# alu_seq

alu_seq/met4.png
The bar under the picture is 50 um long.
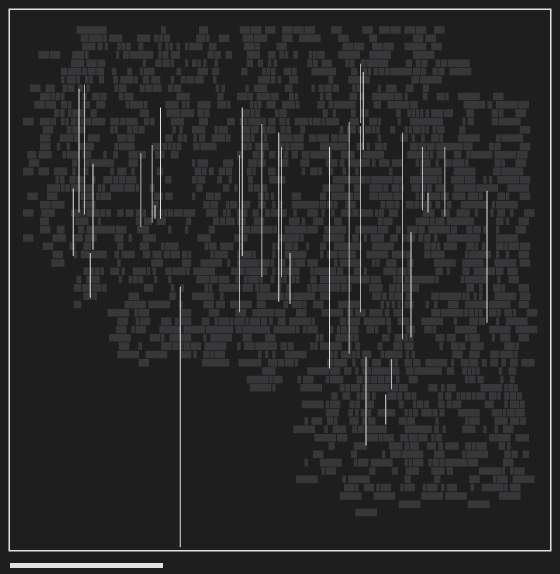
alu_seq/met2.png
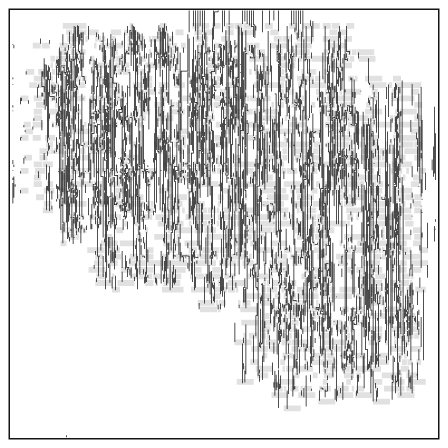
### config.mk
export PLATFORM = sky130hd
export DESIGN_NAME = alu_seq
export DESIGN_NICKNAME = d
export VERILOG_FILES = /design/src/rtl/alu_pkg.sv /design/src/rtl/alu_mul_seq.sv /design/src/rtl/alu_seq.sv
export SDC_FILE = /design/constraint.sdc
export NUM_CORES = 1
export LEC_CHECK = 0
export CAP_MARGIN = 20
export CORE_MARGIN = 4
export CORE_UTILIZATION = 35
export CTS_CLUSTER_DIAMETER = 60
export CTS_CLUSTER_SIZE = 8
export DETAILED_ROUTE_END_ITERATION = 10
export GPL_TIMING_DRIVEN = 0
export PLACE_DENSITY = 0.6
export SLEW_MARGIN = 5
export SYNTH_ARGS = -nofsm -noshare
export SYNTH_HDL_FRONTEND = slang
export SYNTH_SLANG_ARGS = --single-unit
### constraint.sdc
create_clock -name clk -period 4.1 [get_ports clk]
set_input_delay 0.615 -clock clk [delete_from_list [all_inputs] [get_ports clk]]
set_output_delay 0.615 -clock clk [all_outputs]
set_load 0.02 [all_outputs]
### src/rtl/alu_pkg.sv
// Shared definitions for the sequential ALU: widths, opcode map and FSM states.
package alu_pkg;

    localparam int DW  = 16;
    localparam int OPW = 4;

    localparam logic [OPW-1:0] OP_ADD   = 4'd0;
    localparam logic [OPW-1:0] OP_SUB   = 4'd1;
    localparam logic [OPW-1:0] OP_AND   = 4'd2;
    localparam logic [OPW-1:0] OP_OR    = 4'd3;
    localparam logic [OPW-1:0] OP_NOT   = 4'd4;
    localparam logic [OPW-1:0] OP_SHL   = 4'd5;
    localparam logic [OPW-1:0] OP_SHR   = 4'd6;
    localparam logic [OPW-1:0] OP_MPY   = 4'd7;
    localparam logic [OPW-1:0] OP_PASSB = 4'd8;

    typedef enum logic [1:0] {
        ST_IDLE = 2'd0,
        ST_MUL  = 2'd1,
        ST_WB   = 2'd2
    } state_e;

endpackage

### src/rtl/alu_mul_seq.sv
// 16-iteration unsigned shift-add multiplier; product is presented together with done
// on the final iteration so the caller can register it on the same edge.
module alu_mul_seq
    import alu_pkg::*;
(
    input  logic            clk,
    input  logic            rst_n,
    input  logic            go,
    input  logic [DW-1:0]   a,
    input  logic [DW-1:0]   b,
    output logic [2*DW-1:0] product,
    output logic            done
);

    logic [2*DW-1:0] mcand_q;
    logic [DW-1:0]   mplier_q;
    logic [2*DW-1:0] prod_q;
    logic [3:0]      cnt_q;
    logic            running_q;
    logic [2*DW-1:0] prodNext;

    assign prodNext = prod_q + (mplier_q[0] ? mcand_q : '0);
    assign product  = prodNext;
    assign done     = running_q && (cnt_q == 4'd15);

    always_ff @(posedge clk) begin
        if (!rst_n) begin
            mcand_q   <= '0;
            mplier_q  <= '0;
            prod_q    <= '0;
            cnt_q     <= '0;
            running_q <= 1'b0;
        end else if (go) begin
            mcand_q   <= {{DW{1'b0}}, a};
            mplier_q  <= b;
            prod_q    <= '0;
            cnt_q     <= '0;
            running_q <= 1'b1;
        end else if (running_q) begin
            prod_q   <= prodNext;
            mcand_q  <= {mcand_q[2*DW-2:0], 1'b0};
            mplier_q <= {1'b0, mplier_q[DW-1:1]};
            cnt_q    <= cnt_q + 4'd1;
            if (cnt_q == 4'd15) begin
                running_q <= 1'b0;
            end
        end
    end

endmodule

### src/rtl/alu_seq.sv
// Multi-cycle ALU feeding the accumulator: single-cycle ops write immediately,
// MPY runs the shift-add multiplier and writes back from the WB state.
module alu_seq
    import alu_pkg::*;
(
    input  logic           clk,
    input  logic           rst_n,
    input  logic           start,
    input  logic [OPW-1:0] op,
    input  logic [DW-1:0]  acc_data,
    input  logic [DW-1:0]  mbr_data,
    output logic [DW-1:0]  alu2acc,
    output logic           acc_alu_io_rw,
    output logic [DW-1:0]  mr_data,
    output logic           busy,
    output logic           flag_z,
    output logic           flag_n,
    output logic           flag_c,
    output logic           flag_v,
    output logic           illegal_op
);

    state_e          state_q, state_d;
    logic [DW-1:0]   result_q, result_d;
    logic [DW-1:0]   mr_q, mr_d;
    logic            strobe_q, strobe_d;
    logic            z_q, z_d, n_q, n_d, c_q, c_d, v_q, v_d;
    logic            illegal_q, illegal_d;

    logic            mulGo;
    logic            mulDone;
    logic [2*DW-1:0] mulProd;

    logic [DW-1:0]   aluRes;
    logic            aluC, aluV, aluLegal;
    logic [DW:0]     sumExt, diffExt;

    alu_mul_seq u_mul (
        .clk     (clk),
        .rst_n   (rst_n),
        .go      (mulGo),
        .a       (acc_data),
        .b       (mbr_data),
        .product (mulProd),
        .done    (mulDone)
    );

    // Combinational result for the single-cycle opcodes; the 17-bit forms give carry/borrow.
    always_comb begin
        aluRes   = '0;
        aluC     = 1'b0;
        aluV     = 1'b0;
        aluLegal = 1'b1;
        sumExt   = {1'b0, acc_data} + {1'b0, mbr_data};
        diffExt  = {1'b0, acc_data} - {1'b0, mbr_data};
        case (op)
            OP_ADD: begin
                aluRes = sumExt[DW-1:0];
                aluC   = sumExt[DW];
                aluV   = (acc_data[DW-1] == mbr_data[DW-1]) && (sumExt[DW-1] != acc_data[DW-1]);
            end
            OP_SUB: begin
                aluRes = diffExt[DW-1:0];
                aluC   = diffExt[DW];
                aluV   = (acc_data[DW-1] != mbr_data[DW-1]) && (diffExt[DW-1] != acc_data[DW-1]);
            end
            OP_AND:   aluRes = acc_data & mbr_data;
            OP_OR:    aluRes = acc_data | mbr_data;
            OP_NOT:   aluRes = ~acc_data;
            OP_SHL: begin
                aluRes = {acc_data[DW-2:0], 1'b0};
                aluC   = acc_data[DW-1];
            end
            OP_SHR: begin
                aluRes = {1'b0, acc_data[DW-1:1]};
                aluC   = acc_data[0];
            end
            OP_MPY:   aluLegal = 1'b1;
            OP_PASSB: aluRes = mbr_data;
            default:  aluLegal = 1'b0;
        endcase
    end

    always_comb begin
        state_d   = state_q;
        result_d  = result_q;
        mr_d      = mr_q;
        strobe_d  = 1'b0;
        z_d       = z_q;
        n_d       = n_q;
        c_d       = c_q;
        v_d       = v_q;
        illegal_d = 1'b0;
        mulGo     = 1'b0;
        case (state_q)
            ST_IDLE: begin
                if (start) begin
                    if (op == OP_MPY) begin
                        mulGo   = 1'b1;
                        state_d = ST_MUL;
                    end else if (aluLegal) begin
                        result_d = aluRes;
                        strobe_d = 1'b1;
                        z_d      = (aluRes == '0);
                        n_d      = aluRes[DW-1];
                        c_d      = aluC;
                        v_d      = aluV;
                    end else begin
                        illegal_d = 1'b1;
                    end
                end
            end
            ST_MUL: begin
                if (mulDone) begin
                    result_d = mulProd[DW-1:0];
                    mr_d     = mulProd[2*DW-1:DW];
                    strobe_d = 1'b1;
                    z_d      = (mulProd[DW-1:0] == '0);
                    n_d      = mulProd[DW-1];
                    c_d      = (mulProd[2*DW-1:DW] != '0);
                    v_d      = 1'b0;
                    state_d  = ST_WB;
                end
            end
            ST_WB:   state_d = ST_IDLE;
            default: state_d = ST_IDLE;
        endcase
    end

    always_ff @(posedge clk) begin
        if (!rst_n) begin
            state_q   <= ST_IDLE;
            result_q  <= '0;
            mr_q      <= '0;
            strobe_q  <= 1'b0;
            z_q       <= 1'b0;
            n_q       <= 1'b0;
            c_q       <= 1'b0;
            v_q       <= 1'b0;
            illegal_q <= 1'b0;
        end else begin
            state_q   <= state_d;
            result_q  <= result_d;
            mr_q      <= mr_d;
            strobe_q  <= strobe_d;
            z_q       <= z_d;
            n_q       <= n_d;
            c_q       <= c_d;
            v_q       <= v_d;
            illegal_q <= illegal_d;
        end
    end

    assign alu2acc       = result_q;
    assign acc_alu_io_rw = strobe_q;
    assign mr_data       = mr_q;
    assign busy          = (state_q == ST_MUL);
    assign flag_z        = z_q;
    assign flag_n        = n_q;
    assign flag_c        = c_q;
    assign flag_v        = v_q;
    assign illegal_op    = illegal_q;

endmodule

==> impl_metrics.tcl <==
# implementation run metrics
set metrics [dict create \
    cts_root_buffer "sky130_fd_sc_hd__clkbuf_16" \
    r2r_setup_slack_ns 0.09 \
    m3_gr_usage 0.0392 \
    timing.clock.skew_ns 0.0109 \
    post-synth-top-area-fraction 0.250 \
    critical_path.startpoint_type "flip-flop" \
    synth_xor_xnor_area_share 0.0282 \
    place_congestion 0.922 \
    status "completed" \
    global_route.usage.total 0.221 \
    worst_path_largest_cell_delay_ns 0.50 \
    buffers_excl_clock 160 \
    rows 61 \
    ir_drop_v 0.000262 \
    share_of_the_core_filled_by_cells_before_placement 0.356 \
    number_of_i_o_port_buffers 76 \
    worst-path-max-fanout 10 \
    area_leader_netlist "sky130_fd_sc_hd__dfxtp_1" \
    worst_pin_slew_ns 0.940 \
    top_usage_layer "met2" \
    min_path_cells 2 \
    crit-reg2reg-capture "flag_c$_SDFFE_PN0P_" \
    crit_path_cell_trace "clkbuf_4 -> and2_1 -> ha_1 -> fa_1 -> a211oi_2 -> o21bai_2 -> a41oi_2 -> a211o_1 -> a31o_2 -> o211ai_1 -> or2_2 -> or3b_2 -> nor4_4 -> nor2_1" \
]
About alu_seq/met4.png:
share of all routed wire	3.1%
longest straight run	85.0 um
main direction	vertical
wire length on this layer	1080 um

About alu_seq/met2.png:
longest straight run	66.6 um
share of all routed wire	45%
main direction	vertical

## metrics by stage
step,utilization,std cells,area (sq um)
final,0.430,1761,12000
after global routing,0.430,1761,12000
after CTS,0.424,1757,11800
after detailed placement,0.401,1725,11200
after global placement,0.400,1724,11200
after floorplan,-,1270,9940
## state kept, by name (all words and copies together) (netlist names)
name             flops
u_mul.mcand_q       32
u_mul.prod_q        32
alu2acc             16
mr_data             16
u_mul.mplier_q      16
u_mul.cnt_q          4
state_q              2
acc_alu_io_rw        1
flag_c               1
flag_v               1
flag_z               1
illegal_op           1
u_mul.running_q      1

# ball_ctrl

ball_ctrl/met2.png
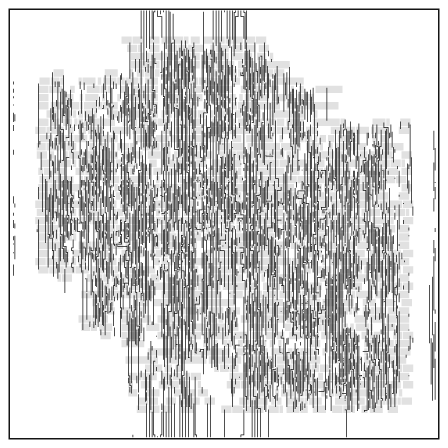
ball_ctrl/metal_stack.png
Two of the layers only.
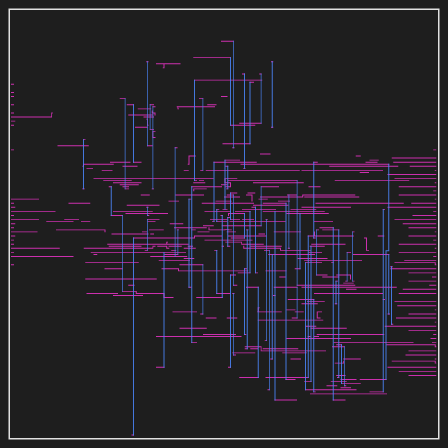
ball_ctrl/met4.png
The bar under the picture is 50 um long.
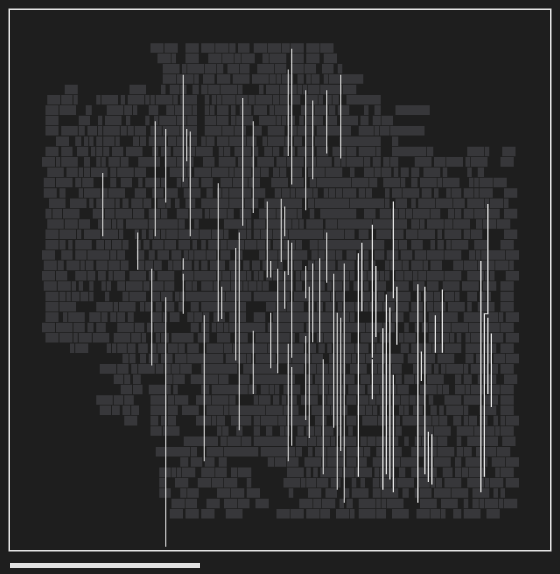
==> config.mk <==
export PLATFORM = sky130hd
export DESIGN_NAME = ball_ctrl
export DESIGN_NICKNAME = d
export VERILOG_FILES = /design/src/rtl/ball_ctrl_pkg.sv /design/src/rtl/paddle_hit_det.sv /design/src/rtl/ball_ctrl.sv
export SDC_FILE = /design/constraint.sdc
export NUM_CORES = 1
export LEC_CHECK = 0
export CORE_MARGIN = 8
export CORE_UTILIZATION = 58
export CTS_BUF_LIST = sky130_fd_sc_hd__clkbuf_4
export CTS_CLUSTER_DIAMETER = 30
export CTS_CLUSTER_SIZE = 40
export DETAILED_ROUTE_END_ITERATION = 10
export HOLD_SLACK_MARGIN = 0.05
export PLACE_DENSITY = 0.92
export SLEW_MARGIN = 20
export SYNTH_ARGS = -nofsm -noshare
export SYNTH_HDL_FRONTEND = slang
export SYNTH_HIERARCHICAL = 1
export SYNTH_SLANG_ARGS = --single-unit
==> constraint.sdc <==
create_clock -name clk_i -period 7.5 [get_ports clk_i]
set_clock_uncertainty 0.1 [all_clocks]
set_input_delay 1.5 -clock clk_i [delete_from_list [all_inputs] [get_ports clk_i]]
set_output_delay 1.5 -clock clk_i [all_outputs]
set_load 0.05 [all_outputs]
==> src/rtl/ball_ctrl_pkg.sv <==
// rtl/ball_ctrl_pkg.sv - shared types and constants for the Pong ball engine
package ball_ctrl_pkg;

  localparam int X_POS_W   = 10;
  localparam int Y_POS_W   = 10;
  localparam int X_SW      = X_POS_W + 1;
  localparam int Y_SW      = Y_POS_W + 1;
  localparam int SPEED_W   = 5;
  localparam int SPEED_X_W = SPEED_W - 2;
  localparam int SPEED_Y_W = SPEED_W - 1;
  localparam int RND_NUM_W = 3;

  localparam int SCREEN_H_RES  = 640;
  localparam int SCREEN_V_RES  = 480;
  localparam int SCREEN_BORDER = 10;
  localparam int BALL_SIDE     = 10;

  localparam int BALL_CENTER_X = SCREEN_H_RES / 2 - BALL_SIDE / 2;
  localparam int BALL_CENTER_Y = SCREEN_V_RES / 2 - BALL_SIDE / 2;
  localparam int BASE_SPEED_X  = 2;
  localparam int MAX_SPEED_X   = 7;
  localparam int EDGE_ZONE     = 10;
  localparam int EDGE_SPEED_Y  = 5;
  localparam int MID_SPEED_Y   = 1;

  typedef struct packed {
    logic [X_POS_W-1:0] x_pos;
    logic [Y_POS_W-1:0] y_pos;
    logic [X_POS_W-1:0] right;
    logic [Y_POS_W-1:0] bottom;
  } sprite_t;

  typedef enum logic [1:0] {IDLE, SERVE, MOVE, SCORE} ball_state_t;

  typedef enum logic {SIDE_PLAYER = 1'b0, SIDE_ENEMY = 1'b1} paddle_side_t;

endpackage

==> src/rtl/paddle_hit_det.sv <==
// rtl/paddle_hit_det.sv - combinational paddle crossing and edge-zone detector
module paddle_hit_det
  import ball_ctrl_pkg::*;
(
  input  logic [X_POS_W-1:0]     cur_x,
  input  logic [X_POS_W-1:0]     cur_right,
  input  logic signed [X_SW-1:0] nxt_x,
  input  logic signed [X_SW-1:0] nxt_right,
  input  logic signed [Y_SW-1:0] nxt_y,
  input  logic signed [Y_SW-1:0] nxt_bottom,
  input  sprite_t                paddle,
  input  paddle_side_t           side,
  output logic                   hit,
  output logic                   edge_top,
  output logic                   edge_bot
);

  localparam logic signed [Y_SW-1:0] HALF_SIDE = Y_SW'(BALL_SIDE / 2);
  localparam logic signed [Y_SW-1:0] EDGE_S    = Y_SW'(EDGE_ZONE);

  logic signed [X_SW-1:0] pad_left, pad_right, cur_left_s, cur_right_s;
  logic signed [Y_SW-1:0] pad_top, pad_bot, centre_y;
  logic                   crossed, overlap;

  assign pad_left    = $signed({1'b0, paddle.x_pos});
  assign pad_right   = $signed({1'b0, paddle.right});
  assign pad_top     = $signed({1'b0, paddle.y_pos});
  assign pad_bot     = $signed({1'b0, paddle.bottom});
  assign cur_left_s  = $signed({1'b0, cur_x});
  assign cur_right_s = $signed({1'b0, cur_right});
  assign centre_y    = nxt_y + HALF_SIDE;

  // A hit needs the ball face to cross the paddle face during this frame's step
  assign crossed = (side == SIDE_PLAYER) ?
                   ((cur_left_s > pad_right) && (nxt_x <= pad_right)) :
                   ((cur_right_s < pad_left) && (nxt_right >= pad_left));

  assign overlap  = (nxt_bottom >= pad_top) && (nxt_y <= pad_bot);
  assign hit      = crossed && overlap;
  assign edge_top = centre_y < (pad_top + EDGE_S);
  assign edge_bot = centre_y > (pad_bot - EDGE_S);

endmodule

==> src/rtl/ball_ctrl.sv <==
// rtl/ball_ctrl.sv - Pong ball motion engine: serve, move, bounce, deflect, score
module ball_ctrl
  import ball_ctrl_pkg::*;
#(
  parameter int SERVE_FRAMES = 60
) (
  input  logic                 clk_i,
  input  logic                 rst_n_i,
  input  logic                 frame_tick_i,
  input  logic                 start_i,
  input  logic [RND_NUM_W-1:0] rnd_i,
  input  sprite_t              player_i,
  input  sprite_t              enemy_i,
  output sprite_t              ball_o,
  output logic                 player_scored_o,
  output logic                 enemy_scored_o,
  output logic                 ball_active_o
);

  localparam int CNT_W = $clog2(SERVE_FRAMES + 1);
  localparam logic [CNT_W-1:0]     CNT_LAST = CNT_W'(SERVE_FRAMES - 1);
  localparam logic [X_POS_W-1:0]   X_CENTER = X_POS_W'(BALL_CENTER_X);
  localparam logic [Y_POS_W-1:0]   Y_CENTER = Y_POS_W'(BALL_CENTER_Y);
  localparam logic [Y_POS_W-1:0]   Y_MIN    = Y_POS_W'(SCREEN_BORDER);
  localparam logic [Y_POS_W-1:0]   Y_MAX    = Y_POS_W'(SCREEN_V_RES - SCREEN_BORDER - BALL_SIDE);
  localparam logic [SPEED_X_W-1:0] SX_BASE  = SPEED_X_W'(BASE_SPEED_X);
  localparam logic [SPEED_X_W-1:0] SX_MAX   = SPEED_X_W'(MAX_SPEED_X);
  localparam logic [SPEED_Y_W-1:0] SY_EDGE  = SPEED_Y_W'(EDGE_SPEED_Y);
  localparam logic [SPEED_Y_W-1:0] SY_MID   = SPEED_Y_W'(MID_SPEED_Y);

  localparam logic signed [X_SW-1:0] X_SIDE_M1 = X_SW'(BALL_SIDE - 1);
  localparam logic signed [X_SW-1:0] X_LIMIT   = X_SW'(SCREEN_H_RES - 1);
  localparam logic signed [Y_SW-1:0] Y_SIDE_M1 = Y_SW'(BALL_SIDE - 1);
  localparam logic signed [Y_SW-1:0] Y_TOP_S   = Y_SW'(SCREEN_BORDER);
  localparam logic signed [Y_SW-1:0] Y_BOT_S   = Y_SW'(SCREEN_V_RES - 1 - SCREEN_BORDER);

  ball_state_t          state_q, state_d;
  logic [X_POS_W-1:0]   x_q, x_d;
  logic [Y_POS_W-1:0]   y_q, y_d;
  logic [SPEED_X_W-1:0] sx_q, sx_d;
  logic [SPEED_Y_W-1:0] sy_q, sy_d;
  logic                 dx_q, dx_d;  // 1 = moving right
  logic                 dy_q, dy_d;  // 1 = moving down
  logic [CNT_W-1:0]     cnt_q, cnt_d;
  logic                 player_won_q, player_won_d;

  logic signed [X_SW-1:0] x_s, sx_s, nx, nx_right;
  logic signed [Y_SW-1:0] y_s, sy_s, ny, ny_bottom;
  logic [X_POS_W-1:0]     cur_right;
  logic [Y_POS_W-1:0]     cur_bottom;
  logic det_hit_p, det_top_p, det_bot_p, det_hit_e, det_top_e, det_bot_e;
  logic hit_p, hit_e, hit, edge_top, edge_bot, miss_l, miss_r;

  assign x_s        = $signed({1'b0, x_q});
  assign y_s        = $signed({1'b0, y_q});
  assign sx_s       = $signed({{(X_SW - SPEED_X_W){1'b0}}, sx_q});
  assign sy_s       = $signed({{(Y_SW - SPEED_Y_W){1'b0}}, sy_q});
  assign nx         = dx_q ? (x_s + sx_s) : (x_s - sx_s);
  assign ny         = dy_q ? (y_s + sy_s) : (y_s - sy_s);
  assign nx_right   = nx + X_SIDE_M1;
  assign ny_bottom  = ny + Y_SIDE_M1;
  assign cur_right  = x_q + X_POS_W'(BALL_SIDE - 1);
  assign cur_bottom = y_q + Y_POS_W'(BALL_SIDE - 1);

  paddle_hit_det u_player_det (
    .cur_x      (x_q),
    .cur_right  (cur_right),
    .nxt_x      (nx),
    .nxt_right  (nx_right),
    .nxt_y      (ny),
    .nxt_bottom (ny_bottom),
    .paddle     (player_i),
    .side       (SIDE_PLAYER),
    .hit        (det_hit_p),
    .edge_top   (det_top_p),
    .edge_bot   (det_bot_p)
  );

  paddle_hit_det u_enemy_det (
    .cur_x      (x_q),
    .cur_right  (cur_right),
    .nxt_x      (nx),
    .nxt_right  (nx_right),
    .nxt_y      (ny),
    .nxt_bottom (ny_bottom),
    .paddle     (enemy_i),
    .side       (SIDE_ENEMY),
    .hit        (det_hit_e),
    .edge_top   (det_top_e),
    .edge_bot   (det_bot_e)
  );

  assign hit_p    = det_hit_p && !dx_q;
  assign hit_e    = det_hit_e && dx_q;
  assign hit      = hit_p || hit_e;
  assign edge_top = hit_p ? det_top_p : det_top_e;
  assign edge_bot = hit_p ? det_bot_p : det_bot_e;
  assign miss_l   = nx[X_SW-1];
  assign miss_r   = nx_right > X_LIMIT;

  always_comb begin
    state_d      = state_q;
    x_d          = x_q;
    y_d          = y_q;
    sx_d         = sx_q;
    sy_d         = sy_q;
    dx_d         = dx_q;
    dy_d         = dy_q;
    cnt_d        = cnt_q;
    player_won_d = player_won_q;
    case (state_q)
      IDLE: begin
        if (start_i) state_d = SERVE;
      end
      SERVE: begin
        if (frame_tick_i) begin
          if (cnt_q == CNT_LAST) begin
            state_d = MOVE;
            sx_d    = SX_BASE;
            dy_d    = rnd_i[0];
            sy_d    = SPEED_Y_W'(rnd_i[2:1]);
          end else begin
            cnt_d = cnt_q + 1'b1;
          end
        end
      end
      MOVE: begin
        if (frame_tick_i) begin
          if (!hit && (miss_l || miss_r)) begin
            state_d      = SCORE;
            player_won_d = miss_r;
          end else begin
            x_d = nx[X_POS_W-1:0];
            if (hit_p) begin
              x_d  = player_i.right + 1'b1;
              dx_d = 1'b1;
            end else if (hit_e) begin
              x_d  = enemy_i.x_pos - X_POS_W'(BALL_SIDE);
              dx_d = 1'b0;
            end
            if (hit) begin
              sx_d = (sx_q >= SX_MAX) ? SX_MAX : sx_q + 1'b1;
              if (edge_top) begin
                sy_d = SY_EDGE;
                dy_d = 1'b0;
              end else if (edge_bot) begin
                sy_d = SY_EDGE;
                dy_d = 1'b1;
              end else begin
                sy_d = SY_MID;
              end
            end
            // Wall correction is applied last so it overrides any edge-zone dy
            y_d = ny[Y_POS_W-1:0];
            if (ny < Y_TOP_S) begin
              y_d  = Y_MIN;
              dy_d = 1'b1;
            end else if (ny_bottom > Y_BOT_S) begin
              y_d  = Y_MAX;
              dy_d = 1'b0;
            end
          end
        end
      end
      SCORE: begin
        state_d = SERVE;
        x_d     = X_CENTER;
        y_d     = Y_CENTER;
        cnt_d   = '0;
      end
      default: state_d = IDLE;
    endcase
  end

  always_ff @(posedge clk_i or negedge rst_n_i) begin
    if (!rst_n_i) begin
      state_q      <= IDLE;
      x_q          <= X_CENTER;
      y_q          <= Y_CENTER;
      sx_q         <= SX_BASE;
      sy_q         <= '0;
      dx_q         <= 1'b0;
      dy_q         <= 1'b1;
      cnt_q        <= '0;
      player_won_q <= 1'b0;
    end else begin
      state_q      <= state_d;
      x_q          <= x_d;
      y_q          <= y_d;
      sx_q         <= sx_d;
      sy_q         <= sy_d;
      dx_q         <= dx_d;
      dy_q         <= dy_d;
      cnt_q        <= cnt_d;
      player_won_q <= player_won_d;
    end
  end

  assign ball_o          = '{x_pos: x_q, y_pos: y_q, right: cur_right, bottom: cur_bottom};
  assign ball_active_o   = (state_q == MOVE);
  assign player_scored_o = (state_q == SCORE) && player_won_q;
  assign enemy_scored_o  = (state_q == SCORE) && !player_won_q;

endmodule

==> impl_metrics.tcl <==
# implementation run metrics
set metrics [dict create \
    status "completed" \
    n_fill_cell 1220 \
    cp_common_cell "sky130_fd_sc_hd__ha_1" \
    number_of_buffers_added_by_the_clock_tree_synthesis_step 5 \
    layout.non_clock_inverters 138 \
    design.core.area_sq_um 15700 \
    chipHeight_um 142 \
    worst_path_largest_cell_delay_ns 0.71 \
    post_route_cells_drive_above_1_share 0.0673 \
    drc 0 \
    crit_path_end_kind "flip-flop" \
    m3_gr_usage 0.0450 \
    r2r_setup_slack_ns 0.81 \
    postLayoutSetupSlackWorst_ns 0.813 \
    worstSetupPathType "flip-flop to flip-flop" \
    grt_max_degree 38 \
    comb_share 0.706 \
    cp_data_required_time_ns 7.70 \
    min_path_type "flip-flop to flip-flop" \
    cts_root_buffer "sky130_fd_sc_hd__clkbuf_4" \
    critical-path-slowest-cell "sky130_fd_sc_hd__o22ai_2" \
    top_usage_layer "met2" \
]
About ball_ctrl/met2.png:
share of all routed wire	47%
wire length on this layer	13800 um

About ball_ctrl/metal_stack.png:
layer	color	wire length
met4	blue	1830 um
met3	magenta	2560 um
Via Count: 9724
total track usage: 0.287
final wirelength: 29.3 mm

About ball_ctrl/met4.png:
wire length on this layer	1830 um
share of all routed wire	6.3%
main direction	vertical
nets with wire on the layer	63
longest straight run	65.3 um

==> per-stage QoR <==
step | instances | hold WS (ns)
floorplan | 1163 | 0.369
global placement | 1501 | 0.396
detailed placement | 1501 | 0.393
CTS | 1509 | 0.419
global route | 1510 | 0.441
finish | 1510 | 0.423

# date_counter

`src/rtl/date_counter.sv`:
```
`default_nettype none
// ============================================================================
// Module   : date_counter
// Purpose  : Calendar day/month/year register; advances on tick and
//            commits validated date-set requests using nod from day_rst.
// Revision : 1.0  initial release
// ============================================================================
module date_counter #(
    parameter int unsigned RST_YEAR = 2000,
    parameter int unsigned RST_MON  = 1,
    parameter int unsigned RST_DAY  = 1,
    parameter int unsigned MAX_YEAR = 9999
) (
    input  logic        clk,
    input  logic        rst,
    input  logic        tick,
    input  logic        set_req,
    input  logic [4:0]  set_day,
    input  logic [3:0]  set_mon,
    input  logic [13:0] set_year,
    input  logic [5:0]  nod,
    output logic [13:0] q_year,
    output logic [3:0]  q_mon,
    output logic [4:0]  day,
    output logic [3:0]  mon,
    output logic [13:0] year,
    output logic        set_ack,
    output logic        set_err,
    output logic        carry_mon,
    output logic        carry_year
);

    typedef enum logic [0:0] {
        RUN   = 1'b0,
        CHECK = 1'b1
    } state_t;

    localparam logic [13:0] C_MAX_YEAR = 14'(MAX_YEAR);
    localparam logic [13:0] C_RST_YEAR = 14'(RST_YEAR);
    localparam logic [3:0]  C_RST_MON  = 4'(RST_MON);
    localparam logic [4:0]  C_RST_DAY  = 5'(RST_DAY);

    state_t      state_q;
    logic [4:0]  day_q;
    logic [3:0]  mon_q;
    logic [13:0] year_q;
    logic [4:0]  pend_day_q;
    logic [3:0]  pend_mon_q;
    logic [13:0] pend_year_q;
    logic        tick_pend_q;
    logic        set_ack_q;
    logic        set_err_q;
    logic        carry_mon_q;
    logic        carry_year_q;

    logic [4:0]  adv_day_d;
    logic [3:0]  adv_mon_d;
    logic [13:0] adv_year_d;
    logic        adv_cm_d;
    logic        adv_cy_d;
    logic [5:0]  day_inc;
    logic        do_tick;
    logic        pend_valid;

    // day_rst is queried about the pending date while it is being checked
    always_comb begin
        q_mon  = mon_q;
        q_year = year_q;
        if (state_q == CHECK) begin
            q_mon  = pend_mon_q;
            q_year = pend_year_q;
        end
    end

    assign day_inc = {1'b0, day_q} + 6'd1;
    assign do_tick = tick | tick_pend_q;

    always_comb begin
        adv_day_d  = day_inc[4:0];
        adv_mon_d  = mon_q;
        adv_year_d = year_q;
        adv_cm_d   = 1'b0;
        adv_cy_d   = 1'b0;
        if (day_inc >= nod) begin
            adv_day_d = 5'd1;
            adv_cm_d  = 1'b1;
            if (mon_q == 4'd12) begin
                adv_mon_d  = 4'd1;
                adv_cy_d   = 1'b1;
                adv_year_d = (year_q == C_MAX_YEAR) ? 14'd0 : year_q + 14'd1;
            end else begin
                adv_mon_d = mon_q + 4'd1;
            end
        end
    end

    // An out-of-range month leaves nod at its default, so the month test rejects it
    assign pend_valid = (pend_mon_q >= 4'd1) && (pend_mon_q <= 4'd12) &&
                        (pend_day_q != 5'd0) && ({1'b0, pend_day_q} < nod) &&
                        (pend_year_q <= C_MAX_YEAR);

    always_ff @(posedge clk) begin
        if (rst) begin
            state_q      <= RUN;
            day_q        <= C_RST_DAY;
            mon_q        <= C_RST_MON;
            year_q       <= C_RST_YEAR;
            pend_day_q   <= 5'd0;
            pend_mon_q   <= 4'd0;
            pend_year_q  <= 14'd0;
            tick_pend_q  <= 1'b0;
            set_ack_q    <= 1'b0;
            set_err_q    <= 1'b0;
            carry_mon_q  <= 1'b0;
            carry_year_q <= 1'b0;
        end else begin
            set_ack_q    <= 1'b0;
            set_err_q    <= 1'b0;
            carry_mon_q  <= 1'b0;
            carry_year_q <= 1'b0;
            if (state_q == RUN) begin
                tick_pend_q <= 1'b0;
                if (do_tick) begin
                    day_q        <= adv_day_d;
                    mon_q        <= adv_mon_d;
                    year_q       <= adv_year_d;
                    carry_mon_q  <= adv_cm_d;
                    carry_year_q <= adv_cy_d;
                end
                if (set_req) begin
                    pend_day_q  <= set_day;
                    pend_mon_q  <= set_mon;
                    pend_year_q <= set_year;
                    state_q     <= CHECK;
                end
            end else begin
                // a tick arriving here is deferred to the first RUN cycle
                tick_pend_q <= tick;
                set_ack_q   <= 1'b1;
                set_err_q   <= ~pend_valid;
                if (pend_valid) begin
                    day_q  <= pend_day_q;
                    mon_q  <= pend_mon_q;
                    year_q <= pend_year_q;
                end
                state_q <= RUN;
            end
        end
    end

    assign day        = day_q;
    assign mon        = mon_q;
    assign year       = year_q;
    assign set_ack    = set_ack_q;
    assign set_err    = set_err_q;
    assign carry_mon  = carry_mon_q;
    assign carry_year = carry_year_q;

endmodule
`default_nettype wire

```
`config.mk`:
```
export PLATFORM = sky130hd
export DESIGN_NAME = date_counter
export DESIGN_NICKNAME = d
export VERILOG_FILES = /design/src/rtl/date_counter.sv
export SDC_FILE = /design/constraint.sdc
export NUM_CORES = 1
export LEC_CHECK = 0
export CELL_PAD_IN_SITES_DETAIL_PLACEMENT = 2
export CELL_PAD_IN_SITES_GLOBAL_PLACEMENT = 2
export CORE_MARGIN = 2
export CORE_UTILIZATION = 28
export CTS_BUF_LIST = sky130_fd_sc_hd__clkbuf_4 sky130_fd_sc_hd__clkbuf_8
export DETAILED_ROUTE_END_ITERATION = 12
export GPL_ROUTABILITY_DRIVEN = 0
export GPL_TIMING_DRIVEN = 0
export MAX_ROUTING_LAYER = met4
export PLACE_DENSITY_LB_ADDON = 0.1
export SETUP_SLACK_MARGIN = 0.5
export SLEW_MARGIN = 0
export SYNTH_ARGS = -nofsm -noshare
export SYNTH_HDL_FRONTEND = slang
export SYNTH_SLANG_ARGS = --single-unit
export TNS_END_PERCENT = 50
```
`constraint.sdc`:
```
create_clock -name clk -period 3 [get_ports clk]
set_input_delay 0.9 -clock clk [delete_from_list [all_inputs] [get_ports clk]]
set_output_delay 0.9 -clock clk [all_outputs]
set_load 0.05 [all_outputs]
```
==> impl_metrics.tcl <==
# implementation run metrics
set metrics [dict create \
    worst-path-max-fanout 4 \
    path_depth 9 \
    synthTopCellsByCount "sky130_fd_sc_hd__nand2_1 (77), sky130_fd_sc_hd__dfxtp_1 (52), sky130_fd_sc_hd__a21oi_1 (31), sky130_fd_sc_hd__nor2_1 (24), sky130_fd_sc_hd__o21ai_0 (24)" \
    grtUsageMet2 0.398 \
    rows 37 \
    drt-wirelength-per-cell_um 22.5 \
    dp_hpwl_mm 8.76 \
    internal_power_uw 1200 \
    comb_share 0.430 \
    cts-root-to-sink-buffers 2 \
    multi_input_comb_cells 282 \
    status "completed" \
    p_sw_frac 0.371 \
    layout_min_cycle_time_ns 2.63 \
    topmost_layer_with_routed_signal_wires "met4" \
    min_path_type "flip-flop to flip-flop" \
    mux_area_frac 0.0262 \
    global_route.overflow_total 0 \
    setup_viol 0 \
    critical-path-slowest-cell "sky130_fd_sc_hd__ha_1" \
    m3_gr_usage 0.0255 \
    yosys.stat.seqShare 0.351 \
    log.warning_count 30 \
    drtIter0Drc 135 \
    rr_worst_depth 10 \
    number_of_buffers_added_by_the_clock_tree_synthesis_step 5 \
    grt_antenna_before_repair 0 \
    drc 0 \
    combPwrFrac 0.345 \
    source_of_the_worst_register_to_register_timing_path "day[1]$_SDFFE_PP0P_" \
]
[repair_timing]
item / in CTS / in global routing
gates cloned: 4 / 0
pin swaps: 17 / 17
resized: 190 / 41
endpoints found under the setup margin: 52 / 54
buffers inserted: 19 / 10
[tightest hold or removal path: stages (launching register included)]
cell,delay (ns)
sky130_fd_sc_hd__dfxtp_1,0.33
sky130_fd_sc_hd__nand2_1,0.05
sky130_fd_sc_hd__a21oi_1,0.05
[cell families after synthesis]
family	after synthesis
AND-OR/OR-AND	117
XOR/XNOR	5
adder cells (fa/ha/maj)	14
buffers and inverters	41
flip-flops	52
multiplexers	7
AND/OR/NAND/NOR	139
date_counter/final_clocks.png
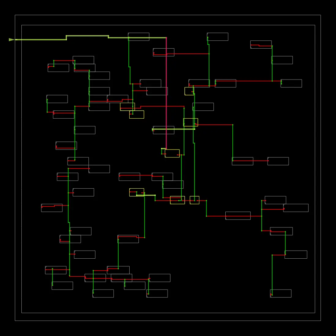
clock-net power: 468 uW
clock skew after layout: 0.0138 ns
total of clock buffers placed in the layout: 6
number of clock sinks seen by CTS: 52
count of flip-flops and latches: 52

date_counter/drive_strength.png
The bar under the picture is 20 um long.
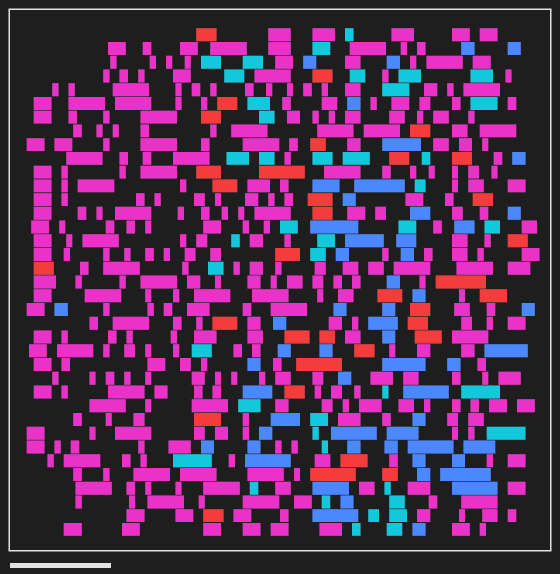
size	color	cells	share
drive 2	cyan	42	8.5%
drive 6 and up	red	34	6.9%
drive 1 or less	magenta	360	73%
drive 3 to 4	blue	57	12%
growth of design area from synthesis to finish: 57.3%
post-route setup slack: 0.373 ns

date_counter/metal_stack.png
Two of the layers only.
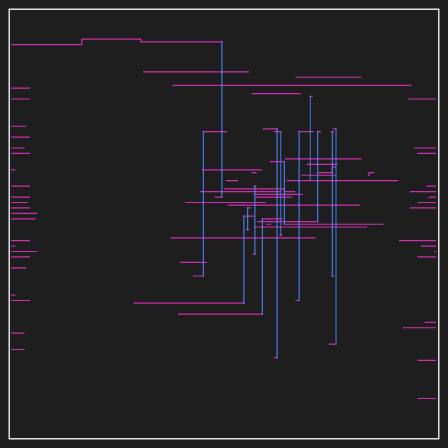
layer	color	wire length
met3	magenta	719 um
met4	blue	417 um


# march_bist_ctrl_flat

--- src/rtl/march_bist_if.sv ---
// March BIST controller bus: wrapper handshake (start/result) plus the SRAM
// port-mux side. The controller takes the master modport; the wrapper/SRAM
// side takes the slave modport.
interface march_bist_if #(
    parameter int ADDR_W = 8,
    parameter int DATA_W = 4
) ();
    logic              start;
    logic              sram_en;
    logic              sram_we;
    logic [ADDR_W-1:0] sram_addr;
    logic [DATA_W-1:0] sram_wdata;
    logic [DATA_W-1:0] sram_rdata;
    logic              busy;
    logic              done;
    logic              pass;
    logic [ADDR_W-1:0] fail_addr;
    logic [2:0]        fail_elem;
    logic [DATA_W-1:0] fail_data;
    logic [7:0]        fail_count;

    modport master (
        input  start, sram_rdata,
        output sram_en, sram_we, sram_addr, sram_wdata,
        output busy, done, pass, fail_addr, fail_elem, fail_data, fail_count
    );

    modport slave (
        output start, sram_rdata,
        input  sram_en, sram_we, sram_addr, sram_wdata,
        input  busy, done, pass, fail_addr, fail_elem, fail_data, fail_count
    );
endinterface

--- src/rtl/march_bist_ctrl.sv ---
// March C- BIST sequencer for a single-port synchronous SRAM.
// Issues one op per cycle over elements M0..M5, compares each read one cycle
// later, and records first-failure info plus a saturating failure count.
// Optional build macro BIST_STOP_ON_FAIL_EN: end the test on the first mismatch.
module march_bist_ctrl #(
    parameter int ADDR_W = 8,
    parameter int DATA_W = 4
) (
    input  logic         clk,
    input  logic         rst,
    march_bist_if.master bus
);
    typedef enum logic [1:0] {S_IDLE, S_RUN, S_DRAIN, S_DONE} state_e;

    localparam logic [ADDR_W-1:0] ADDR_MAX  = '1;
    localparam logic [2:0]        LAST_ELEM = 3'd5;

    state_e            state_q, state_d;
    logic              en_q, en_d, we_q, we_d;
    logic [ADDR_W-1:0] addr_q, addr_d;
    logic [DATA_W-1:0] wdata_q, wdata_d;
    logic [2:0]        elem_q, elem_d;
    logic              op_q, op_d;          // 0 = first op at this address, 1 = second
    logic              busy_q, busy_d, done_q, done_d, pass_q, pass_d;
    logic [ADDR_W-1:0] fail_addr_q, fail_addr_d;
    logic [2:0]        fail_elem_q, fail_elem_d;
    logic [DATA_W-1:0] fail_data_q, fail_data_d;
    logic [7:0]        fail_count_q, fail_count_d;
    logic              cmp_valid_q, cmp_valid_d;
    logic [DATA_W-1:0] cmp_exp_q, cmp_exp_d;
    logic [ADDR_W-1:0] cmp_addr_q, cmp_addr_d;
    logic [2:0]        cmp_elem_q, cmp_elem_d;

    logic       mismatch, stop_req, last_op, last_addr;
    logic [2:0] nxt_elem;

    // Descending elements are M3 and M4.
    function automatic logic elem_down(input logic [2:0] e);
        return (e == 3'd3) || (e == 3'd4);
    endfunction

    // Only M0 starts with a write; every second op is a write.
    function automatic logic op_is_write(input logic [2:0] e, input logic op);
        return (e == 3'd0) || op;
    endfunction

    // Background bit: read value for the first op, write value for the second.
    // For reads the driven wdata doubles as the expected data.
    function automatic logic op_bg(input logic [2:0] e, input logic op);
        return op ? ((e == 3'd1) || (e == 3'd3)) : ((e == 3'd2) || (e == 3'd4));
    endfunction

    assign mismatch  = cmp_valid_q && (state_q == S_RUN || state_q == S_DRAIN)
                       && (bus.sram_rdata != cmp_exp_q);
    assign last_op   = op_q || (elem_q == 3'd0) || (elem_q == LAST_ELEM);
    assign last_addr = elem_down(elem_q) ? (addr_q == '0) : (addr_q == ADDR_MAX);
    assign nxt_elem  = elem_q + 3'd1;

`ifdef BIST_STOP_ON_FAIL_EN
    assign stop_req = mismatch;
`else
    assign stop_req = 1'b0;
`endif

    // Next-state, next-op and failure-capture logic.
    always_comb begin
        // NOTE: every target gets a default first so no path can infer a latch.
        state_d      = state_q;
        en_d         = 1'b0;
        we_d         = 1'b0;
        addr_d       = addr_q;
        wdata_d      = wdata_q;
        elem_d       = elem_q;
        op_d         = op_q;
        busy_d       = busy_q;
        done_d       = done_q;
        pass_d       = pass_q;
        fail_addr_d  = fail_addr_q;
        fail_elem_d  = fail_elem_q;
        fail_data_d  = fail_data_q;
        fail_count_d = fail_count_q;
        cmp_valid_d  = en_q && !we_q;
        cmp_exp_d    = wdata_q;
        cmp_addr_d   = addr_q;
        cmp_elem_d   = elem_q;

        if (mismatch) begin
            if (fail_count_q != 8'hFF) fail_count_d = fail_count_q + 8'd1;
            if (fail_count_q == 8'd0) begin
                fail_addr_d = cmp_addr_q;
                fail_elem_d = cmp_elem_q;
                fail_data_d = bus.sram_rdata;
            end
        end

        unique case (state_q)
            S_IDLE, S_DONE: begin
                if (bus.start) begin
                    state_d      = S_RUN;
                    busy_d       = 1'b1;
                    done_d       = 1'b0;
                    pass_d       = 1'b0;
                    fail_addr_d  = '0;
                    fail_elem_d  = '0;
                    fail_data_d  = '0;
                    fail_count_d = '0;
                    en_d         = 1'b1;
                    we_d         = 1'b1;
                    addr_d       = '0;
                    wdata_d      = '0;
                    elem_d       = 3'd0;
                    op_d         = 1'b0;
                end
            end
            S_RUN: begin
                if (stop_req) begin
                    state_d = S_DONE;
                    busy_d  = 1'b0;
                    done_d  = 1'b1;
                    pass_d  = 1'b0;
                end else if (!last_op) begin
                    en_d    = 1'b1;
                    op_d    = 1'b1;
                    we_d    = op_is_write(elem_q, 1'b1);
                    wdata_d = {DATA_W{op_bg(elem_q, 1'b1)}};
                end else if (!last_addr) begin
                    en_d    = 1'b1;
                    op_d    = 1'b0;
                    addr_d  = elem_down(elem_q) ? addr_q - ADDR_W'(1) : addr_q + ADDR_W'(1);
                    we_d    = op_is_write(elem_q, 1'b0);
                    wdata_d = {DATA_W{op_bg(elem_q, 1'b0)}};
                end else if (elem_q == LAST_ELEM) begin
                    state_d = S_DRAIN;
                end else begin
                    en_d    = 1'b1;
                    op_d    = 1'b0;
                    elem_d  = nxt_elem;
                    addr_d  = elem_down(nxt_elem) ? ADDR_MAX : '0;
                    we_d    = op_is_write(nxt_elem, 1'b0);
                    wdata_d = {DATA_W{op_bg(nxt_elem, 1'b0)}};
                end
            end
            S_DRAIN: begin
                state_d = S_DONE;
                busy_d  = 1'b0;
                done_d  = 1'b1;
                pass_d  = (fail_count_d == 8'd0);
            end
            default: state_d = S_IDLE;
        endcase
    end

    // State and output registers; synchronous reset aborts any run at once.
    always_ff @(posedge clk) begin
        // NOTE: sequential state uses non-blocking assignment only.
        if (rst) begin
            state_q      <= S_IDLE;
            en_q         <= 1'b0;
            we_q         <= 1'b0;
            addr_q       <= '0;
            wdata_q      <= '0;
            elem_q       <= 3'd0;
            op_q         <= 1'b0;
            busy_q       <= 1'b0;
            done_q       <= 1'b0;
            pass_q       <= 1'b0;
            fail_addr_q  <= '0;
            fail_elem_q  <= 3'd0;
            fail_data_q  <= '0;
            fail_count_q <= 8'd0;
            cmp_valid_q  <= 1'b0;
            cmp_exp_q    <= '0;
            cmp_addr_q   <= '0;
            cmp_elem_q   <= 3'd0;
        end else begin
            state_q      <= state_d;
            en_q         <= en_d;
            we_q         <= we_d;
            addr_q       <= addr_d;
            wdata_q      <= wdata_d;
            elem_q       <= elem_d;
            op_q         <= op_d;
            busy_q       <= busy_d;
            done_q       <= done_d;
            pass_q       <= pass_d;
            fail_addr_q  <= fail_addr_d;
            fail_elem_q  <= fail_elem_d;
            fail_data_q  <= fail_data_d;
            fail_count_q <= fail_count_d;
            cmp_valid_q  <= cmp_valid_d;
            cmp_exp_q    <= cmp_exp_d;
            cmp_addr_q   <= cmp_addr_d;
            cmp_elem_q   <= cmp_elem_d;
        end
    end

    assign bus.sram_en    = en_q;
    assign bus.sram_we    = we_q;
    assign bus.sram_addr  = addr_q;
    assign bus.sram_wdata = wdata_q;
    assign bus.busy       = busy_q;
    assign bus.done       = done_q;
    assign bus.pass       = pass_q;
    assign bus.fail_addr  = fail_addr_q;
    assign bus.fail_elem  = fail_elem_q;
    assign bus.fail_data  = fail_data_q;
    assign bus.fail_count = fail_count_q;
endmodule

--- src/flat_wrapper.sv ---
// flat-port wrapper written by rule: the top's interface ports become plain ports
module march_bist_ctrl_flat 
#(
    parameter int ADDR_W = 8,
    parameter int DATA_W = 4
)
  (clk, rst, bus_start, bus_sram_rdata, bus_sram_en, bus_sram_we, bus_sram_addr, bus_sram_wdata, bus_busy, bus_done, bus_pass, bus_fail_addr, bus_fail_elem, bus_fail_data, bus_fail_count);
  march_bist_if #(.ADDR_W(ADDR_W), .DATA_W(DATA_W)) bus_i ();
  input  logic clk;
  input  logic rst;
  input wire logic [$bits(bus_i.start)-1:0] bus_start;
  input wire logic [$bits(bus_i.sram_rdata)-1:0] bus_sram_rdata;
  output wire logic [$bits(bus_i.sram_en)-1:0] bus_sram_en;
  output wire logic [$bits(bus_i.sram_we)-1:0] bus_sram_we;
  output wire logic [$bits(bus_i.sram_addr)-1:0] bus_sram_addr;
  output wire logic [$bits(bus_i.sram_wdata)-1:0] bus_sram_wdata;
  output wire logic [$bits(bus_i.busy)-1:0] bus_busy;
  output wire logic [$bits(bus_i.done)-1:0] bus_done;
  output wire logic [$bits(bus_i.pass)-1:0] bus_pass;
  output wire logic [$bits(bus_i.fail_addr)-1:0] bus_fail_addr;
  output wire logic [$bits(bus_i.fail_elem)-1:0] bus_fail_elem;
  output wire logic [$bits(bus_i.fail_data)-1:0] bus_fail_data;
  output wire logic [$bits(bus_i.fail_count)-1:0] bus_fail_count;
  assign bus_i.start = bus_start;
  assign bus_i.sram_rdata = bus_sram_rdata;
  assign bus_sram_en = bus_i.sram_en;
  assign bus_sram_we = bus_i.sram_we;
  assign bus_sram_addr = bus_i.sram_addr;
  assign bus_sram_wdata = bus_i.sram_wdata;
  assign bus_busy = bus_i.busy;
  assign bus_done = bus_i.done;
  assign bus_pass = bus_i.pass;
  assign bus_fail_addr = bus_i.fail_addr;
  assign bus_fail_elem = bus_i.fail_elem;
  assign bus_fail_data = bus_i.fail_data;
  assign bus_fail_count = bus_i.fail_count;
  march_bist_ctrl #(.ADDR_W(ADDR_W), .DATA_W(DATA_W)) u_core (.clk(clk), .rst(rst), .bus(bus_i));
endmodule
--- config.mk ---
export PLATFORM = sky130hd
export DESIGN_NAME = march_bist_ctrl_flat
export DESIGN_NICKNAME = d
export VERILOG_FILES = /design/src/rtl/march_bist_if.sv /design/src/rtl/march_bist_ctrl.sv /design/src/flat_wrapper.sv
export SDC_FILE = /design/constraint.sdc
export NUM_CORES = 1
export LEC_CHECK = 0
export CORE_MARGIN = 4
export CORE_UTILIZATION = 35
export CTS_CLUSTER_SIZE = 14
export DETAILED_ROUTE_END_ITERATION = 16
export SYNTH_ARGS = -nofsm -noshare
export SYNTH_HDL_FRONTEND = slang
export SYNTH_SLANG_ARGS = --single-unit
export TNS_END_PERCENT = 1
--- constraint.sdc ---
create_clock -name clk -period 7.8 [get_ports clk]
set_clock_uncertainty 0.05 [all_clocks]
set_input_delay 0.78 -clock clk [delete_from_list [all_inputs] [get_ports clk]]
set_output_delay 0.78 -clock clk [all_outputs]
set_load 0.005 [all_outputs]
march_bist_ctrl_flat/met2.png
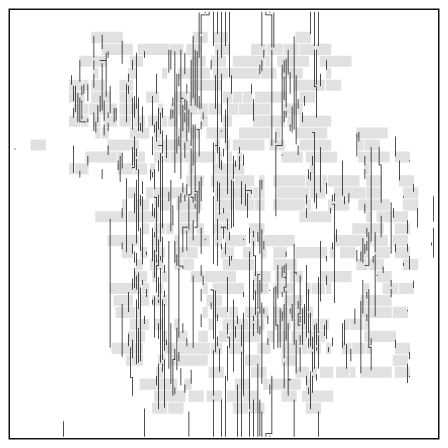
longest straight run	35.7 um
share of all routed wire	45%
nets with wire on the layer	299
wire length on this layer	2660 um
main direction	vertical
Via Count: 2222
met2 global-route usage: 0.210
final wirelength: 5.87 mm

==> impl_metrics.tcl <==
# implementation run metrics
set metrics [dict create \
    min_to "u_core.cmp_valid_q$_SDFF_PP0_" \
    min_path_type "flip-flop to flip-flop" \
    area_used_by_sequential_logic_in_the_layout_sq_um 1120 \
    crit_path_cell_trace "inv_1 -> ha_1 -> mux2_4 -> and3_1 -> nor2_1 -> nor2_1 -> o31a_1 -> a22o_1" \
    post-synth-top-area-fraction 0.401 \
    combPwrFrac 0.285 \
    synthTopCellsByArea "sky130_fd_sc_hd__dfxtp_1 (40%), sky130_fd_sc_hd__mux2i_1 (9.0%), sky130_fd_sc_hd__ha_1 (7.2%), sky130_fd_sc_hd__nor2_1 (6.2%), sky130_fd_sc_hd__nor2b_1 (2.5%)" \
    worstSetupPathType "flip-flop to flip-flop" \
    n_fill_cell 750 \
    antenna_left 0 \
    source_of_the_worst_register_to_register_timing_path "u_core.cmp_elem_d[0]$_SDFFE_PP0P_" \
    post_route_cells_drive_above_1_share 0.0519 \
    number_of_buffers_added_by_the_clock_tree_synthesis_step 5 \
    cp_common_cell "sky130_fd_sc_hd__nor2_1" \
    rr_worst_depth 8 \
    avgSynthCellArea_sq_um 9.07 \
    critical_path.startpoint_type "flip-flop" \
    layout_min_cycle_time_ns 3.07 \
    power_spent_charging_and_discharging_nets_uw 230 \
    pwr_density_cell_nw_per_um2 204 \
    crit-reg2reg-capture "u_core.bus.sram_addr[6]$_SDFFE_PP0P_" \
    top_layout_cell "sky130_fd_sc_hd__dfxtp_1" \
    drt-wirelength-per-cell_um 13.1 \
    m3_gr_usage 0.0258 \
    chipHeight_um 97.3 \
    route.met3.wl_um 191 \
    met2_wire_length_mm 2.66 \
    worst-path-max-fanout 14 \
    worst_pin_slew_ns 0.945 \
    finalClockPeriodUsage 0.393 \
    internal_power_uw 465 \
    synthTopCellsByCount "sky130_fd_sc_hd__dfxtp_1 (56), sky130_fd_sc_hd__nor2_1 (46), sky130_fd_sc_hd__mux2i_1 (25), sky130_fd_sc_hd__nand2_1 (17), sky130_fd_sc_hd__ha_1 (16)" \
    worst_path_largest_cell_delay_ns 0.72 \
    log.warning_count 32 \
    total_leakage_power_uw 0.00125 \
    global_route.usage.met1 0.168 \
    htreeDepth 2 \
    number_of_top_level_pins 47 \
    dr.pass1.iters 8 \
    rsz_0062_raised_after_global_routing "no" \
    dp_hpwl_mm 4.30 \
    critical_path.top_delay_family "simple AND/OR/NAND/NOR gates" \
    power.largest_group "registers" \
    layout_top_cells_excl_fill_tap "sky130_fd_sc_hd__dfxtp_1 (56), sky130_fd_sc_hd__nor2_1 (46), sky130_fd_sc_hd__clkdlybuf4s50_1 (46)" \
    first_global_vias 2118 \
    yosys.stat.seqShare 0.401 \
    drtIter0Drc 69 \
    num_antenna_cells 0 \
    clkSlewWorstSetupHoldPaths_ns 0.10 \
    path_depth 8 \
    ir_drop_v 0.0000985 \
    wl_met1_mm 2.94 \
    path_buffers 1 \
    pg_seq_uw 330 \
    cp_data_required_time_ns 7.96 \
    global_route.usage.total 0.127 \
    ys_warn_count 0 \
    comb_power_uw 198 \
    number_of_i_o_port_buffers 46 \
    final_hold_viol_count 0 \
    worst_setup_path_endpoint "u_core.bus.sram_addr[6]$_SDFFE_PP0P_" \
    syn_to_final_growth_pct 21.9 \
    detailedPlace.worstSlack_ns 4.64 \
    ys.flops 56 \
    crit_path_end_kind "flip-flop" \
    status "completed" \
]
## kinds of logic (layout without fill, tap and decap cells)
group	Yosys count	after routing	synth area share
simple gates	117	117	0.211
flops	56	56	0.401
compound gates	50	50	0.129
buf+inv	30	69	0.0461
mux	28	28	0.103
fa+ha+maj	17	17	0.0788
xor+xnor	10	10	0.0313
## cell type report
cell class	count	area share
Clock buffer	5	0.0202
Clock inverter	3	0.00772
Inverter	15	0.0165
Multi-Input combinational cell	222	0.454
Sequential cell	56	0.329
Tap cell	102	0.0375
Timing Repair Buffer	46	0.135

# conv1d_pe

conv1d_pe/drive_strength.png
The bar under the picture is 100 um long.
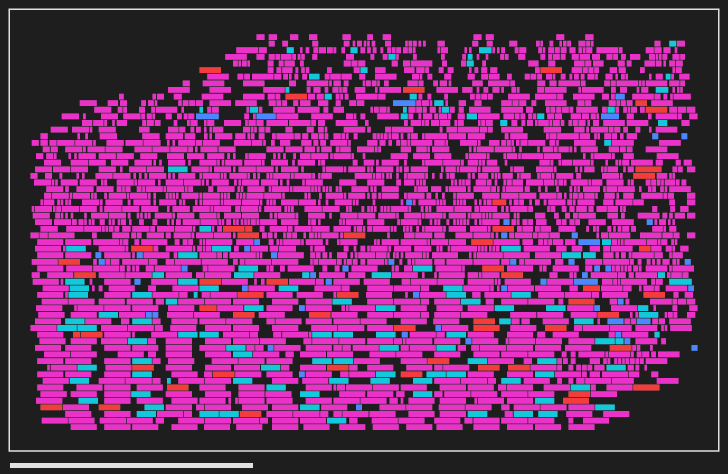
### config.mk
export PLATFORM = sky130hd
export DESIGN_NAME = conv1d_pe
export DESIGN_NICKNAME = d
export VERILOG_FILES = /design/src/rtl/pe_pkg.sv /design/src/rtl/sat_mac.sv /design/src/rtl/conv1d_pe.sv
export SDC_FILE = /design/constraint.sdc
export NUM_CORES = 1
export LEC_CHECK = 0
export CORE_ASPECT_RATIO = 0.6
export CORE_MARGIN = 8
export CORE_UTILIZATION = 64
export DETAILED_ROUTE_END_ITERATION = 16
export HOLD_SLACK_MARGIN = 0.1
export PLACE_DENSITY = 0.79
export SLEW_MARGIN = 20
export SYNTH_ARGS = -nofsm -noshare
export SYNTH_HDL_FRONTEND = slang
export SYNTH_HIERARCHICAL = 1
export SYNTH_SLANG_ARGS = --single-unit
### constraint.sdc
create_clock -name clk -period 10.93 [get_ports clk]
set_input_delay 1.6395 -clock clk [delete_from_list [all_inputs] [get_ports clk]]
set_output_delay 1.6395 -clock clk [all_outputs]
set_load 0.03 [all_outputs]
### src/rtl/pe_pkg.sv
// Shared types and saturating arithmetic helpers for the conv1d
// processing element.
package pe_pkg;

  typedef enum logic [1:0] {
    IDLE,
    MAC,
    OUT,
    FINISH
  } pe_state_t;

  localparam logic LOAD_SEL_WEIGHT = 1'b0;
  localparam logic LOAD_SEL_ACT    = 1'b1;

  function automatic int out_size(
    input int act,
    input int k,
    input int stride
  );
    return (act - k) / stride + 1;
  endfunction

  function automatic logic signed [63:0] sat_narrow(
    input logic signed [63:0] v,
    input int                 w
  );
    logic signed [63:0] hi;
    logic signed [63:0] lo;
    hi = (64'sd1 <<< (w - 1)) - 64'sd1;
    lo = -(64'sd1 <<< (w - 1));
    if (v > hi) return hi;
    if (v < lo) return lo;
    return v;
  endfunction

  function automatic logic signed [63:0] sat_add(
    input logic signed [63:0] a,
    input logic signed [63:0] b,
    input int                 w
  );
    return sat_narrow(a + b, w);
  endfunction

endpackage

### src/rtl/sat_mac.sv
// Two-stage multiply / saturating accumulate: the rescaled product is
// registered first, then folded into the accumulator one edge later.
import pe_pkg::*;

module sat_mac #(
  parameter int DW   = 16,
  parameter int FRAC = 8,
  parameter int AW   = 32
) (
  input  logic                 clk,
  input  logic                 reset,
  input  logic                 en,
  input  logic                 clr_first,
  input  logic signed [DW-1:0] w,
  input  logic signed [DW-1:0] a,
  output logic signed [AW-1:0] acc,
  output logic                 sat
);

  logic signed [2*DW-1:0] prod;
  logic signed [2*DW-1:0] term_q;
  logic                   en_q;
  logic                   clr_q;
  logic signed [63:0]     base;
  logic signed [63:0]     raw;
  logic signed [63:0]     clamped;

  always_comb begin
    prod = (w * a) >>> FRAC;
  end

  always_comb begin
    base    = clr_q ? '0 : 64'(acc);
    raw     = base + 64'(term_q);
    clamped = sat_add(base, 64'(term_q), AW);
  end

  always_ff @(posedge clk or negedge reset) begin
    if (!reset) begin
      term_q <= '0;
      en_q   <= 1'b0;
      clr_q  <= 1'b0;
      acc    <= '0;
      sat    <= 1'b0;
    end else begin
      term_q <= prod;
      en_q   <= en;
      clr_q  <= clr_first;
      sat    <= 1'b0;
      if (en_q) begin
        acc <= clamped[AW-1:0];
        sat <= clamped != raw;
      end
    end
  end

endmodule

### src/rtl/conv1d_pe.sv
// Multi-channel strided 1-D convolution PE: local weight/activation
// register files, one saturating MAC per cycle, valid/ready result port.
import pe_pkg::*;

module conv1d_pe #(
  parameter int DATA_WIDTH   = 16,
  parameter int FRAC_BITS    = 8,
  parameter int ACC_WIDTH    = 32,
  parameter int KERNEL_SIZE  = 3,
  parameter int ACT_SIZE     = 8,
  parameter int NUM_CHANNELS = 2,
  parameter int STRIDE       = 1,
  localparam int OUT_SIZE =
    out_size(ACT_SIZE, KERNEL_SIZE, STRIDE),
  localparam int IW = $clog2(OUT_SIZE) + 1
) (
  input  logic                  clk,
  input  logic                  reset,
  input  logic                  load_valid,
  output logic                  load_ready,
  input  logic                  load_sel,
  input  logic [DATA_WIDTH-1:0] load_data,
  input  logic                  start,
  input  logic                  relu_en,
  output logic                  busy,
  output logic                  done,
  output logic                  start_err,
  output logic                  out_valid,
  input  logic                  out_ready,
  output logic [DATA_WIDTH-1:0] out_data,
  output logic [IW-1:0]         out_index,
  output logic                  sat_flag
);

  localparam int KN  = KERNEL_SIZE * NUM_CHANNELS;
  localparam int AN  = ACT_SIZE * NUM_CHANNELS;
  localparam int WIW = $clog2(KN);
  localparam int AIW = $clog2(AN);
  localparam int TW  = $clog2(KN + 1);

  localparam logic [WIW-1:0] W_LAST = WIW'(KN - 1);
  localparam logic [AIW-1:0] A_LAST = AIW'(AN - 1);
  localparam logic [WIW-1:0] K_LAST = WIW'(KERNEL_SIZE - 1);
  localparam logic [TW-1:0]  T_END  = TW'(KN);
  localparam logic [IW-1:0]  P_LAST = IW'(OUT_SIZE - 1);
  localparam logic [AIW-1:0] A_STEP = AIW'(ACT_SIZE);
  localparam logic [AIW-1:0] P_STEP = AIW'(STRIDE);

  pe_state_t state, state_nx;

  logic signed [DATA_WIDTH-1:0] wrf [KN];
  logic signed [DATA_WIDTH-1:0] arf [AN];

  logic [WIW-1:0] wptr;
  logic [AIW-1:0] aptr;
  logic           w_ok;
  logic           a_ok;
  logic           alive;
  logic           idle_rdy;
  logic           start_ok;
  logic           beat;

  logic [TW-1:0]  t;
  logic [WIW-1:0] k;
  logic [AIW-1:0] c_off;
  logic [AIW-1:0] pbase;
  logic [AIW-1:0] pb;
  logic [IW-1:0]  p;
  logic           relu_l;
  logic           issue;
  logic           clr_first;
  logic [WIW-1:0] widx;
  logic [AIW-1:0] aidx;

  logic signed [DATA_WIDTH-1:0] mac_w;
  logic signed [DATA_WIDTH-1:0] mac_a;
  logic signed [ACC_WIDTH-1:0]  acc;
  logic                         mac_sat;
  logic signed [63:0]           res;
  logic signed [63:0]           res_sat;
  logic                         out_clamp;

  assign idle_rdy = (state == IDLE) && alive;
  assign start_ok = start && idle_rdy && w_ok && a_ok;
  assign beat     = load_valid && idle_rdy && !start_ok;

  always_ff @(posedge clk or negedge reset) begin
    if (!reset) state <= IDLE;
    else        state <= state_nx;
  end

  // The handshake edge issues the first term of the next position,
  // overlapping the output slot with the MAC pipeline fill.
  always_comb begin
    state_nx   = state;
    load_ready = 1'b0;
    busy       = 1'b0;
    out_valid  = 1'b0;
    done       = 1'b0;
    issue      = 1'b0;
    clr_first  = 1'b0;
    unique case (state)
      IDLE: begin
        load_ready = alive;
        if (start_ok) state_nx = MAC;
      end
      MAC: begin
        busy      = 1'b1;
        issue     = t != T_END;
        clr_first = t == '0;
        if (t == T_END) state_nx = OUT;
      end
      OUT: begin
        busy      = 1'b1;
        out_valid = 1'b1;
        if (out_ready) begin
          if (p == P_LAST) begin
            state_nx = FINISH;
          end else begin
            state_nx  = MAC;
            issue     = 1'b1;
            clr_first = 1'b1;
          end
        end
      end
      FINISH: begin
        done     = 1'b1;
        state_nx = IDLE;
      end
      default: state_nx = IDLE;
    endcase
  end

  always_comb begin
    pb    = (state == OUT) ? pbase + P_STEP : pbase;
    aidx  = c_off + pb + AIW'(k);
    widx  = t[WIW-1:0];
    mac_w = wrf[widx];
    mac_a = arf[aidx];
  end

  always_ff @(posedge clk) begin
    if (beat) begin
      if (load_sel == LOAD_SEL_WEIGHT) wrf[wptr] <= load_data;
      else                             arf[aptr] <= load_data;
    end
  end

  always_ff @(posedge clk or negedge reset) begin
    if (!reset) begin
      alive     <= 1'b0;
      start_err <= 1'b0;
      wptr      <= '0;
      aptr      <= '0;
      w_ok      <= 1'b0;
      a_ok      <= 1'b0;
      t         <= '0;
      k         <= '0;
      c_off     <= '0;
      pbase     <= '0;
      p         <= '0;
      relu_l    <= 1'b0;
      sat_flag  <= 1'b0;
    end else begin
      alive     <= 1'b1;
      start_err <= start && idle_rdy && !(w_ok && a_ok);
      if (beat && load_sel == LOAD_SEL_WEIGHT) begin
        wptr <= (wptr == W_LAST) ? '0 : wptr + 1'b1;
        w_ok <= wptr == W_LAST;
      end
      if (beat && load_sel == LOAD_SEL_ACT) begin
        aptr <= (aptr == A_LAST) ? '0 : aptr + 1'b1;
        a_ok <= aptr == A_LAST;
      end
      if (start_ok) begin
        relu_l <= relu_en;
        p      <= '0;
        pbase  <= '0;
      end
      if (issue) begin
        t <= t + 1'b1;
        if (k == K_LAST) begin
          k     <= '0;
          c_off <= c_off + A_STEP;
        end else begin
          k <= k + 1'b1;
        end
      end else if (state == MAC && t == T_END) begin
        t     <= '0;
        k     <= '0;
        c_off <= '0;
      end
      if (state == OUT && out_ready && p != P_LAST) begin
        p     <= p + 1'b1;
        pbase <= pbase + P_STEP;
      end
      if (start_ok)
        sat_flag <= 1'b0;
      else if (mac_sat || (out_valid && out_clamp))
        sat_flag <= 1'b1;
    end
  end

  sat_mac #(
    .DW   (DATA_WIDTH),
    .FRAC (FRAC_BITS),
    .AW   (ACC_WIDTH)
  ) u_mac (
    .clk       (clk),
    .reset     (reset),
    .en        (issue),
    .clr_first (clr_first),
    .w         (mac_w),
    .a         (mac_a),
    .acc       (acc),
    .sat       (mac_sat)
  );

  always_comb begin
    res       = (relu_l && acc[ACC_WIDTH-1]) ? '0 : 64'(acc);
    res_sat   = sat_narrow(res, DATA_WIDTH);
    out_clamp = res_sat != res;
    out_data  = out_valid ? res_sat[DATA_WIDTH-1:0] : '0;
    out_index = out_valid ? p : '0;
  end

endmodule
==> impl_metrics.tcl <==
# implementation run metrics
set metrics [dict create \
    worst-path-max-fanout 25 \
    post_route_cells_drive_above_1_share 0.0965 \
    worst_setup_path_endpoint "u_mac/term_q[21]$_DFF_PN0_" \
    grtUsageMet2 0.377 \
    syn_to_final_growth_pct 8.89 \
    area.combinational_sq_um 14800 \
    met2_wire_length_mm 29.4 \
    grt_max_degree 68 \
    worst_pin_slew_ns 1.15 \
    netlist_area_before_placement_sq_um 29100 \
    ys_warn_count 6 \
    critical_path.startpoint_type "flip-flop" \
    worstSetupPathType "flip-flop to flip-flop" \
    area_leader_netlist "sky130_fd_sc_hd__edfxtp_1" \
    crit_path_start "state[0]$_DFFE_PN0P_" \
    layout.non_clock_inverters 302 \
    timing.clock.skew_ns 0.0195 \
    worst_slew_margin_rel 0.234 \
    bufAreaShareNonClock 0.0263 \
    drtIter0Drc 1866 \
    first_global_vias 18987 \
    avgSynthCellArea_sq_um 12.8 \
    status "completed" \
    comb_share 0.468 \
    cts_hold_buffers 0 \
    avgViaCountPerCell 6.22 \
    sh_seq_area 0.404 \
    layout.area.top_class "multi-input combinational cells" \
    rows 60 \
    detailedPlace.worstSlack_ns 0.501 \
    crit_path_end_kind "flip-flop" \
    post-synth-top-area-fraction 0.363 \
    route.met3.wl_mm 6.73 \
    ys.flops 441 \
    netlist-cell-type-count 85 \
    min_path_cells 2 \
    seq_cell_count 441 \
    dr.pass1.iters 6 \
    cp_common_cell "sky130_fd_sc_hd__fa_1" \
    setup_viol 0 \
    worst_path_largest_cell_delay_ns 0.56 \
    clock_buffers 55 \
    rr_worst_depth 33 \
    cp_data_required_time_ns 11.39 \
    path_depth 33 \
    num_antenna_cells 0 \
    placed_area_sq_um 30300 \
    clock.fmax_mhz 96.3 \
    worst_hold_slack_ns 0.510 \
    fp.dieArea_sq_um 52700 \
    insertion_delay_ns 0.55 \
    via_count 18279 \
    yosys_area_sq_um 29100 \
    synth_stat.cells 2275 \
]
## Picture notes: conv1d_pe/drive_strength.png
size	color	cells	share
drive 1 or less	magenta	2125	90%
drive 3 to 4	blue	53	2.3%
drive 6 and up	red	53	2.3%
drive 2	cyan	121	5.1%
Non-CTS buffers: 92
post-route setup slack: 0.551 ns
post-route cell area: 31700 sq um

-- worst min-delay path, cell delays in order (launching register included) --
cell                      delay [ns]
sky130_fd_sc_hd__dfrtp_1        0.32
sky130_fd_sc_hd__o21ai_0        0.08
sky130_fd_sc_hd__o21ai_0        0.07
-- kinds of logic after synthesis --
| family | synth area share |
|---|---|
| adders and majority gates | 0.238 |
| AOI/OAI and AO/OA | 0.0652 |
| and+or+nand+nor | 0.101 |
| DFF | 0.440 |
| muxes | 0.0854 |
| xor gates and xnor gates | 0.0171 |
| buffers and inverters | 0.0527 |
| other | 0.000129 |

# axi4_line_master_flat

axi4_line_master_flat/metal_stack.png
Two of the layers only.
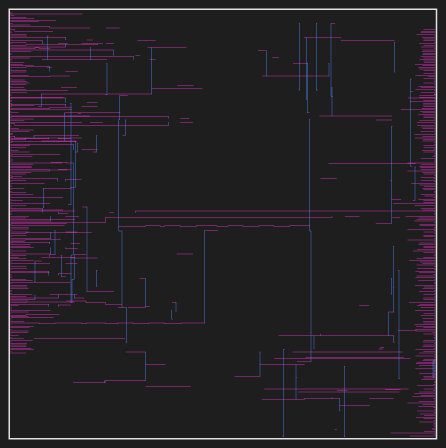
axi4_line_master_flat/met4.png
The bar under the picture is 100 um long.
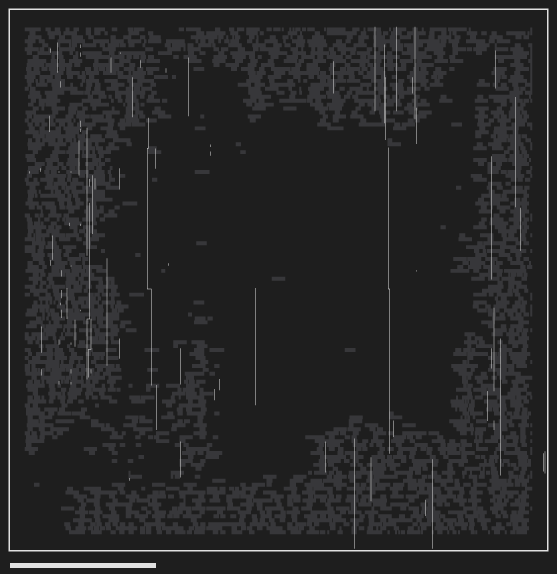
===== src/rtl/axi4_line_master_if.sv =====
// Core-side line request/response channels plus the full AXI4 master bus for axi4_line_master.
// Latency: none; pure signal bundle.
// Backpressure: valid/ready on every channel; the master modport faces the initiator.
interface axi4_line_master_if #(
   parameter int AXI_ADDR_W = 64,
   parameter int AXI_ID_W   = 8,
   parameter int AXI_DATA_W = 64,
   parameter int BURST_LEN  = 4
);
   localparam int LINE_W = BURST_LEN * AXI_DATA_W;

   // core-side request / response
   logic                  req_valid;
   logic                  req_ready;
   logic                  req_wen;
   logic [AXI_ADDR_W-1:0] req_addr;
   logic [LINE_W-1:0]     req_wdata;
   logic                  rsp_valid;
   logic                  rsp_ready;
   logic                  rsp_err;
   logic [LINE_W-1:0]     rsp_rdata;

   // write address
   logic                  axi_awvalid;
   logic                  axi_awready;
   logic [AXI_ADDR_W-1:0] axi_awaddr;
   logic [7:0]            axi_awlen;
   logic [2:0]            axi_awsize;
   logic [1:0]            axi_awburst;
   logic [AXI_ID_W-1:0]   axi_awid;
   logic                  axi_awlock;
   logic [3:0]            axi_awcache;
   logic [2:0]            axi_awprot;
   logic [3:0]            axi_awqos;
   logic [3:0]            axi_awregion;

   // write data
   logic                    axi_wvalid;
   logic                    axi_wready;
   logic                    axi_wlast;
   logic [AXI_DATA_W-1:0]   axi_wdata;
   logic [AXI_DATA_W/8-1:0] axi_wstrb;

   // write response
   logic                  axi_bvalid;
   logic                  axi_bready;
   logic [AXI_ID_W-1:0]   axi_bid;
   logic [1:0]            axi_bresp;

   // read address
   logic                  axi_arvalid;
   logic                  axi_arready;
   logic [AXI_ADDR_W-1:0] axi_araddr;
   logic [7:0]            axi_arlen;
   logic [2:0]            axi_arsize;
   logic [1:0]            axi_arburst;
   logic [AXI_ID_W-1:0]   axi_arid;
   logic                  axi_arlock;
   logic [3:0]            axi_arcache;
   logic [2:0]            axi_arprot;
   logic [3:0]            axi_arqos;
   logic [3:0]            axi_arregion;

   // read data
   logic                  axi_rvalid;
   logic                  axi_rready;
   logic [AXI_ID_W-1:0]   axi_rid;
   logic [1:0]            axi_rresp;
   logic [AXI_DATA_W-1:0] axi_rdata;
   logic                  axi_rlast;

   modport master (
      input  req_valid, req_wen, req_addr, req_wdata, rsp_ready,
      output req_ready, rsp_valid, rsp_err, rsp_rdata,
      output axi_awvalid, axi_awaddr, axi_awlen, axi_awsize, axi_awburst, axi_awid,
      output axi_awlock, axi_awcache, axi_awprot, axi_awqos, axi_awregion,
      input  axi_awready,
      output axi_wvalid, axi_wlast, axi_wdata, axi_wstrb,
      input  axi_wready,
      output axi_bready,
      input  axi_bvalid, axi_bid, axi_bresp,
      output axi_arvalid, axi_araddr, axi_arlen, axi_arsize, axi_arburst, axi_arid,
      output axi_arlock, axi_arcache, axi_arprot, axi_arqos, axi_arregion,
      input  axi_arready,
      output axi_rready,
      input  axi_rvalid, axi_rid, axi_rresp, axi_rdata, axi_rlast
   );

   modport slave (
      output req_valid, req_wen, req_addr, req_wdata, rsp_ready,
      input  req_ready, rsp_valid, rsp_err, rsp_rdata,
      input  axi_awvalid, axi_awaddr, axi_awlen, axi_awsize, axi_awburst, axi_awid,
      input  axi_awlock, axi_awcache, axi_awprot, axi_awqos, axi_awregion,
      output axi_awready,
      input  axi_wvalid, axi_wlast, axi_wdata, axi_wstrb,
      output axi_wready,
      input  axi_bready,
      output axi_bvalid, axi_bid, axi_bresp,
      input  axi_arvalid, axi_araddr, axi_arlen, axi_arsize, axi_arburst, axi_arid,
      input  axi_arlock, axi_arcache, axi_arprot, axi_arqos, axi_arregion,
      output axi_arready,
      input  axi_rready,
      output axi_rvalid, axi_rid, axi_rresp, axi_rdata, axi_rlast
   );
endinterface


===== src/rtl/axi4_line_master.sv =====
// AXI4 initiator: one cache-line request becomes one INCR burst (AR+R or AW+W+B), one in flight.
// Latency: zero-wait read = accept + AR + BURST_LEN beats before rsp_valid; write = accept + AW + BURST_LEN + B.
// Backpressure: every AXI valid holds until its ready; rsp_valid/data hold until rsp_ready; req_ready only in IDLE.
module axi4_line_master #(
   parameter int AXI_ADDR_W = 64,
   parameter int AXI_ID_W   = 8,
   parameter int AXI_DATA_W = 64,
   parameter int BURST_LEN  = 4,
   parameter int MST_ID     = 0
) (
   input  logic               aclk,
   input  logic               arst_n,
   axi4_line_master_if.master bus
);
   localparam int LINE_W     = BURST_LEN * AXI_DATA_W;
   localparam int LINE_BYTES = LINE_W / 8;

   localparam logic [AXI_ADDR_W-1:0] ADDR_MASK = ~(AXI_ADDR_W'(LINE_BYTES - 1));
   localparam logic [7:0]            LAST_BEAT = 8'(BURST_LEN - 1);
   localparam logic [2:0]            AX_SIZE   = 3'($clog2(AXI_DATA_W / 8));
   localparam logic [AXI_ID_W-1:0]   ID        = AXI_ID_W'(MST_ID);

   localparam logic [2:0] S_IDLE = 3'd0;
   localparam logic [2:0] S_AR   = 3'd1;
   localparam logic [2:0] S_R    = 3'd2;
   localparam logic [2:0] S_AW   = 3'd3;
   localparam logic [2:0] S_W    = 3'd4;
   localparam logic [2:0] S_B    = 3'd5;
   localparam logic [2:0] S_RSP  = 3'd6;

   logic [2:0]            state;
   logic [AXI_ADDR_W-1:0] addr_q;
   logic [LINE_W-1:0]     wdata_q;
   logic [LINE_W-1:0]     rdata_q;
   logic                  err_q;
   logic [7:0]            beat_cnt;
   logic [AXI_DATA_W-1:0] wbeat;

   // Transaction sequencing, beat counting, read-line assembly and error accumulation
   always_ff @(posedge aclk or negedge arst_n) begin
      if (!arst_n) begin
         state    <= S_IDLE;
         addr_q   <= '0;
         wdata_q  <= '0;
         rdata_q  <= '0;
         err_q    <= 1'b0;
         beat_cnt <= '0;
      end else begin
         case (state)
            S_IDLE: if (bus.req_valid) begin
               addr_q   <= bus.req_addr & ADDR_MASK;
               wdata_q  <= bus.req_wdata;
               err_q    <= 1'b0;
               beat_cnt <= '0;
               state    <= bus.req_wen ? S_AW : S_AR;
            end
            S_AR: if (bus.axi_arready) state <= S_R;
            S_R: if (bus.axi_rvalid) begin
               beat_cnt <= beat_cnt + 8'd1;
               // the final slot only takes the beat that really closes the burst
               for (int k = 0; k < BURST_LEN; k++) begin
                  if (beat_cnt == 8'(k) && (bus.axi_rlast || beat_cnt != LAST_BEAT))
                     rdata_q[k*AXI_DATA_W +: AXI_DATA_W] <= bus.axi_rdata;
               end
               err_q <= err_q | (bus.axi_rresp != 2'b00) | (bus.axi_rid != ID) |
                        (bus.axi_rlast ? (beat_cnt != LAST_BEAT) : (beat_cnt == LAST_BEAT));
               if (bus.axi_rlast) state <= S_RSP;
            end
            S_AW: if (bus.axi_awready) state <= S_W;
            S_W: if (bus.axi_wready) begin
               beat_cnt <= beat_cnt + 8'd1;
               if (beat_cnt == LAST_BEAT) state <= S_B;
            end
            S_B: if (bus.axi_bvalid) begin
               err_q <= err_q | (bus.axi_bresp != 2'b00) | (bus.axi_bid != ID);
               state <= S_RSP;
            end
            S_RSP: if (bus.rsp_ready) state <= S_IDLE;
            default: state <= S_IDLE;
         endcase
      end
   end

   // Select the latched write beat addressed by the beat counter
   always_comb begin
      wbeat = '0;
      for (int k = 0; k < BURST_LEN; k++) begin
         if (beat_cnt == 8'(k)) wbeat = wdata_q[k*AXI_DATA_W +: AXI_DATA_W];
      end
   end

   assign bus.req_ready = (state == S_IDLE);
   assign bus.rsp_valid = (state == S_RSP);
   assign bus.rsp_err   = err_q;
   assign bus.rsp_rdata = rdata_q;

   assign bus.axi_awvalid  = (state == S_AW);
   assign bus.axi_awaddr   = addr_q;
   assign bus.axi_awlen    = LAST_BEAT;
   assign bus.axi_awsize   = AX_SIZE;
   assign bus.axi_awburst  = 2'b01;
   assign bus.axi_awid     = ID;
   assign bus.axi_awlock   = 1'b0;
   assign bus.axi_awcache  = 4'd0;
   assign bus.axi_awprot   = 3'd0;
   assign bus.axi_awqos    = 4'd0;
   assign bus.axi_awregion = 4'd0;

   assign bus.axi_wvalid = (state == S_W);
   assign bus.axi_wlast  = (beat_cnt == LAST_BEAT);
   assign bus.axi_wdata  = wbeat;
   assign bus.axi_wstrb  = '1;
   assign bus.axi_bready = (state == S_B);

   assign bus.axi_arvalid  = (state == S_AR);
   assign bus.axi_araddr   = addr_q;
   assign bus.axi_arlen    = LAST_BEAT;
   assign bus.axi_arsize   = AX_SIZE;
   assign bus.axi_arburst  = 2'b01;
   assign bus.axi_arid     = ID;
   assign bus.axi_arlock   = 1'b0;
   assign bus.axi_arcache  = 4'd0;
   assign bus.axi_arprot   = 3'd0;
   assign bus.axi_arqos    = 4'd0;
   assign bus.axi_arregion = 4'd0;
   assign bus.axi_rready   = (state == S_R);
endmodule

===== src/flat_wrapper.sv =====
// flat-port wrapper written by rule: the top's interface ports become plain ports
module axi4_line_master_flat 
#(
   parameter int AXI_ADDR_W = 64,
   parameter int AXI_ID_W   = 8,
   parameter int AXI_DATA_W = 64,
   parameter int BURST_LEN  = 4,
   parameter int MST_ID     = 0
)
  (aclk, arst_n, bus_req_valid, bus_req_wen, bus_req_addr, bus_req_wdata, bus_rsp_ready, bus_req_ready, bus_rsp_valid, bus_rsp_err, bus_rsp_rdata, bus_axi_awvalid, bus_axi_awaddr, bus_axi_awlen, bus_axi_awsize, bus_axi_awburst, bus_axi_awid, bus_axi_awlock, bus_axi_awcache, bus_axi_awprot, bus_axi_awqos, bus_axi_awregion, bus_axi_awready, bus_axi_wvalid, bus_axi_wlast, bus_axi_wdata, bus_axi_wstrb, bus_axi_wready, bus_axi_bready, bus_axi_bvalid, bus_axi_bid, bus_axi_bresp, bus_axi_arvalid, bus_axi_araddr, bus_axi_arlen, bus_axi_arsize, bus_axi_arburst, bus_axi_arid, bus_axi_arlock, bus_axi_arcache, bus_axi_arprot, bus_axi_arqos, bus_axi_arregion, bus_axi_arready, bus_axi_rready, bus_axi_rvalid, bus_axi_rid, bus_axi_rresp, bus_axi_rdata, bus_axi_rlast);
  axi4_line_master_if #(.AXI_ADDR_W(AXI_ADDR_W), .AXI_ID_W(AXI_ID_W), .AXI_DATA_W(AXI_DATA_W), .BURST_LEN(BURST_LEN)) bus_i ();
  input  logic aclk;
  input  logic arst_n;
  input wire logic [$bits(bus_i.req_valid)-1:0] bus_req_valid;
  input wire logic [$bits(bus_i.req_wen)-1:0] bus_req_wen;
  input wire logic [$bits(bus_i.req_addr)-1:0] bus_req_addr;
  input wire logic [$bits(bus_i.req_wdata)-1:0] bus_req_wdata;
  input wire logic [$bits(bus_i.rsp_ready)-1:0] bus_rsp_ready;
  output wire logic [$bits(bus_i.req_ready)-1:0] bus_req_ready;
  output wire logic [$bits(bus_i.rsp_valid)-1:0] bus_rsp_valid;
  output wire logic [$bits(bus_i.rsp_err)-1:0] bus_rsp_err;
  output wire logic [$bits(bus_i.rsp_rdata)-1:0] bus_rsp_rdata;
  output wire logic [$bits(bus_i.axi_awvalid)-1:0] bus_axi_awvalid;
  output wire logic [$bits(bus_i.axi_awaddr)-1:0] bus_axi_awaddr;
  output wire logic [$bits(bus_i.axi_awlen)-1:0] bus_axi_awlen;
  output wire logic [$bits(bus_i.axi_awsize)-1:0] bus_axi_awsize;
  output wire logic [$bits(bus_i.axi_awburst)-1:0] bus_axi_awburst;
  output wire logic [$bits(bus_i.axi_awid)-1:0] bus_axi_awid;
  output wire logic [$bits(bus_i.axi_awlock)-1:0] bus_axi_awlock;
  output wire logic [$bits(bus_i.axi_awcache)-1:0] bus_axi_awcache;
  output wire logic [$bits(bus_i.axi_awprot)-1:0] bus_axi_awprot;
  output wire logic [$bits(bus_i.axi_awqos)-1:0] bus_axi_awqos;
  output wire logic [$bits(bus_i.axi_awregion)-1:0] bus_axi_awregion;
  input wire logic [$bits(bus_i.axi_awready)-1:0] bus_axi_awready;
  output wire logic [$bits(bus_i.axi_wvalid)-1:0] bus_axi_wvalid;
  output wire logic [$bits(bus_i.axi_wlast)-1:0] bus_axi_wlast;
  output wire logic [$bits(bus_i.axi_wdata)-1:0] bus_axi_wdata;
  output wire logic [$bits(bus_i.axi_wstrb)-1:0] bus_axi_wstrb;
  input wire logic [$bits(bus_i.axi_wready)-1:0] bus_axi_wready;
  output wire logic [$bits(bus_i.axi_bready)-1:0] bus_axi_bready;
  input wire logic [$bits(bus_i.axi_bvalid)-1:0] bus_axi_bvalid;
  input wire logic [$bits(bus_i.axi_bid)-1:0] bus_axi_bid;
  input wire logic [$bits(bus_i.axi_bresp)-1:0] bus_axi_bresp;
  output wire logic [$bits(bus_i.axi_arvalid)-1:0] bus_axi_arvalid;
  output wire logic [$bits(bus_i.axi_araddr)-1:0] bus_axi_araddr;
  output wire logic [$bits(bus_i.axi_arlen)-1:0] bus_axi_arlen;
  output wire logic [$bits(bus_i.axi_arsize)-1:0] bus_axi_arsize;
  output wire logic [$bits(bus_i.axi_arburst)-1:0] bus_axi_arburst;
  output wire logic [$bits(bus_i.axi_arid)-1:0] bus_axi_arid;
  output wire logic [$bits(bus_i.axi_arlock)-1:0] bus_axi_arlock;
  output wire logic [$bits(bus_i.axi_arcache)-1:0] bus_axi_arcache;
  output wire logic [$bits(bus_i.axi_arprot)-1:0] bus_axi_arprot;
  output wire logic [$bits(bus_i.axi_arqos)-1:0] bus_axi_arqos;
  output wire logic [$bits(bus_i.axi_arregion)-1:0] bus_axi_arregion;
  input wire logic [$bits(bus_i.axi_arready)-1:0] bus_axi_arready;
  output wire logic [$bits(bus_i.axi_rready)-1:0] bus_axi_rready;
  input wire logic [$bits(bus_i.axi_rvalid)-1:0] bus_axi_rvalid;
  input wire logic [$bits(bus_i.axi_rid)-1:0] bus_axi_rid;
  input wire logic [$bits(bus_i.axi_rresp)-1:0] bus_axi_rresp;
  input wire logic [$bits(bus_i.axi_rdata)-1:0] bus_axi_rdata;
  input wire logic [$bits(bus_i.axi_rlast)-1:0] bus_axi_rlast;
  assign bus_i.req_valid = bus_req_valid;
  assign bus_i.req_wen = bus_req_wen;
  assign bus_i.req_addr = bus_req_addr;
  assign bus_i.req_wdata = bus_req_wdata;
  assign bus_i.rsp_ready = bus_rsp_ready;
  assign bus_req_ready = bus_i.req_ready;
  assign bus_rsp_valid = bus_i.rsp_valid;
  assign bus_rsp_err = bus_i.rsp_err;
  assign bus_rsp_rdata = bus_i.rsp_rdata;
  assign bus_axi_awvalid = bus_i.axi_awvalid;
  assign bus_axi_awaddr = bus_i.axi_awaddr;
  assign bus_axi_awlen = bus_i.axi_awlen;
  assign bus_axi_awsize = bus_i.axi_awsize;
  assign bus_axi_awburst = bus_i.axi_awburst;
  assign bus_axi_awid = bus_i.axi_awid;
  assign bus_axi_awlock = bus_i.axi_awlock;
  assign bus_axi_awcache = bus_i.axi_awcache;
  assign bus_axi_awprot = bus_i.axi_awprot;
  assign bus_axi_awqos = bus_i.axi_awqos;
  assign bus_axi_awregion = bus_i.axi_awregion;
  assign bus_i.axi_awready = bus_axi_awready;
  assign bus_axi_wvalid = bus_i.axi_wvalid;
  assign bus_axi_wlast = bus_i.axi_wlast;
  assign bus_axi_wdata = bus_i.axi_wdata;
  assign bus_axi_wstrb = bus_i.axi_wstrb;
  assign bus_i.axi_wready = bus_axi_wready;
  assign bus_axi_bready = bus_i.axi_bready;
  assign bus_i.axi_bvalid = bus_axi_bvalid;
  assign bus_i.axi_bid = bus_axi_bid;
  assign bus_i.axi_bresp = bus_axi_bresp;
  assign bus_axi_arvalid = bus_i.axi_arvalid;
  assign bus_axi_araddr = bus_i.axi_araddr;
  assign bus_axi_arlen = bus_i.axi_arlen;
  assign bus_axi_arsize = bus_i.axi_arsize;
  assign bus_axi_arburst = bus_i.axi_arburst;
  assign bus_axi_arid = bus_i.axi_arid;
  assign bus_axi_arlock = bus_i.axi_arlock;
  assign bus_axi_arcache = bus_i.axi_arcache;
  assign bus_axi_arprot = bus_i.axi_arprot;
  assign bus_axi_arqos = bus_i.axi_arqos;
  assign bus_axi_arregion = bus_i.axi_arregion;
  assign bus_i.axi_arready = bus_axi_arready;
  assign bus_axi_rready = bus_i.axi_rready;
  assign bus_i.axi_rvalid = bus_axi_rvalid;
  assign bus_i.axi_rid = bus_axi_rid;
  assign bus_i.axi_rresp = bus_axi_rresp;
  assign bus_i.axi_rdata = bus_axi_rdata;
  assign bus_i.axi_rlast = bus_axi_rlast;
  axi4_line_master #(.AXI_ADDR_W(AXI_ADDR_W), .AXI_ID_W(AXI_ID_W), .AXI_DATA_W(AXI_DATA_W), .BURST_LEN(BURST_LEN), .MST_ID(MST_ID)) u_core (.aclk(aclk), .arst_n(arst_n), .bus(bus_i));
endmodule

===== config.mk =====
export PLATFORM = sky130hd
export DESIGN_NAME = axi4_line_master_flat
export DESIGN_NICKNAME = d
export VERILOG_FILES = /design/src/rtl/axi4_line_master_if.sv /design/src/rtl/axi4_line_master.sv /design/src/flat_wrapper.sv
export SDC_FILE = /design/constraint.sdc
export NUM_CORES = 1
export LEC_CHECK = 0
export CORE_AREA = 10 10 359 361
export DETAILED_ROUTE_END_ITERATION = 10
export DIE_AREA = 0 0 369 371
export SYNTH_ARGS = -nofsm -noshare
export SYNTH_HDL_FRONTEND = slang
export SYNTH_SLANG_ARGS = --single-unit
export TNS_END_PERCENT = 100

===== constraint.sdc =====
create_clock -name aclk -period 3 [get_ports aclk]
set_input_delay 0.45 -clock aclk [delete_from_list [all_inputs] [get_ports aclk]]
set_output_delay 0.45 -clock aclk [all_outputs]
set_load 0.03 [all_outputs]

==> impl_metrics.tcl <==
# implementation run metrics
set metrics [dict create \
    count_of_non_filler_cells_in_the_finished_layout 4414 \
    setup_viol 48 \
    cp_data_required_time_ns 2.55 \
    place_congestion 0.783 \
    postLayoutSetupSlackWorst_ns -0.132 \
    failed_checks "setup timing" \
    area_used_by_sequential_logic_in_the_layout_sq_um 14600 \
    antenna_left 0 \
    synthAdderAreaFrac 0.00198 \
    critical_path.startpoint_type "flip-flop" \
    post_route_cells_drive_above_1_share 0.362 \
    post_synth_main_logic_family "multiplexers" \
    placed_area_sq_um 35500 \
    mux_area_frac 0.255 \
    yosys.stat.seqShare 0.577 \
    grt_max_degree 98 \
    status "finished, violations left" \
    final_hold_viol_count 0 \
]
Notes on axi4_line_master_flat/metal_stack.png above:
layer	color	wire length
met3	magenta	10100 um
met4	blue	2250 um
routed length per placed instance: 23.4 um
Via Count: 18155

Notes on axi4_line_master_flat/met4.png above:
main direction	vertical
wire length on this layer	2250 um
final wirelength: 103 mm

## power groups by stage
stage | sequential, uW | combinational, uW | clock (uW)
after global placement | 13200 | 22200 | 0
after global routing | 13800 | 25300 | 9330
after floorplan | 15500 | 10100 | 0
after CTS | 13300 | 23800 | 9000
after detailed placement | 13300 | 22300 | 0
final | 13400 | 23900 | 8690
## routing by layer
layer	track usage	wire length, um	vias to the layer above
li1	-	-	8086
met1	0.159	39000	9171
met2	0.251	51500	656
met3	0.0616	10100	182
met4	0.0340	2250	60
met5	0	369	-

# sum_unit

--- src/rtl/sum_unit.sv ---
// Registered three-operand 4-bit adder with a saturating 10-bit running accumulator.
// Define SUM_INPUT_REG_EN to add an input register stage (2-cycle latency).
module sum_unit (
    input  logic       clk,
    input  logic       rst_n,
    input  logic [3:0] a,
    input  logic [3:0] b,
    input  logic [3:0] c,
    input  logic       in_valid,
    input  logic       acc_en,
    input  logic       acc_clr,
    output logic [5:0] out,
    output logic       out_valid,
    output logic [9:0] acc,
    output logic       acc_sat
);

    localparam logic [9:0] ACC_MAX = 10'd1023;

    logic [3:0] a_s;
    logic [3:0] b_s;
    logic [3:0] c_s;
    logic       in_valid_s;
    logic       acc_en_s;
    logic       acc_clr_s;
    logic [5:0] sum_s;
    logic [9:0] acc_next_s;
    logic       acc_sat_next_s;

    logic [5:0] out_r;
    logic       out_valid_r;
    logic [9:0] acc_r;
    logic       acc_sat_r;

    // Unclamped total carries into bit 10 exactly when it exceeds 1023.
    function automatic logic [10:0] acc_add(input logic [9:0] total, input logic [5:0] sample);
        acc_add = {1'b0, total} + {5'b00000, sample};
    endfunction

`ifdef SUM_INPUT_REG_EN
    logic [3:0] a_r;
    logic [3:0] b_r;
    logic [3:0] c_r;
    logic       in_valid_r;
    logic       acc_en_r;
    logic       acc_clr_r;

    // Input capture stage ahead of the adder.
    always_ff @(posedge clk or negedge rst_n) begin
        if (!rst_n) begin
            a_r        <= 4'd0;
            b_r        <= 4'd0;
            c_r        <= 4'd0;
            in_valid_r <= 1'b0;
            acc_en_r   <= 1'b0;
            acc_clr_r  <= 1'b0;
        end else begin
            a_r        <= a;
            b_r        <= b;
            c_r        <= c;
            in_valid_r <= in_valid;
            acc_en_r   <= acc_en;
            acc_clr_r  <= acc_clr;
        end
    end

    assign a_s        = a_r;
    assign b_s        = b_r;
    assign c_s        = c_r;
    assign in_valid_s = in_valid_r;
    assign acc_en_s   = acc_en_r;
    assign acc_clr_s  = acc_clr_r;
`else
    assign a_s        = a;
    assign b_s        = b;
    assign c_s        = c;
    assign in_valid_s = in_valid;
    assign acc_en_s   = acc_en;
    assign acc_clr_s  = acc_clr;
`endif

    assign sum_s = {2'b00, a_s} + {2'b00, b_s} + {2'b00, c_s};

    // Next accumulator state: clear wins over accumulate, saturate at 1023.
    always_comb begin
        logic [10:0] wide_s;
        wide_s         = acc_add(acc_r, sum_s);
        acc_next_s     = acc_r;
        acc_sat_next_s = acc_sat_r;
        if (acc_clr_s) begin
            acc_next_s     = 10'd0;
            acc_sat_next_s = 1'b0;
        end else if (in_valid_s && acc_en_s) begin
            if (wide_s[10]) begin
                acc_next_s     = ACC_MAX;
                acc_sat_next_s = 1'b1;
            end else begin
                acc_next_s     = wide_s[9:0];
                acc_sat_next_s = acc_sat_r;
            end
        end else begin
            acc_next_s     = acc_r;
            acc_sat_next_s = acc_sat_r;
        end
    end

    // Output and accumulator registers.
    always_ff @(posedge clk or negedge rst_n) begin
        if (!rst_n) begin
            out_r       <= 6'd0;
            out_valid_r <= 1'b0;
            acc_r       <= 10'd0;
            acc_sat_r   <= 1'b0;
        end else begin
            if (in_valid_s) begin
                out_r <= sum_s;
            end else begin
                out_r <= out_r;
            end
            out_valid_r <= in_valid_s;
            acc_r       <= acc_next_s;
            acc_sat_r   <= acc_sat_next_s;
        end
    end

    assign out       = out_r;
    assign out_valid = out_valid_r;
    assign acc       = acc_r;
    assign acc_sat   = acc_sat_r;

endmodule

--- config.mk ---
export PLATFORM = sky130hd
export DESIGN_NAME = sum_unit
export DESIGN_NICKNAME = d
export VERILOG_FILES = /design/src/rtl/sum_unit.sv
export SDC_FILE = /design/constraint.sdc
export NUM_CORES = 1
export LEC_CHECK = 0
export CORE_UTILIZATION = 50
export CTS_BUF_LIST = sky130_fd_sc_hd__clkbuf_16
export CTS_CLUSTER_DIAMETER = 150
export CTS_CLUSTER_SIZE = 14
export DETAILED_ROUTE_END_ITERATION = 10
export PLACE_DENSITY = 0.84
export SYNTH_ARGS = -nofsm -noshare
export SYNTH_HDL_FRONTEND = slang
export SYNTH_SLANG_ARGS = --single-unit
export TNS_END_PERCENT = 50
--- constraint.sdc ---
create_clock -name clk -period 3.6 [get_ports clk]
set_input_delay 0.54 -clock clk [delete_from_list [all_inputs] [get_ports clk]]
set_output_delay 0.54 -clock clk [all_outputs]
set_load 0.005 [all_outputs]
sum_unit/metal_stack.png
Two of the layers only.
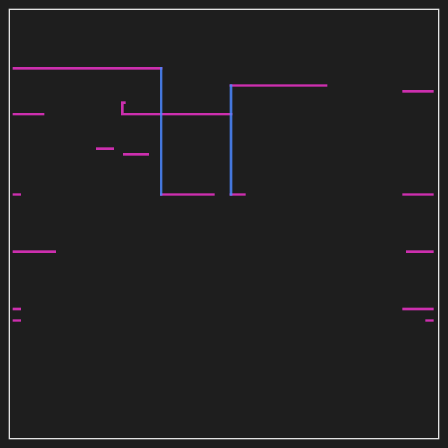
layer	color	wire length
met3	magenta	80.0 um
met4	blue	27.9 um

==> impl_metrics.tcl <==
# implementation run metrics
set metrics [dict create \
    status "completed" \
    cp_data_arrival_time_ns 3.60 \
    design_area_sq_um 1700 \
    cp_data_required_time_ns 3.74 \
    synth_stat.cells 107 \
    avgSynthCellArea_sq_um 11.1 \
    drc 0 \
    share_of_the_core_filled_by_cells_before_placement 0.533 \
    crit_path_end_kind "flip-flop" \
    worst-path-max-fanout 4 \
    tritoncts_num_sinks 18 \
    yosys_area_sq_um 1190 \
    global_route.overflow_total 0 \
    crit_path_cell_trace "clkdlybuf4s50_1 -> inv_1 -> fa_1 -> inv_1 -> ha_1 -> fa_1 -> a21oi_1 -> nor2b_1 -> ha_1 -> o2111ai_2 -> a21oi_2 -> buf_4 -> a31oi_1 -> o21a_1" \
    fin_util 0.760 \
    design.core.area_sq_um 2230 \
]
sum_unit/met2.png
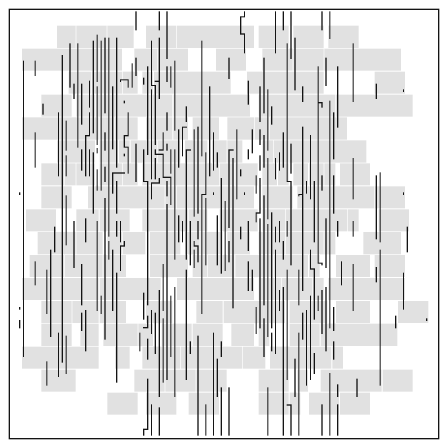
nets with wire on the layer	165
longest straight run	36.4 um
wire length on this layer	1370 um
share of all routed wire	52%
Via Count: 978
met2 global-route usage: 0.393

registers in the layout, indices dropped and copies added (netlist names):
name / count
out: 6
acc_sat: 1
acc: 10
out_valid: 1
power by group:
group	switching [uW]	total [uW]	internal [uW]
registers	22.4	255	233
clock network	74.3	222	148
logic	134	318	185
metal layers:
layer,vias to the layer above,GRT usage,routed length [um]
met2,18,0.393,1370
met1,480,0.294,1180
met5,-,0,0
met3,5,0.0576,80
met4,0,0.0648,27
li1,475,-,-

# uart_tx_fifo

**config.mk**
```make
export PLATFORM = sky130hd
export DESIGN_NAME = uart_tx_fifo
export DESIGN_NICKNAME = d
export VERILOG_FILES = /design/src/rtl/uart_tx_fifo.sv
export SDC_FILE = /design/constraint.sdc
export NUM_CORES = 1
export LEC_CHECK = 0
export CAP_MARGIN = 20
export CORE_ASPECT_RATIO = 0.6
export CORE_MARGIN = 1.5
export CORE_UTILIZATION = 54
export CTS_CLUSTER_DIAMETER = 120
export CTS_CLUSTER_SIZE = 24
export DETAILED_ROUTE_END_ITERATION = 8
export GPL_ROUTABILITY_DRIVEN = 0
export MAX_ROUTING_LAYER = met4
export PLACE_DENSITY = 0.76
export SYNTH_ARGS = -nofsm -noshare
export SYNTH_HDL_FRONTEND = slang
export SYNTH_SLANG_ARGS = --single-unit
```
**constraint.sdc**
```tcl
create_clock -name clk_i -period 2.5 [get_ports clk_i]
set_input_delay 0.5 -clock clk_i [delete_from_list [all_inputs] [get_ports clk_i]]
set_output_delay 0.5 -clock clk_i [all_outputs]
set_load 0.1 [all_outputs]
```
**src/rtl/uart_tx_fifo.sv**
```systemverilog
// Byte FIFO with a drain controller feeding a UART transmitter.
// Software pushes bytes at bus speed. The controller pops one byte at a time and
// issues a single launch pulse per byte. It then waits for the transmitter to show
// busy and go idle again before it pops the next byte.
module uart_tx_fifo #(
  parameter int unsigned DEPTH_LOG2 = 4
) (
  input  logic                  clk_i,
  input  logic                  rst_i,
  input  logic [7:0]            wr_data_i,
  input  logic                  wr_en_i,
  output logic                  full_o,
  output logic                  empty_o,
  output logic [DEPTH_LOG2:0]   count_o,
  output logic                  overflow_o,
  output logic [7:0]            tx_data_o,
  output logic                  tx_en_o,
  input  logic                  tx_busy_i
);

  localparam int unsigned Depth = 2 ** DEPTH_LOG2;
  localparam logic [DEPTH_LOG2:0]   DepthCnt = (DEPTH_LOG2 + 1)'(Depth);
  localparam logic [DEPTH_LOG2:0]   CntOne   = (DEPTH_LOG2 + 1)'(1);
  localparam logic [DEPTH_LOG2-1:0] PtrOne   = DEPTH_LOG2'(1);

  typedef enum logic [1:0] {StIdle, StLaunch, StWaitBusy, StWaitDone} state_e;

  state_e                 state_q;
  logic [7:0]             mem_q [Depth];
  logic [DEPTH_LOG2-1:0]  wr_ptr_q, rd_ptr_q;
  logic [DEPTH_LOG2:0]    count_q, count_d;
  logic                   overflow_q;
  logic                   tx_en_q;
  logic [7:0]             tx_data_q;

  logic full, empty, wr_accept, pop;

  assign full      = (count_q == DepthCnt);
  assign empty     = (count_q == '0);
  // Full is judged on the registered count, so a pop in the same cycle does not
  // open a slot for a simultaneous write.
  assign wr_accept = wr_en_i && !full;
  assign pop       = (state_q == StIdle) && !empty && !tx_busy_i;

  // Occupancy next-state: net of accepted write and pop.
  always_comb begin
    count_d = count_q;
    if (wr_accept && !pop) begin
      count_d = count_q + CntOne;
    end else if (!wr_accept && pop) begin
      count_d = count_q - CntOne;
    end
  end

  // Storage array, no reset: contents are don't-care until written.
  always_ff @(posedge clk_i) begin
    if (wr_accept) begin
      mem_q[wr_ptr_q] <= wr_data_i;
    end
  end

  // Pointers, count, sticky overflow and the drain FSM with registered outputs.
  always_ff @(posedge clk_i) begin
    if (rst_i) begin
      wr_ptr_q   <= '0;
      rd_ptr_q   <= '0;
      count_q    <= '0;
      overflow_q <= 1'b0;
      tx_en_q    <= 1'b0;
      tx_data_q  <= 8'h00;
      state_q    <= StIdle;
    end else begin
      count_q <= count_d;
      tx_en_q <= 1'b0;
      if (wr_accept) begin
        wr_ptr_q <= wr_ptr_q + PtrOne;
      end
      if (wr_en_i && full) begin
        overflow_q <= 1'b1;
      end
      unique case (state_q)
        StIdle: begin
          if (pop) begin
            tx_data_q <= mem_q[rd_ptr_q];
            rd_ptr_q  <= rd_ptr_q + PtrOne;
            tx_en_q   <= 1'b1;
            state_q   <= StLaunch;
          end
        end
        StLaunch: state_q <= StWaitBusy;
        // Wait for the transmitter to acknowledge the launch before watching for idle.
        StWaitBusy: begin
          if (tx_busy_i) begin
            state_q <= StWaitDone;
          end
        end
        StWaitDone: begin
          if (!tx_busy_i) begin
            state_q <= StIdle;
          end
        end
        default: state_q <= StIdle;
      endcase
    end
  end

  assign full_o     = full;
  assign empty_o    = empty;
  assign count_o    = count_q;
  assign overflow_o = overflow_q;
  assign tx_en_o    = tx_en_q;
  assign tx_data_o  = tx_data_q;

endmodule
```
uart_tx_fifo/met2.png
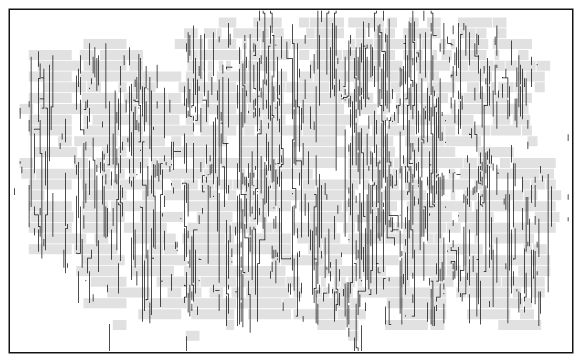
wire length on this layer	5980 um
nets with wire on the layer	432
main direction	vertical
Via Count: 3772
met2 global-route usage: 0.344
final wirelength: 13.5 mm

uart_tx_fifo/drive_strength.png
The bar under the picture is 50 um long.
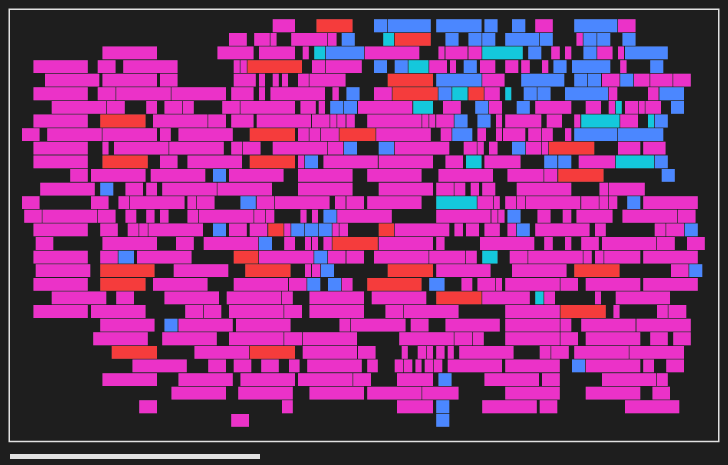
size	color	cells	share
drive 2	cyan	15	3.0%
drive 1 or less	magenta	375	75%
drive 6 and up	red	27	5.4%
drive 3 to 4	blue	80	16%

uart_tx_fifo/final_clocks.png
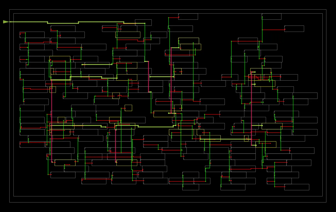
clock latency on the worst-skew pair: 0.42 ns
count of flip-flops and latches: 153
number of clock sinks seen by CTS: 153

==> impl_metrics.tcl <==
# implementation run metrics
set metrics [dict create \
    pg_seq_uw 3110 \
    min_path_cells 2 \
    status "completed" \
    source_of_the_worst_register_to_register_timing_path "count_o[0]$_SDFFE_PP0P_" \
    count_of_non_filler_cells_in_the_finished_layout 641 \
    critical_path.top_delay_family "multiplexers" \
    power.largest_group "registers" \
    min_from "overflow_o$_SDFFE_PP0P_" \
    cp_data_arrival_time_ns 2.76 \
    clock_net_power_uw 2630 \
    synth-edff-count 128 \
    min_to "overflow_o$_SDFFE_PP0P_" \
    layout_min_cycle_time_ns 2.47 \
    log.warning_count 35 \
    final_hold_viol_count 0 \
    setup_viol 0 \
    grt_first_pass_wirelength_mm 20.7 \
    worst_pin_slew_ns 0.840 \
    design_area_sq_um 7640 \
    tns_ns 0 \
    fin_util 0.678 \
    rr_worst_depth 10 \
    min_path_type "flip-flop to flip-flop" \
    grt_antenna_before_repair 0 \
    synthTopCellsByArea "sky130_fd_sc_hd__edfxtp_1 (62%), sky130_fd_sc_hd__mux2i_1 (10%), sky130_fd_sc_hd__dfxtp_1 (8.1%), sky130_fd_sc_hd__o22ai_1 (3.0%), sky130_fd_sc_hd__ha_1 (2.6%)" \
    number_of_i_o_port_buffers 28 \
    synthTopCellsByCount "sky130_fd_sc_hd__edfxtp_1 (128), sky130_fd_sc_hd__mux2i_1 (63), sky130_fd_sc_hd__nor2_1 (39), sky130_fd_sc_hd__o22ai_1 (30), sky130_fd_sc_hd__dfxtp_1 (25)" \
    pwr_density_cell_nw_per_um2 1080 \
    crit_path_start "count_o[0]$_SDFFE_PP0P_" \
    detailedPlace.worstSlack_ns -0.487 \
    design.core.area_sq_um 11300 \
]
## cell type report
| cell class | instances | area [sq um] |
|---|---|---|
| Fill cell | 769 | 3620 |
| Multi-Input combinational cell | 232 | 1830 |
| Timing Repair Buffer | 72 | 606 |
| Tap cell | 144 | 180 |
| Clock inverter | 13 | 170 |
| Clock buffer | 19 | 443 |
| Inverter | 8 | 38.8 |
| Sequential cell | 153 | 4370 |
## timing repair
action                                  4_1_cts  5_1_grt
setup buffers                                 0        5
hold buffers                                  0        0
endpoints found under the hold margin         0        0
endpoints found under the setup margin        3        2
pin swaps                                     0        6
resized                                       5        7

# if_stage_flat

if_stage_flat/metal_stack.png
Two of the layers only.
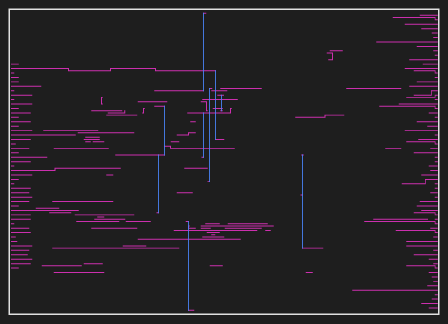
if_stage_flat/met4.png
The bar under the picture is 50 um long.
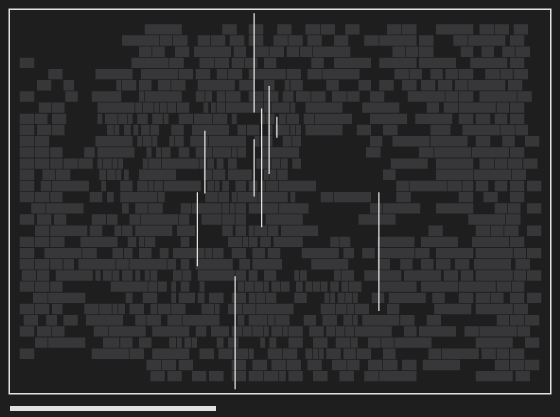
$ cat src/rtl/if_stage_if.sv
// Port bundle for the instruction-fetch stage: pipeline control in, ROM
// fetch bus, and the IF/ID latch outputs toward decode.
// Optional macro FETCH_ALIGN_CHECK_EN adds the fetch_misalign_o signal.
interface if_stage_if;
    logic        stall_if;
    logic        stall_id;
    logic        flush;
    logic [31:0] new_pc;
    logic        branch_flag_i;
    logic [31:0] branch_target_address_i;
    logic [31:0] inst_i;
    logic [31:0] pc_o;
    logic        ce_o;
    logic [31:0] id_pc_o;
    logic [31:0] id_inst_o;
    logic        id_valid_o;
`ifdef FETCH_ALIGN_CHECK_EN
    logic        fetch_misalign_o;
`endif

    // Fetch-stage side: owns the PC, ROM enable and IF/ID latch
    modport master (
        input  stall_if, stall_id, flush, new_pc,
        input  branch_flag_i, branch_target_address_i, inst_i,
        output pc_o, ce_o, id_pc_o, id_inst_o, id_valid_o
`ifdef FETCH_ALIGN_CHECK_EN
        , output fetch_misalign_o
`endif
    );

    // Environment side: control block, decode stage and instruction ROM
    modport slave (
        output stall_if, stall_id, flush, new_pc,
        output branch_flag_i, branch_target_address_i, inst_i,
        input  pc_o, ce_o, id_pc_o, id_inst_o, id_valid_o
`ifdef FETCH_ALIGN_CHECK_EN
        , input fetch_misalign_o
`endif
    );
endinterface

$ cat src/rtl/if_stage.sv
// Instruction-fetch stage: program counter, ROM chip enable and IF/ID latch.
// Handles stalls, branch redirects from ID and exception flushes.
// Optional macro FETCH_ALIGN_CHECK_EN flags misaligned fetches and turns them
// into NOPs while keeping their PC for EPC capture.
module if_stage #(
    parameter logic [31:0] RESET_PC = 32'h0000_0000,
    parameter logic [31:0] PC_INC   = 32'd4
) (
    input  logic   clk,
    input  logic   rst,          // asynchronous, active low
    if_stage_if.master bus
);

    logic [31:0] pc_reg, pc_next;
    logic        ce_reg, ce_next;
    logic [31:0] id_pc_reg, id_pc_next;
    logic [31:0] id_inst_reg, id_inst_next;
    logic        id_valid_reg, id_valid_next;
`ifdef FETCH_ALIGN_CHECK_EN
    logic        misalign_reg, misalign_next;
    logic        fetch_misaligned;
`endif

    // PC and chip-enable next state: flush > stall > branch > sequential
    always_comb begin
        pc_next = pc_reg;
        ce_next = bus.stall_if ? ce_reg : 1'b1;
        if (ce_reg) begin
            if (bus.flush)
                pc_next = bus.new_pc;
            else if (bus.stall_if)
                pc_next = pc_reg;
            else if (bus.branch_flag_i)
                pc_next = bus.branch_target_address_i;
            else
                pc_next = pc_reg + PC_INC;   // wraps modulo 2^32
        end
    end

`ifdef FETCH_ALIGN_CHECK_EN
    // A live fetch from a non-word address cannot be decoded
    assign fetch_misaligned = ce_reg && (pc_reg[1:0] != 2'b00);
`endif

    // IF/ID latch next state: flush bubble > ID hold > IF-stall bubble > load
    always_comb begin
        id_pc_next    = id_pc_reg;
        id_inst_next  = id_inst_reg;
        id_valid_next = id_valid_reg;
`ifdef FETCH_ALIGN_CHECK_EN
        misalign_next = misalign_reg;
`endif
        if (bus.flush || (bus.stall_if && !bus.stall_id)) begin
            id_pc_next    = 32'h0;
            id_inst_next  = 32'h0;
            id_valid_next = 1'b0;
`ifdef FETCH_ALIGN_CHECK_EN
            misalign_next = 1'b0;
`endif
        end else if (!bus.stall_id) begin
            id_pc_next    = pc_reg;
            id_valid_next = ce_reg;
`ifdef FETCH_ALIGN_CHECK_EN
            misalign_next = fetch_misaligned;
            id_inst_next  = fetch_misaligned ? 32'h0 : bus.inst_i;
`else
            id_inst_next  = bus.inst_i;
`endif
        end
    end

    // State registers with immediate clear on reset
    always_ff @(posedge clk or negedge rst) begin
        if (!rst) begin
            pc_reg       <= RESET_PC;
            ce_reg       <= 1'b0;
            id_pc_reg    <= 32'h0;
            id_inst_reg  <= 32'h0;
            id_valid_reg <= 1'b0;
`ifdef FETCH_ALIGN_CHECK_EN
            misalign_reg <= 1'b0;
`endif
        end else begin
            pc_reg       <= pc_next;
            ce_reg       <= ce_next;
            id_pc_reg    <= id_pc_next;
            id_inst_reg  <= id_inst_next;
            id_valid_reg <= id_valid_next;
`ifdef FETCH_ALIGN_CHECK_EN
            misalign_reg <= misalign_next;
`endif
        end
    end

    assign bus.pc_o       = pc_reg;
    assign bus.ce_o       = ce_reg;
    assign bus.id_pc_o    = id_pc_reg;
    assign bus.id_inst_o  = id_inst_reg;
    assign bus.id_valid_o = id_valid_reg;
`ifdef FETCH_ALIGN_CHECK_EN
    assign bus.fetch_misalign_o = misalign_reg;
`endif

endmodule

$ cat src/flat_wrapper.sv
// flat-port wrapper written by rule: the top's interface ports become plain ports
module if_stage_flat 
#(
    parameter logic [31:0] RESET_PC = 32'h0000_0000,
    parameter logic [31:0] PC_INC   = 32'd4
)
  (clk, rst, bus_stall_if, bus_stall_id, bus_flush, bus_new_pc, bus_branch_flag_i, bus_branch_target_address_i, bus_inst_i, bus_pc_o, bus_ce_o, bus_id_pc_o, bus_id_inst_o, bus_id_valid_o);
  if_stage_if bus_i ();
  input  logic clk;
  input  logic rst;
  input wire logic [$bits(bus_i.stall_if)-1:0] bus_stall_if;
  input wire logic [$bits(bus_i.stall_id)-1:0] bus_stall_id;
  input wire logic [$bits(bus_i.flush)-1:0] bus_flush;
  input wire logic [$bits(bus_i.new_pc)-1:0] bus_new_pc;
  input wire logic [$bits(bus_i.branch_flag_i)-1:0] bus_branch_flag_i;
  input wire logic [$bits(bus_i.branch_target_address_i)-1:0] bus_branch_target_address_i;
  input wire logic [$bits(bus_i.inst_i)-1:0] bus_inst_i;
  output wire logic [$bits(bus_i.pc_o)-1:0] bus_pc_o;
  output wire logic [$bits(bus_i.ce_o)-1:0] bus_ce_o;
  output wire logic [$bits(bus_i.id_pc_o)-1:0] bus_id_pc_o;
  output wire logic [$bits(bus_i.id_inst_o)-1:0] bus_id_inst_o;
  output wire logic [$bits(bus_i.id_valid_o)-1:0] bus_id_valid_o;
  assign bus_i.stall_if = bus_stall_if;
  assign bus_i.stall_id = bus_stall_id;
  assign bus_i.flush = bus_flush;
  assign bus_i.new_pc = bus_new_pc;
  assign bus_i.branch_flag_i = bus_branch_flag_i;
  assign bus_i.branch_target_address_i = bus_branch_target_address_i;
  assign bus_i.inst_i = bus_inst_i;
  assign bus_pc_o = bus_i.pc_o;
  assign bus_ce_o = bus_i.ce_o;
  assign bus_id_pc_o = bus_i.id_pc_o;
  assign bus_id_inst_o = bus_i.id_inst_o;
  assign bus_id_valid_o = bus_i.id_valid_o;
  if_stage #(.RESET_PC(RESET_PC), .PC_INC(PC_INC)) u_core (.clk(clk), .rst(rst), .bus(bus_i));
endmodule
$ cat config.mk
export PLATFORM = sky130hd
export DESIGN_NAME = if_stage_flat
export DESIGN_NICKNAME = d
export VERILOG_FILES = /design/src/rtl/if_stage_if.sv /design/src/rtl/if_stage.sv /design/src/flat_wrapper.sv
export SDC_FILE = /design/constraint.sdc
export NUM_CORES = 1
export LEC_CHECK = 0
export CAP_MARGIN = 20
export CORE_ASPECT_RATIO = 0.7
export CORE_MARGIN = 2
export CORE_UTILIZATION = 43
export CTS_CLUSTER_SIZE = 20
export DETAILED_ROUTE_END_ITERATION = 10
export PLACE_DENSITY = 0.8
export SYNTH_ARGS = -nofsm -noshare
export SYNTH_HDL_FRONTEND = slang
export SYNTH_SLANG_ARGS = --single-unit
$ cat constraint.sdc
create_clock -name clk -period 2.01 [get_ports clk]
set_input_delay 0.402 -clock clk [delete_from_list [all_inputs] [get_ports clk]]
set_output_delay 0.402 -clock clk [all_outputs]
set_load 0.01 [all_outputs]
==> impl_metrics.tcl <==
# implementation run metrics
set metrics [dict create \
    status "finished, violations left" \
    failed_checks "hold timing" \
    worst-path-max-fanout 10 \
    synthAoiAreaFrac 0.263 \
    avgSynthCellArea_sq_um 10.6 \
    power.sequential.fraction 0.452 \
    layout_min_cycle_time_ns 1.94 \
    final_hold_viol_count 2 \
    cts_root_buffer "sky130_fd_sc_hd__clkbuf_16" \
    p_sw_frac 0.292 \
    syn_to_final_growth_pct 53.2 \
    critical_path.top_delay_family "buffers and inverters" \
    avgViaCountPerCell 5.96 \
    tritoncts_num_sinks 98 \
    global_route.usage.met1 0.368 \
    post-synth-top-area-fraction 0.503 \
    postSynthNetCount 563 \
    clock_net_power_uw 1700 \
    seq_cell_count 98 \
    worst_path_largest_cell_delay_ns 0.63 \
    route.met3.wl_mm 1.30 \
    worst_hold_slack_ns -0.000938 \
    internal_power_uw 3650 \
    synth.most_common_cell "sky130_fd_sc_hd__dfrtp_1" \
    timing.clock.skew_ns 0.00656 \
    clkCellAreaFrac 0.0395 \
    fp.dieArea_sq_um 12200 \
]
Notes on if_stage_flat/metal_stack.png above:
layer	color	wire length
met4	blue	180 um
met3	magenta	1300 um

Notes on if_stage_flat/met4.png above:
main direction	vertical
share of all routed wire	1.1%
longest straight run	28.6 um
wire length on this layer	180 um
final wirelength: 16.2 mm
Via Count: 4865

-- per-stage QoR --
stage / hold slack, ns / TNS (ns) / std cells / utilization
detailed placement: 0.381 / -0.0307 / 800 / 0.649
finish: -0.000938 / 0 / 816 / 0.676
floorplan: 0.106 / 0 / 460 / -
CTS: 0.0114 / 0 / 816 / 0.676
global route: 0.0284 / 0 / 816 / 0.676
global placement: 0.375 / 0 / 800 / 0.649
-- registers in the layout, summed over array words and instances, names as in the netlist --
signal / cells
u_core.bus.ce_o: 1
u_core.bus.id_valid_o: 1
u_core.bus.id_inst_o: 32
u_core.bus.id_pc_o: 32
u_core.bus.pc_o: 32

# spawn_position_gen

spawn_position_gen/met2.png
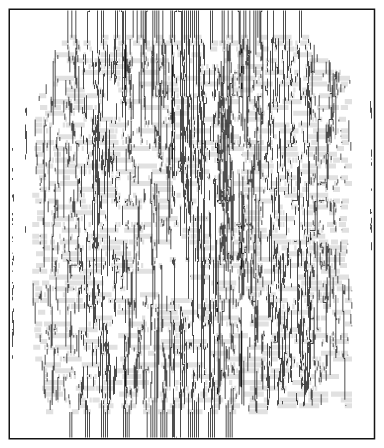
**src/rtl/spawn_position_gen.sv**
```systemverilog
// Spawn-position picker: snapshots the 4x4 board, counts empty cells, reduces an
// LFSR byte modulo that count. Optional macro SEED_LOAD_EN adds a runtime LFSR reload.
module spawn_position_gen #(
  parameter logic [15:0] SEED = 16'hACE1
) (
  input  logic                   clk,
  input  logic                   rst_n,
  input  logic                   req,
  input  logic [3:0][3:0][11:0]  matrix,
`ifdef SEED_LOAD_EN
  input  logic                   seed_load,
  input  logic [15:0]            seed_in,
`endif
  output logic                   busy,
  output logic                   valid,
  output logic [3:0]             position,
  output logic                   full
);

  localparam logic [15:0] SEED_EFF = (SEED == 16'h0000) ? 16'hACE1 : SEED;

  typedef enum logic [1:0] {IDLE, COUNT, REDUCE, DONE} state_e;

  state_e                 state_q, state_d;
  logic [15:0]            lfsr_q, lfsr_d;
  logic [3:0][3:0][11:0]  snap_q;
  logic [7:0]             rnd_q;
  logic [4:0]             cnt_q;
  logic [3:0]             idx_q;
  logic [3:0]             pos_q;
  logic                   full_q;

  logic                   cell_zero;
  logic [4:0]             cnt_inc;
  logic                   rnd_ge;

  assign cell_zero = (snap_q[idx_q[3:2]][idx_q[1:0]] == 12'd0);
  assign cnt_inc   = cnt_q + {4'd0, cell_zero};
  assign rnd_ge    = (rnd_q >= {3'b000, cnt_q});

  // Galois step every cycle; a load replaces the step, zero seed is remapped
  always_comb begin
    lfsr_d = {1'b0, lfsr_q[15:1]} ^ (lfsr_q[0] ? 16'hB400 : 16'h0000);
`ifdef SEED_LOAD_EN
    if (seed_load) lfsr_d = (seed_in == 16'h0000) ? 16'hACE1 : seed_in;
`endif
  end

  always_ff @(posedge clk or negedge rst_n) begin
    if (!rst_n) state_q <= IDLE;
    else        state_q <= state_d;
  end

  always_comb begin
    state_d = state_q;
    unique case (state_q)
      IDLE:    if (req) state_d = COUNT;
      COUNT:   if (idx_q == 4'd15) state_d = (cnt_inc == 5'd0) ? DONE : REDUCE;
      REDUCE:  if (!rnd_ge) state_d = DONE;
      DONE:    state_d = IDLE;
      default: state_d = IDLE;
    endcase
  end

  always_comb begin
    busy     = (state_q != IDLE);
    valid    = (state_q == DONE);
    position = pos_q;
    full     = full_q;
  end

  always_ff @(posedge clk or negedge rst_n) begin
    if (!rst_n) begin
      lfsr_q <= SEED_EFF;
      snap_q <= '0;
      rnd_q  <= 8'd0;
      cnt_q  <= 5'd0;
      idx_q  <= 4'd0;
      pos_q  <= 4'd0;
      full_q <= 1'b0;
    end else begin
      lfsr_q <= lfsr_d;
      unique case (state_q)
        IDLE: if (req) begin
          snap_q <= matrix;
          rnd_q  <= lfsr_q[7:0];
          cnt_q  <= 5'd0;
          idx_q  <= 4'd0;
        end
        COUNT: begin
          cnt_q <= cnt_inc;
          idx_q <= idx_q + 4'd1;
          if (idx_q == 4'd15 && cnt_inc == 5'd0) begin
            pos_q  <= 4'd0;
            full_q <= 1'b1;
          end
        end
        // Modulo by repeated subtraction; remainder < cnt <= 16 fits in 4 bits
        REDUCE: begin
          if (rnd_ge) rnd_q <= rnd_q - {3'b000, cnt_q};
          else begin
            pos_q  <= rnd_q[3:0];
            full_q <= 1'b0;
          end
        end
        default: ;
      endcase
    end
  end

endmodule

```
**config.mk**
```make
export PLATFORM = sky130hd
export DESIGN_NAME = spawn_position_gen
export DESIGN_NICKNAME = d
export VERILOG_FILES = /design/src/rtl/spawn_position_gen.sv
export SDC_FILE = /design/constraint.sdc
export NUM_CORES = 1
export LEC_CHECK = 0
export ABC_AREA = 1
export CELL_PAD_IN_SITES_DETAIL_PLACEMENT = 0
export CELL_PAD_IN_SITES_GLOBAL_PLACEMENT = 1
export CORE_ASPECT_RATIO = 1.2
export CORE_MARGIN = 10
export CORE_UTILIZATION = 38
export CTS_CLUSTER_SIZE = 12
export DETAILED_ROUTE_END_ITERATION = 10
export GPL_TIMING_DRIVEN = 0
export PLACE_DENSITY_LB_ADDON = 0.1
export SLEW_MARGIN = 20
export SYNTH_ARGS = -nofsm -noshare
export SYNTH_HDL_FRONTEND = slang
export SYNTH_SLANG_ARGS = --single-unit
```
**constraint.sdc**
```tcl
create_clock -name clk -period 3.06 [get_ports clk]
set_clock_uncertainty 0.2 [all_clocks]
set_input_delay 0.306 -clock clk [delete_from_list [all_inputs] [get_ports clk]]
set_output_delay 0.306 -clock clk [all_outputs]
set_load 0.05 [all_outputs]
```
==> impl_metrics.tcl <==
# implementation run metrics
set metrics [dict create \
    rr_worst_depth 19 \
    placedCellCount 1788 \
    cts_post_setup_buffers_inserted 2 \
    buffers_excl_clock 260 \
    worst_slew_margin_rel 0.494 \
    first_global_vias 8683 \
    crit_path_end_kind "flip-flop" \
    worst-path-max-fanout 6 \
    via_count 8438 \
    combPwrFrac 0.053 \
    area_used_by_sequential_logic_in_the_layout_sq_um 5820 \
    grt_max_degree 97 \
    worst_hold_slack_ns 0.0921 \
    num_antenna_cells 2 \
    post_route_cells_drive_above_1_share 0.0883 \
    number_of_buffers_added_by_the_clock_tree_synthesis_step 25 \
    status "completed" \
    timing.final.max_slew_violations 0 \
    post_synth_inst_count 1250 \
    count_of_non_filler_cells_in_the_finished_layout 1843 \
    cts_hold_buffers 1 \
    log.warning_count 31 \
    pg_seq_uw 3070 \
    critical-path-slowest-cell "sky130_fd_sc_hd__dfrtp_2" \
    netlist-cell-type-count 37 \
    ys.flop_type "sky130_fd_sc_hd__dfrtp_1" \
    rows 65 \
    r2r_setup_slack_ns 0.08 \
    grt_first_pass_wirelength_mm 46.5 \
    avgSynthCellArea_sq_um 8.12 \
    clock_net_power_uw 2790 \
]
About spawn_position_gen/met2.png:
wire length on this layer	14000 um
longest straight run	78.9 um

==> routing by layer <==
layer,share of wire,GRT usage,up-vias,wire length (um)
li1,-,-,4317,-
met5,0.00068,0,-,20
met4,0.014,0.0384,2,428
met2,0.47,0.281,168,14000
met3,0.058,0.0407,35,1720
met1,0.45,0.227,3916,13400
==> logic make-up after synthesis <==
logic type               after synthesis
AND-OR/OR-AND                         72
XOR/XNOR                               7
adder cells (fa/ha/maj)               14
buffers and inverters                110
flip-flops                           232
AND/OR/NAND/NOR                      815


==> layout pictures side by side <==
Signal wires on met2.
panel A
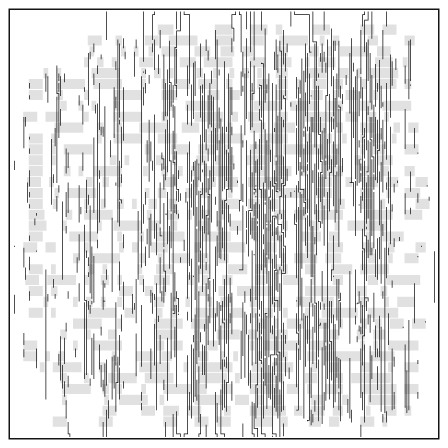
panel B
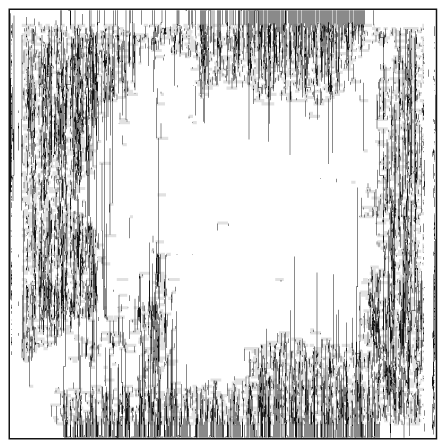
panel C
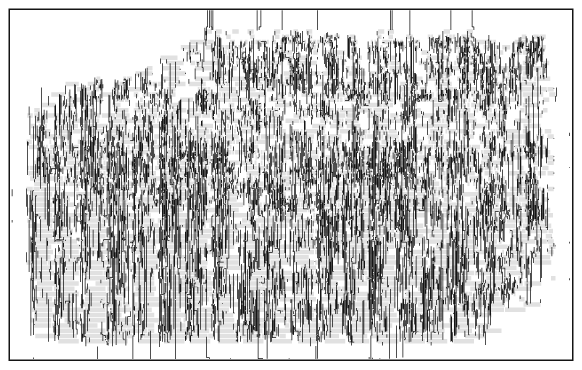
panel D
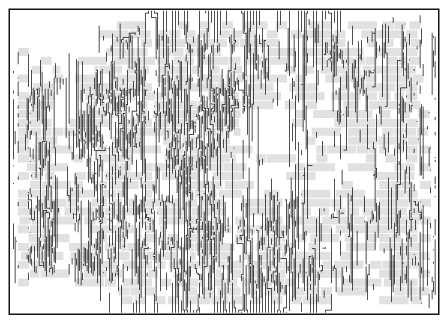
panel C -> conv1d_pe
panel D -> if_stage_flat
panel A -> date_counter
panel B -> axi4_line_master_flat


==> screenshots <==
Drive-strength map.
Plate I
The bar under the picture is 20 um long.
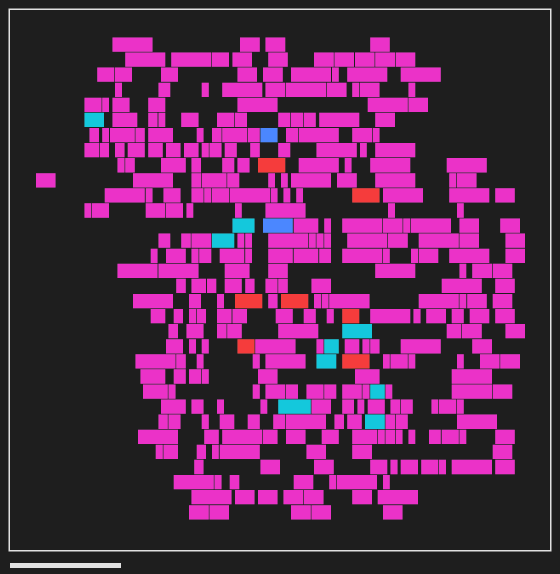
Plate II
The bar under the picture is 50 um long.
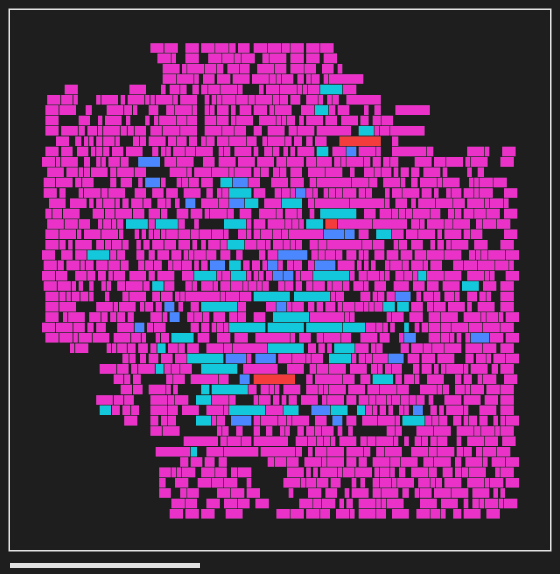
Plate III
The bar under the picture is 50 um long.
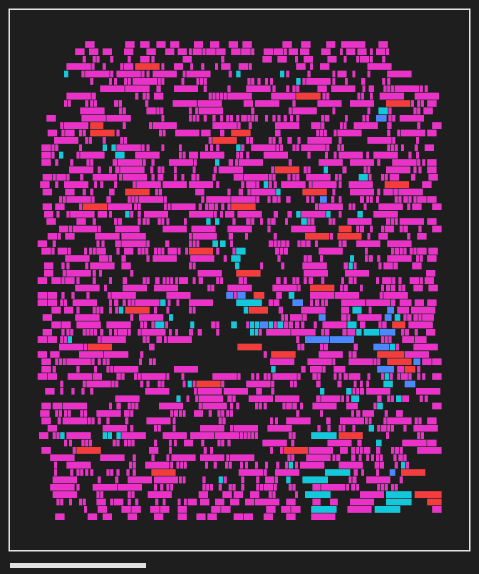
Plate IV
The bar under the picture is 50 um long.
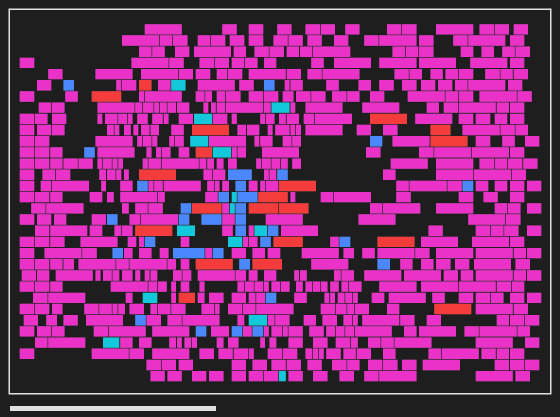
Plate V
The bar under the picture is 20 um long.
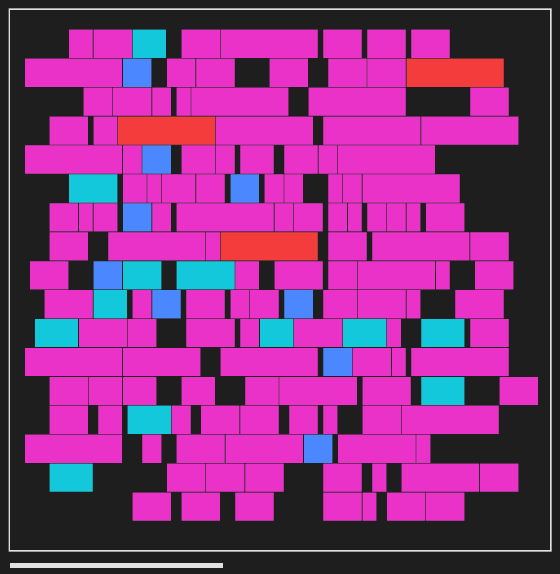
Plate VI
The bar under the picture is 100 um long.
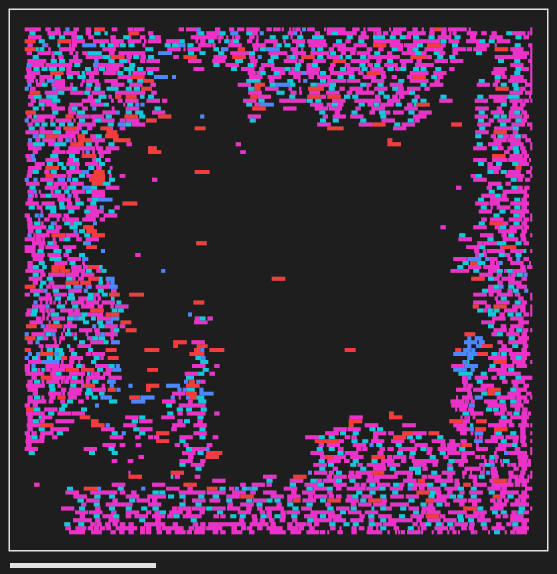
sum_unit is Plate V.
if_stage_flat is Plate IV.
march_bist_ctrl_flat is Plate I.
ball_ctrl is Plate II.
axi4_line_master_flat is Plate VI.
spawn_position_gen is Plate III.
The one with the most cells is Plate VI.

Key to Plate IV:
size	color	cells	share
drive 2	cyan	14	2.1%
drive 3 to 4	blue	32	4.8%
drive 6 and up	red	20	3.0%
drive 1 or less	magenta	597	90%

Power and IR drop assume default switching activity.
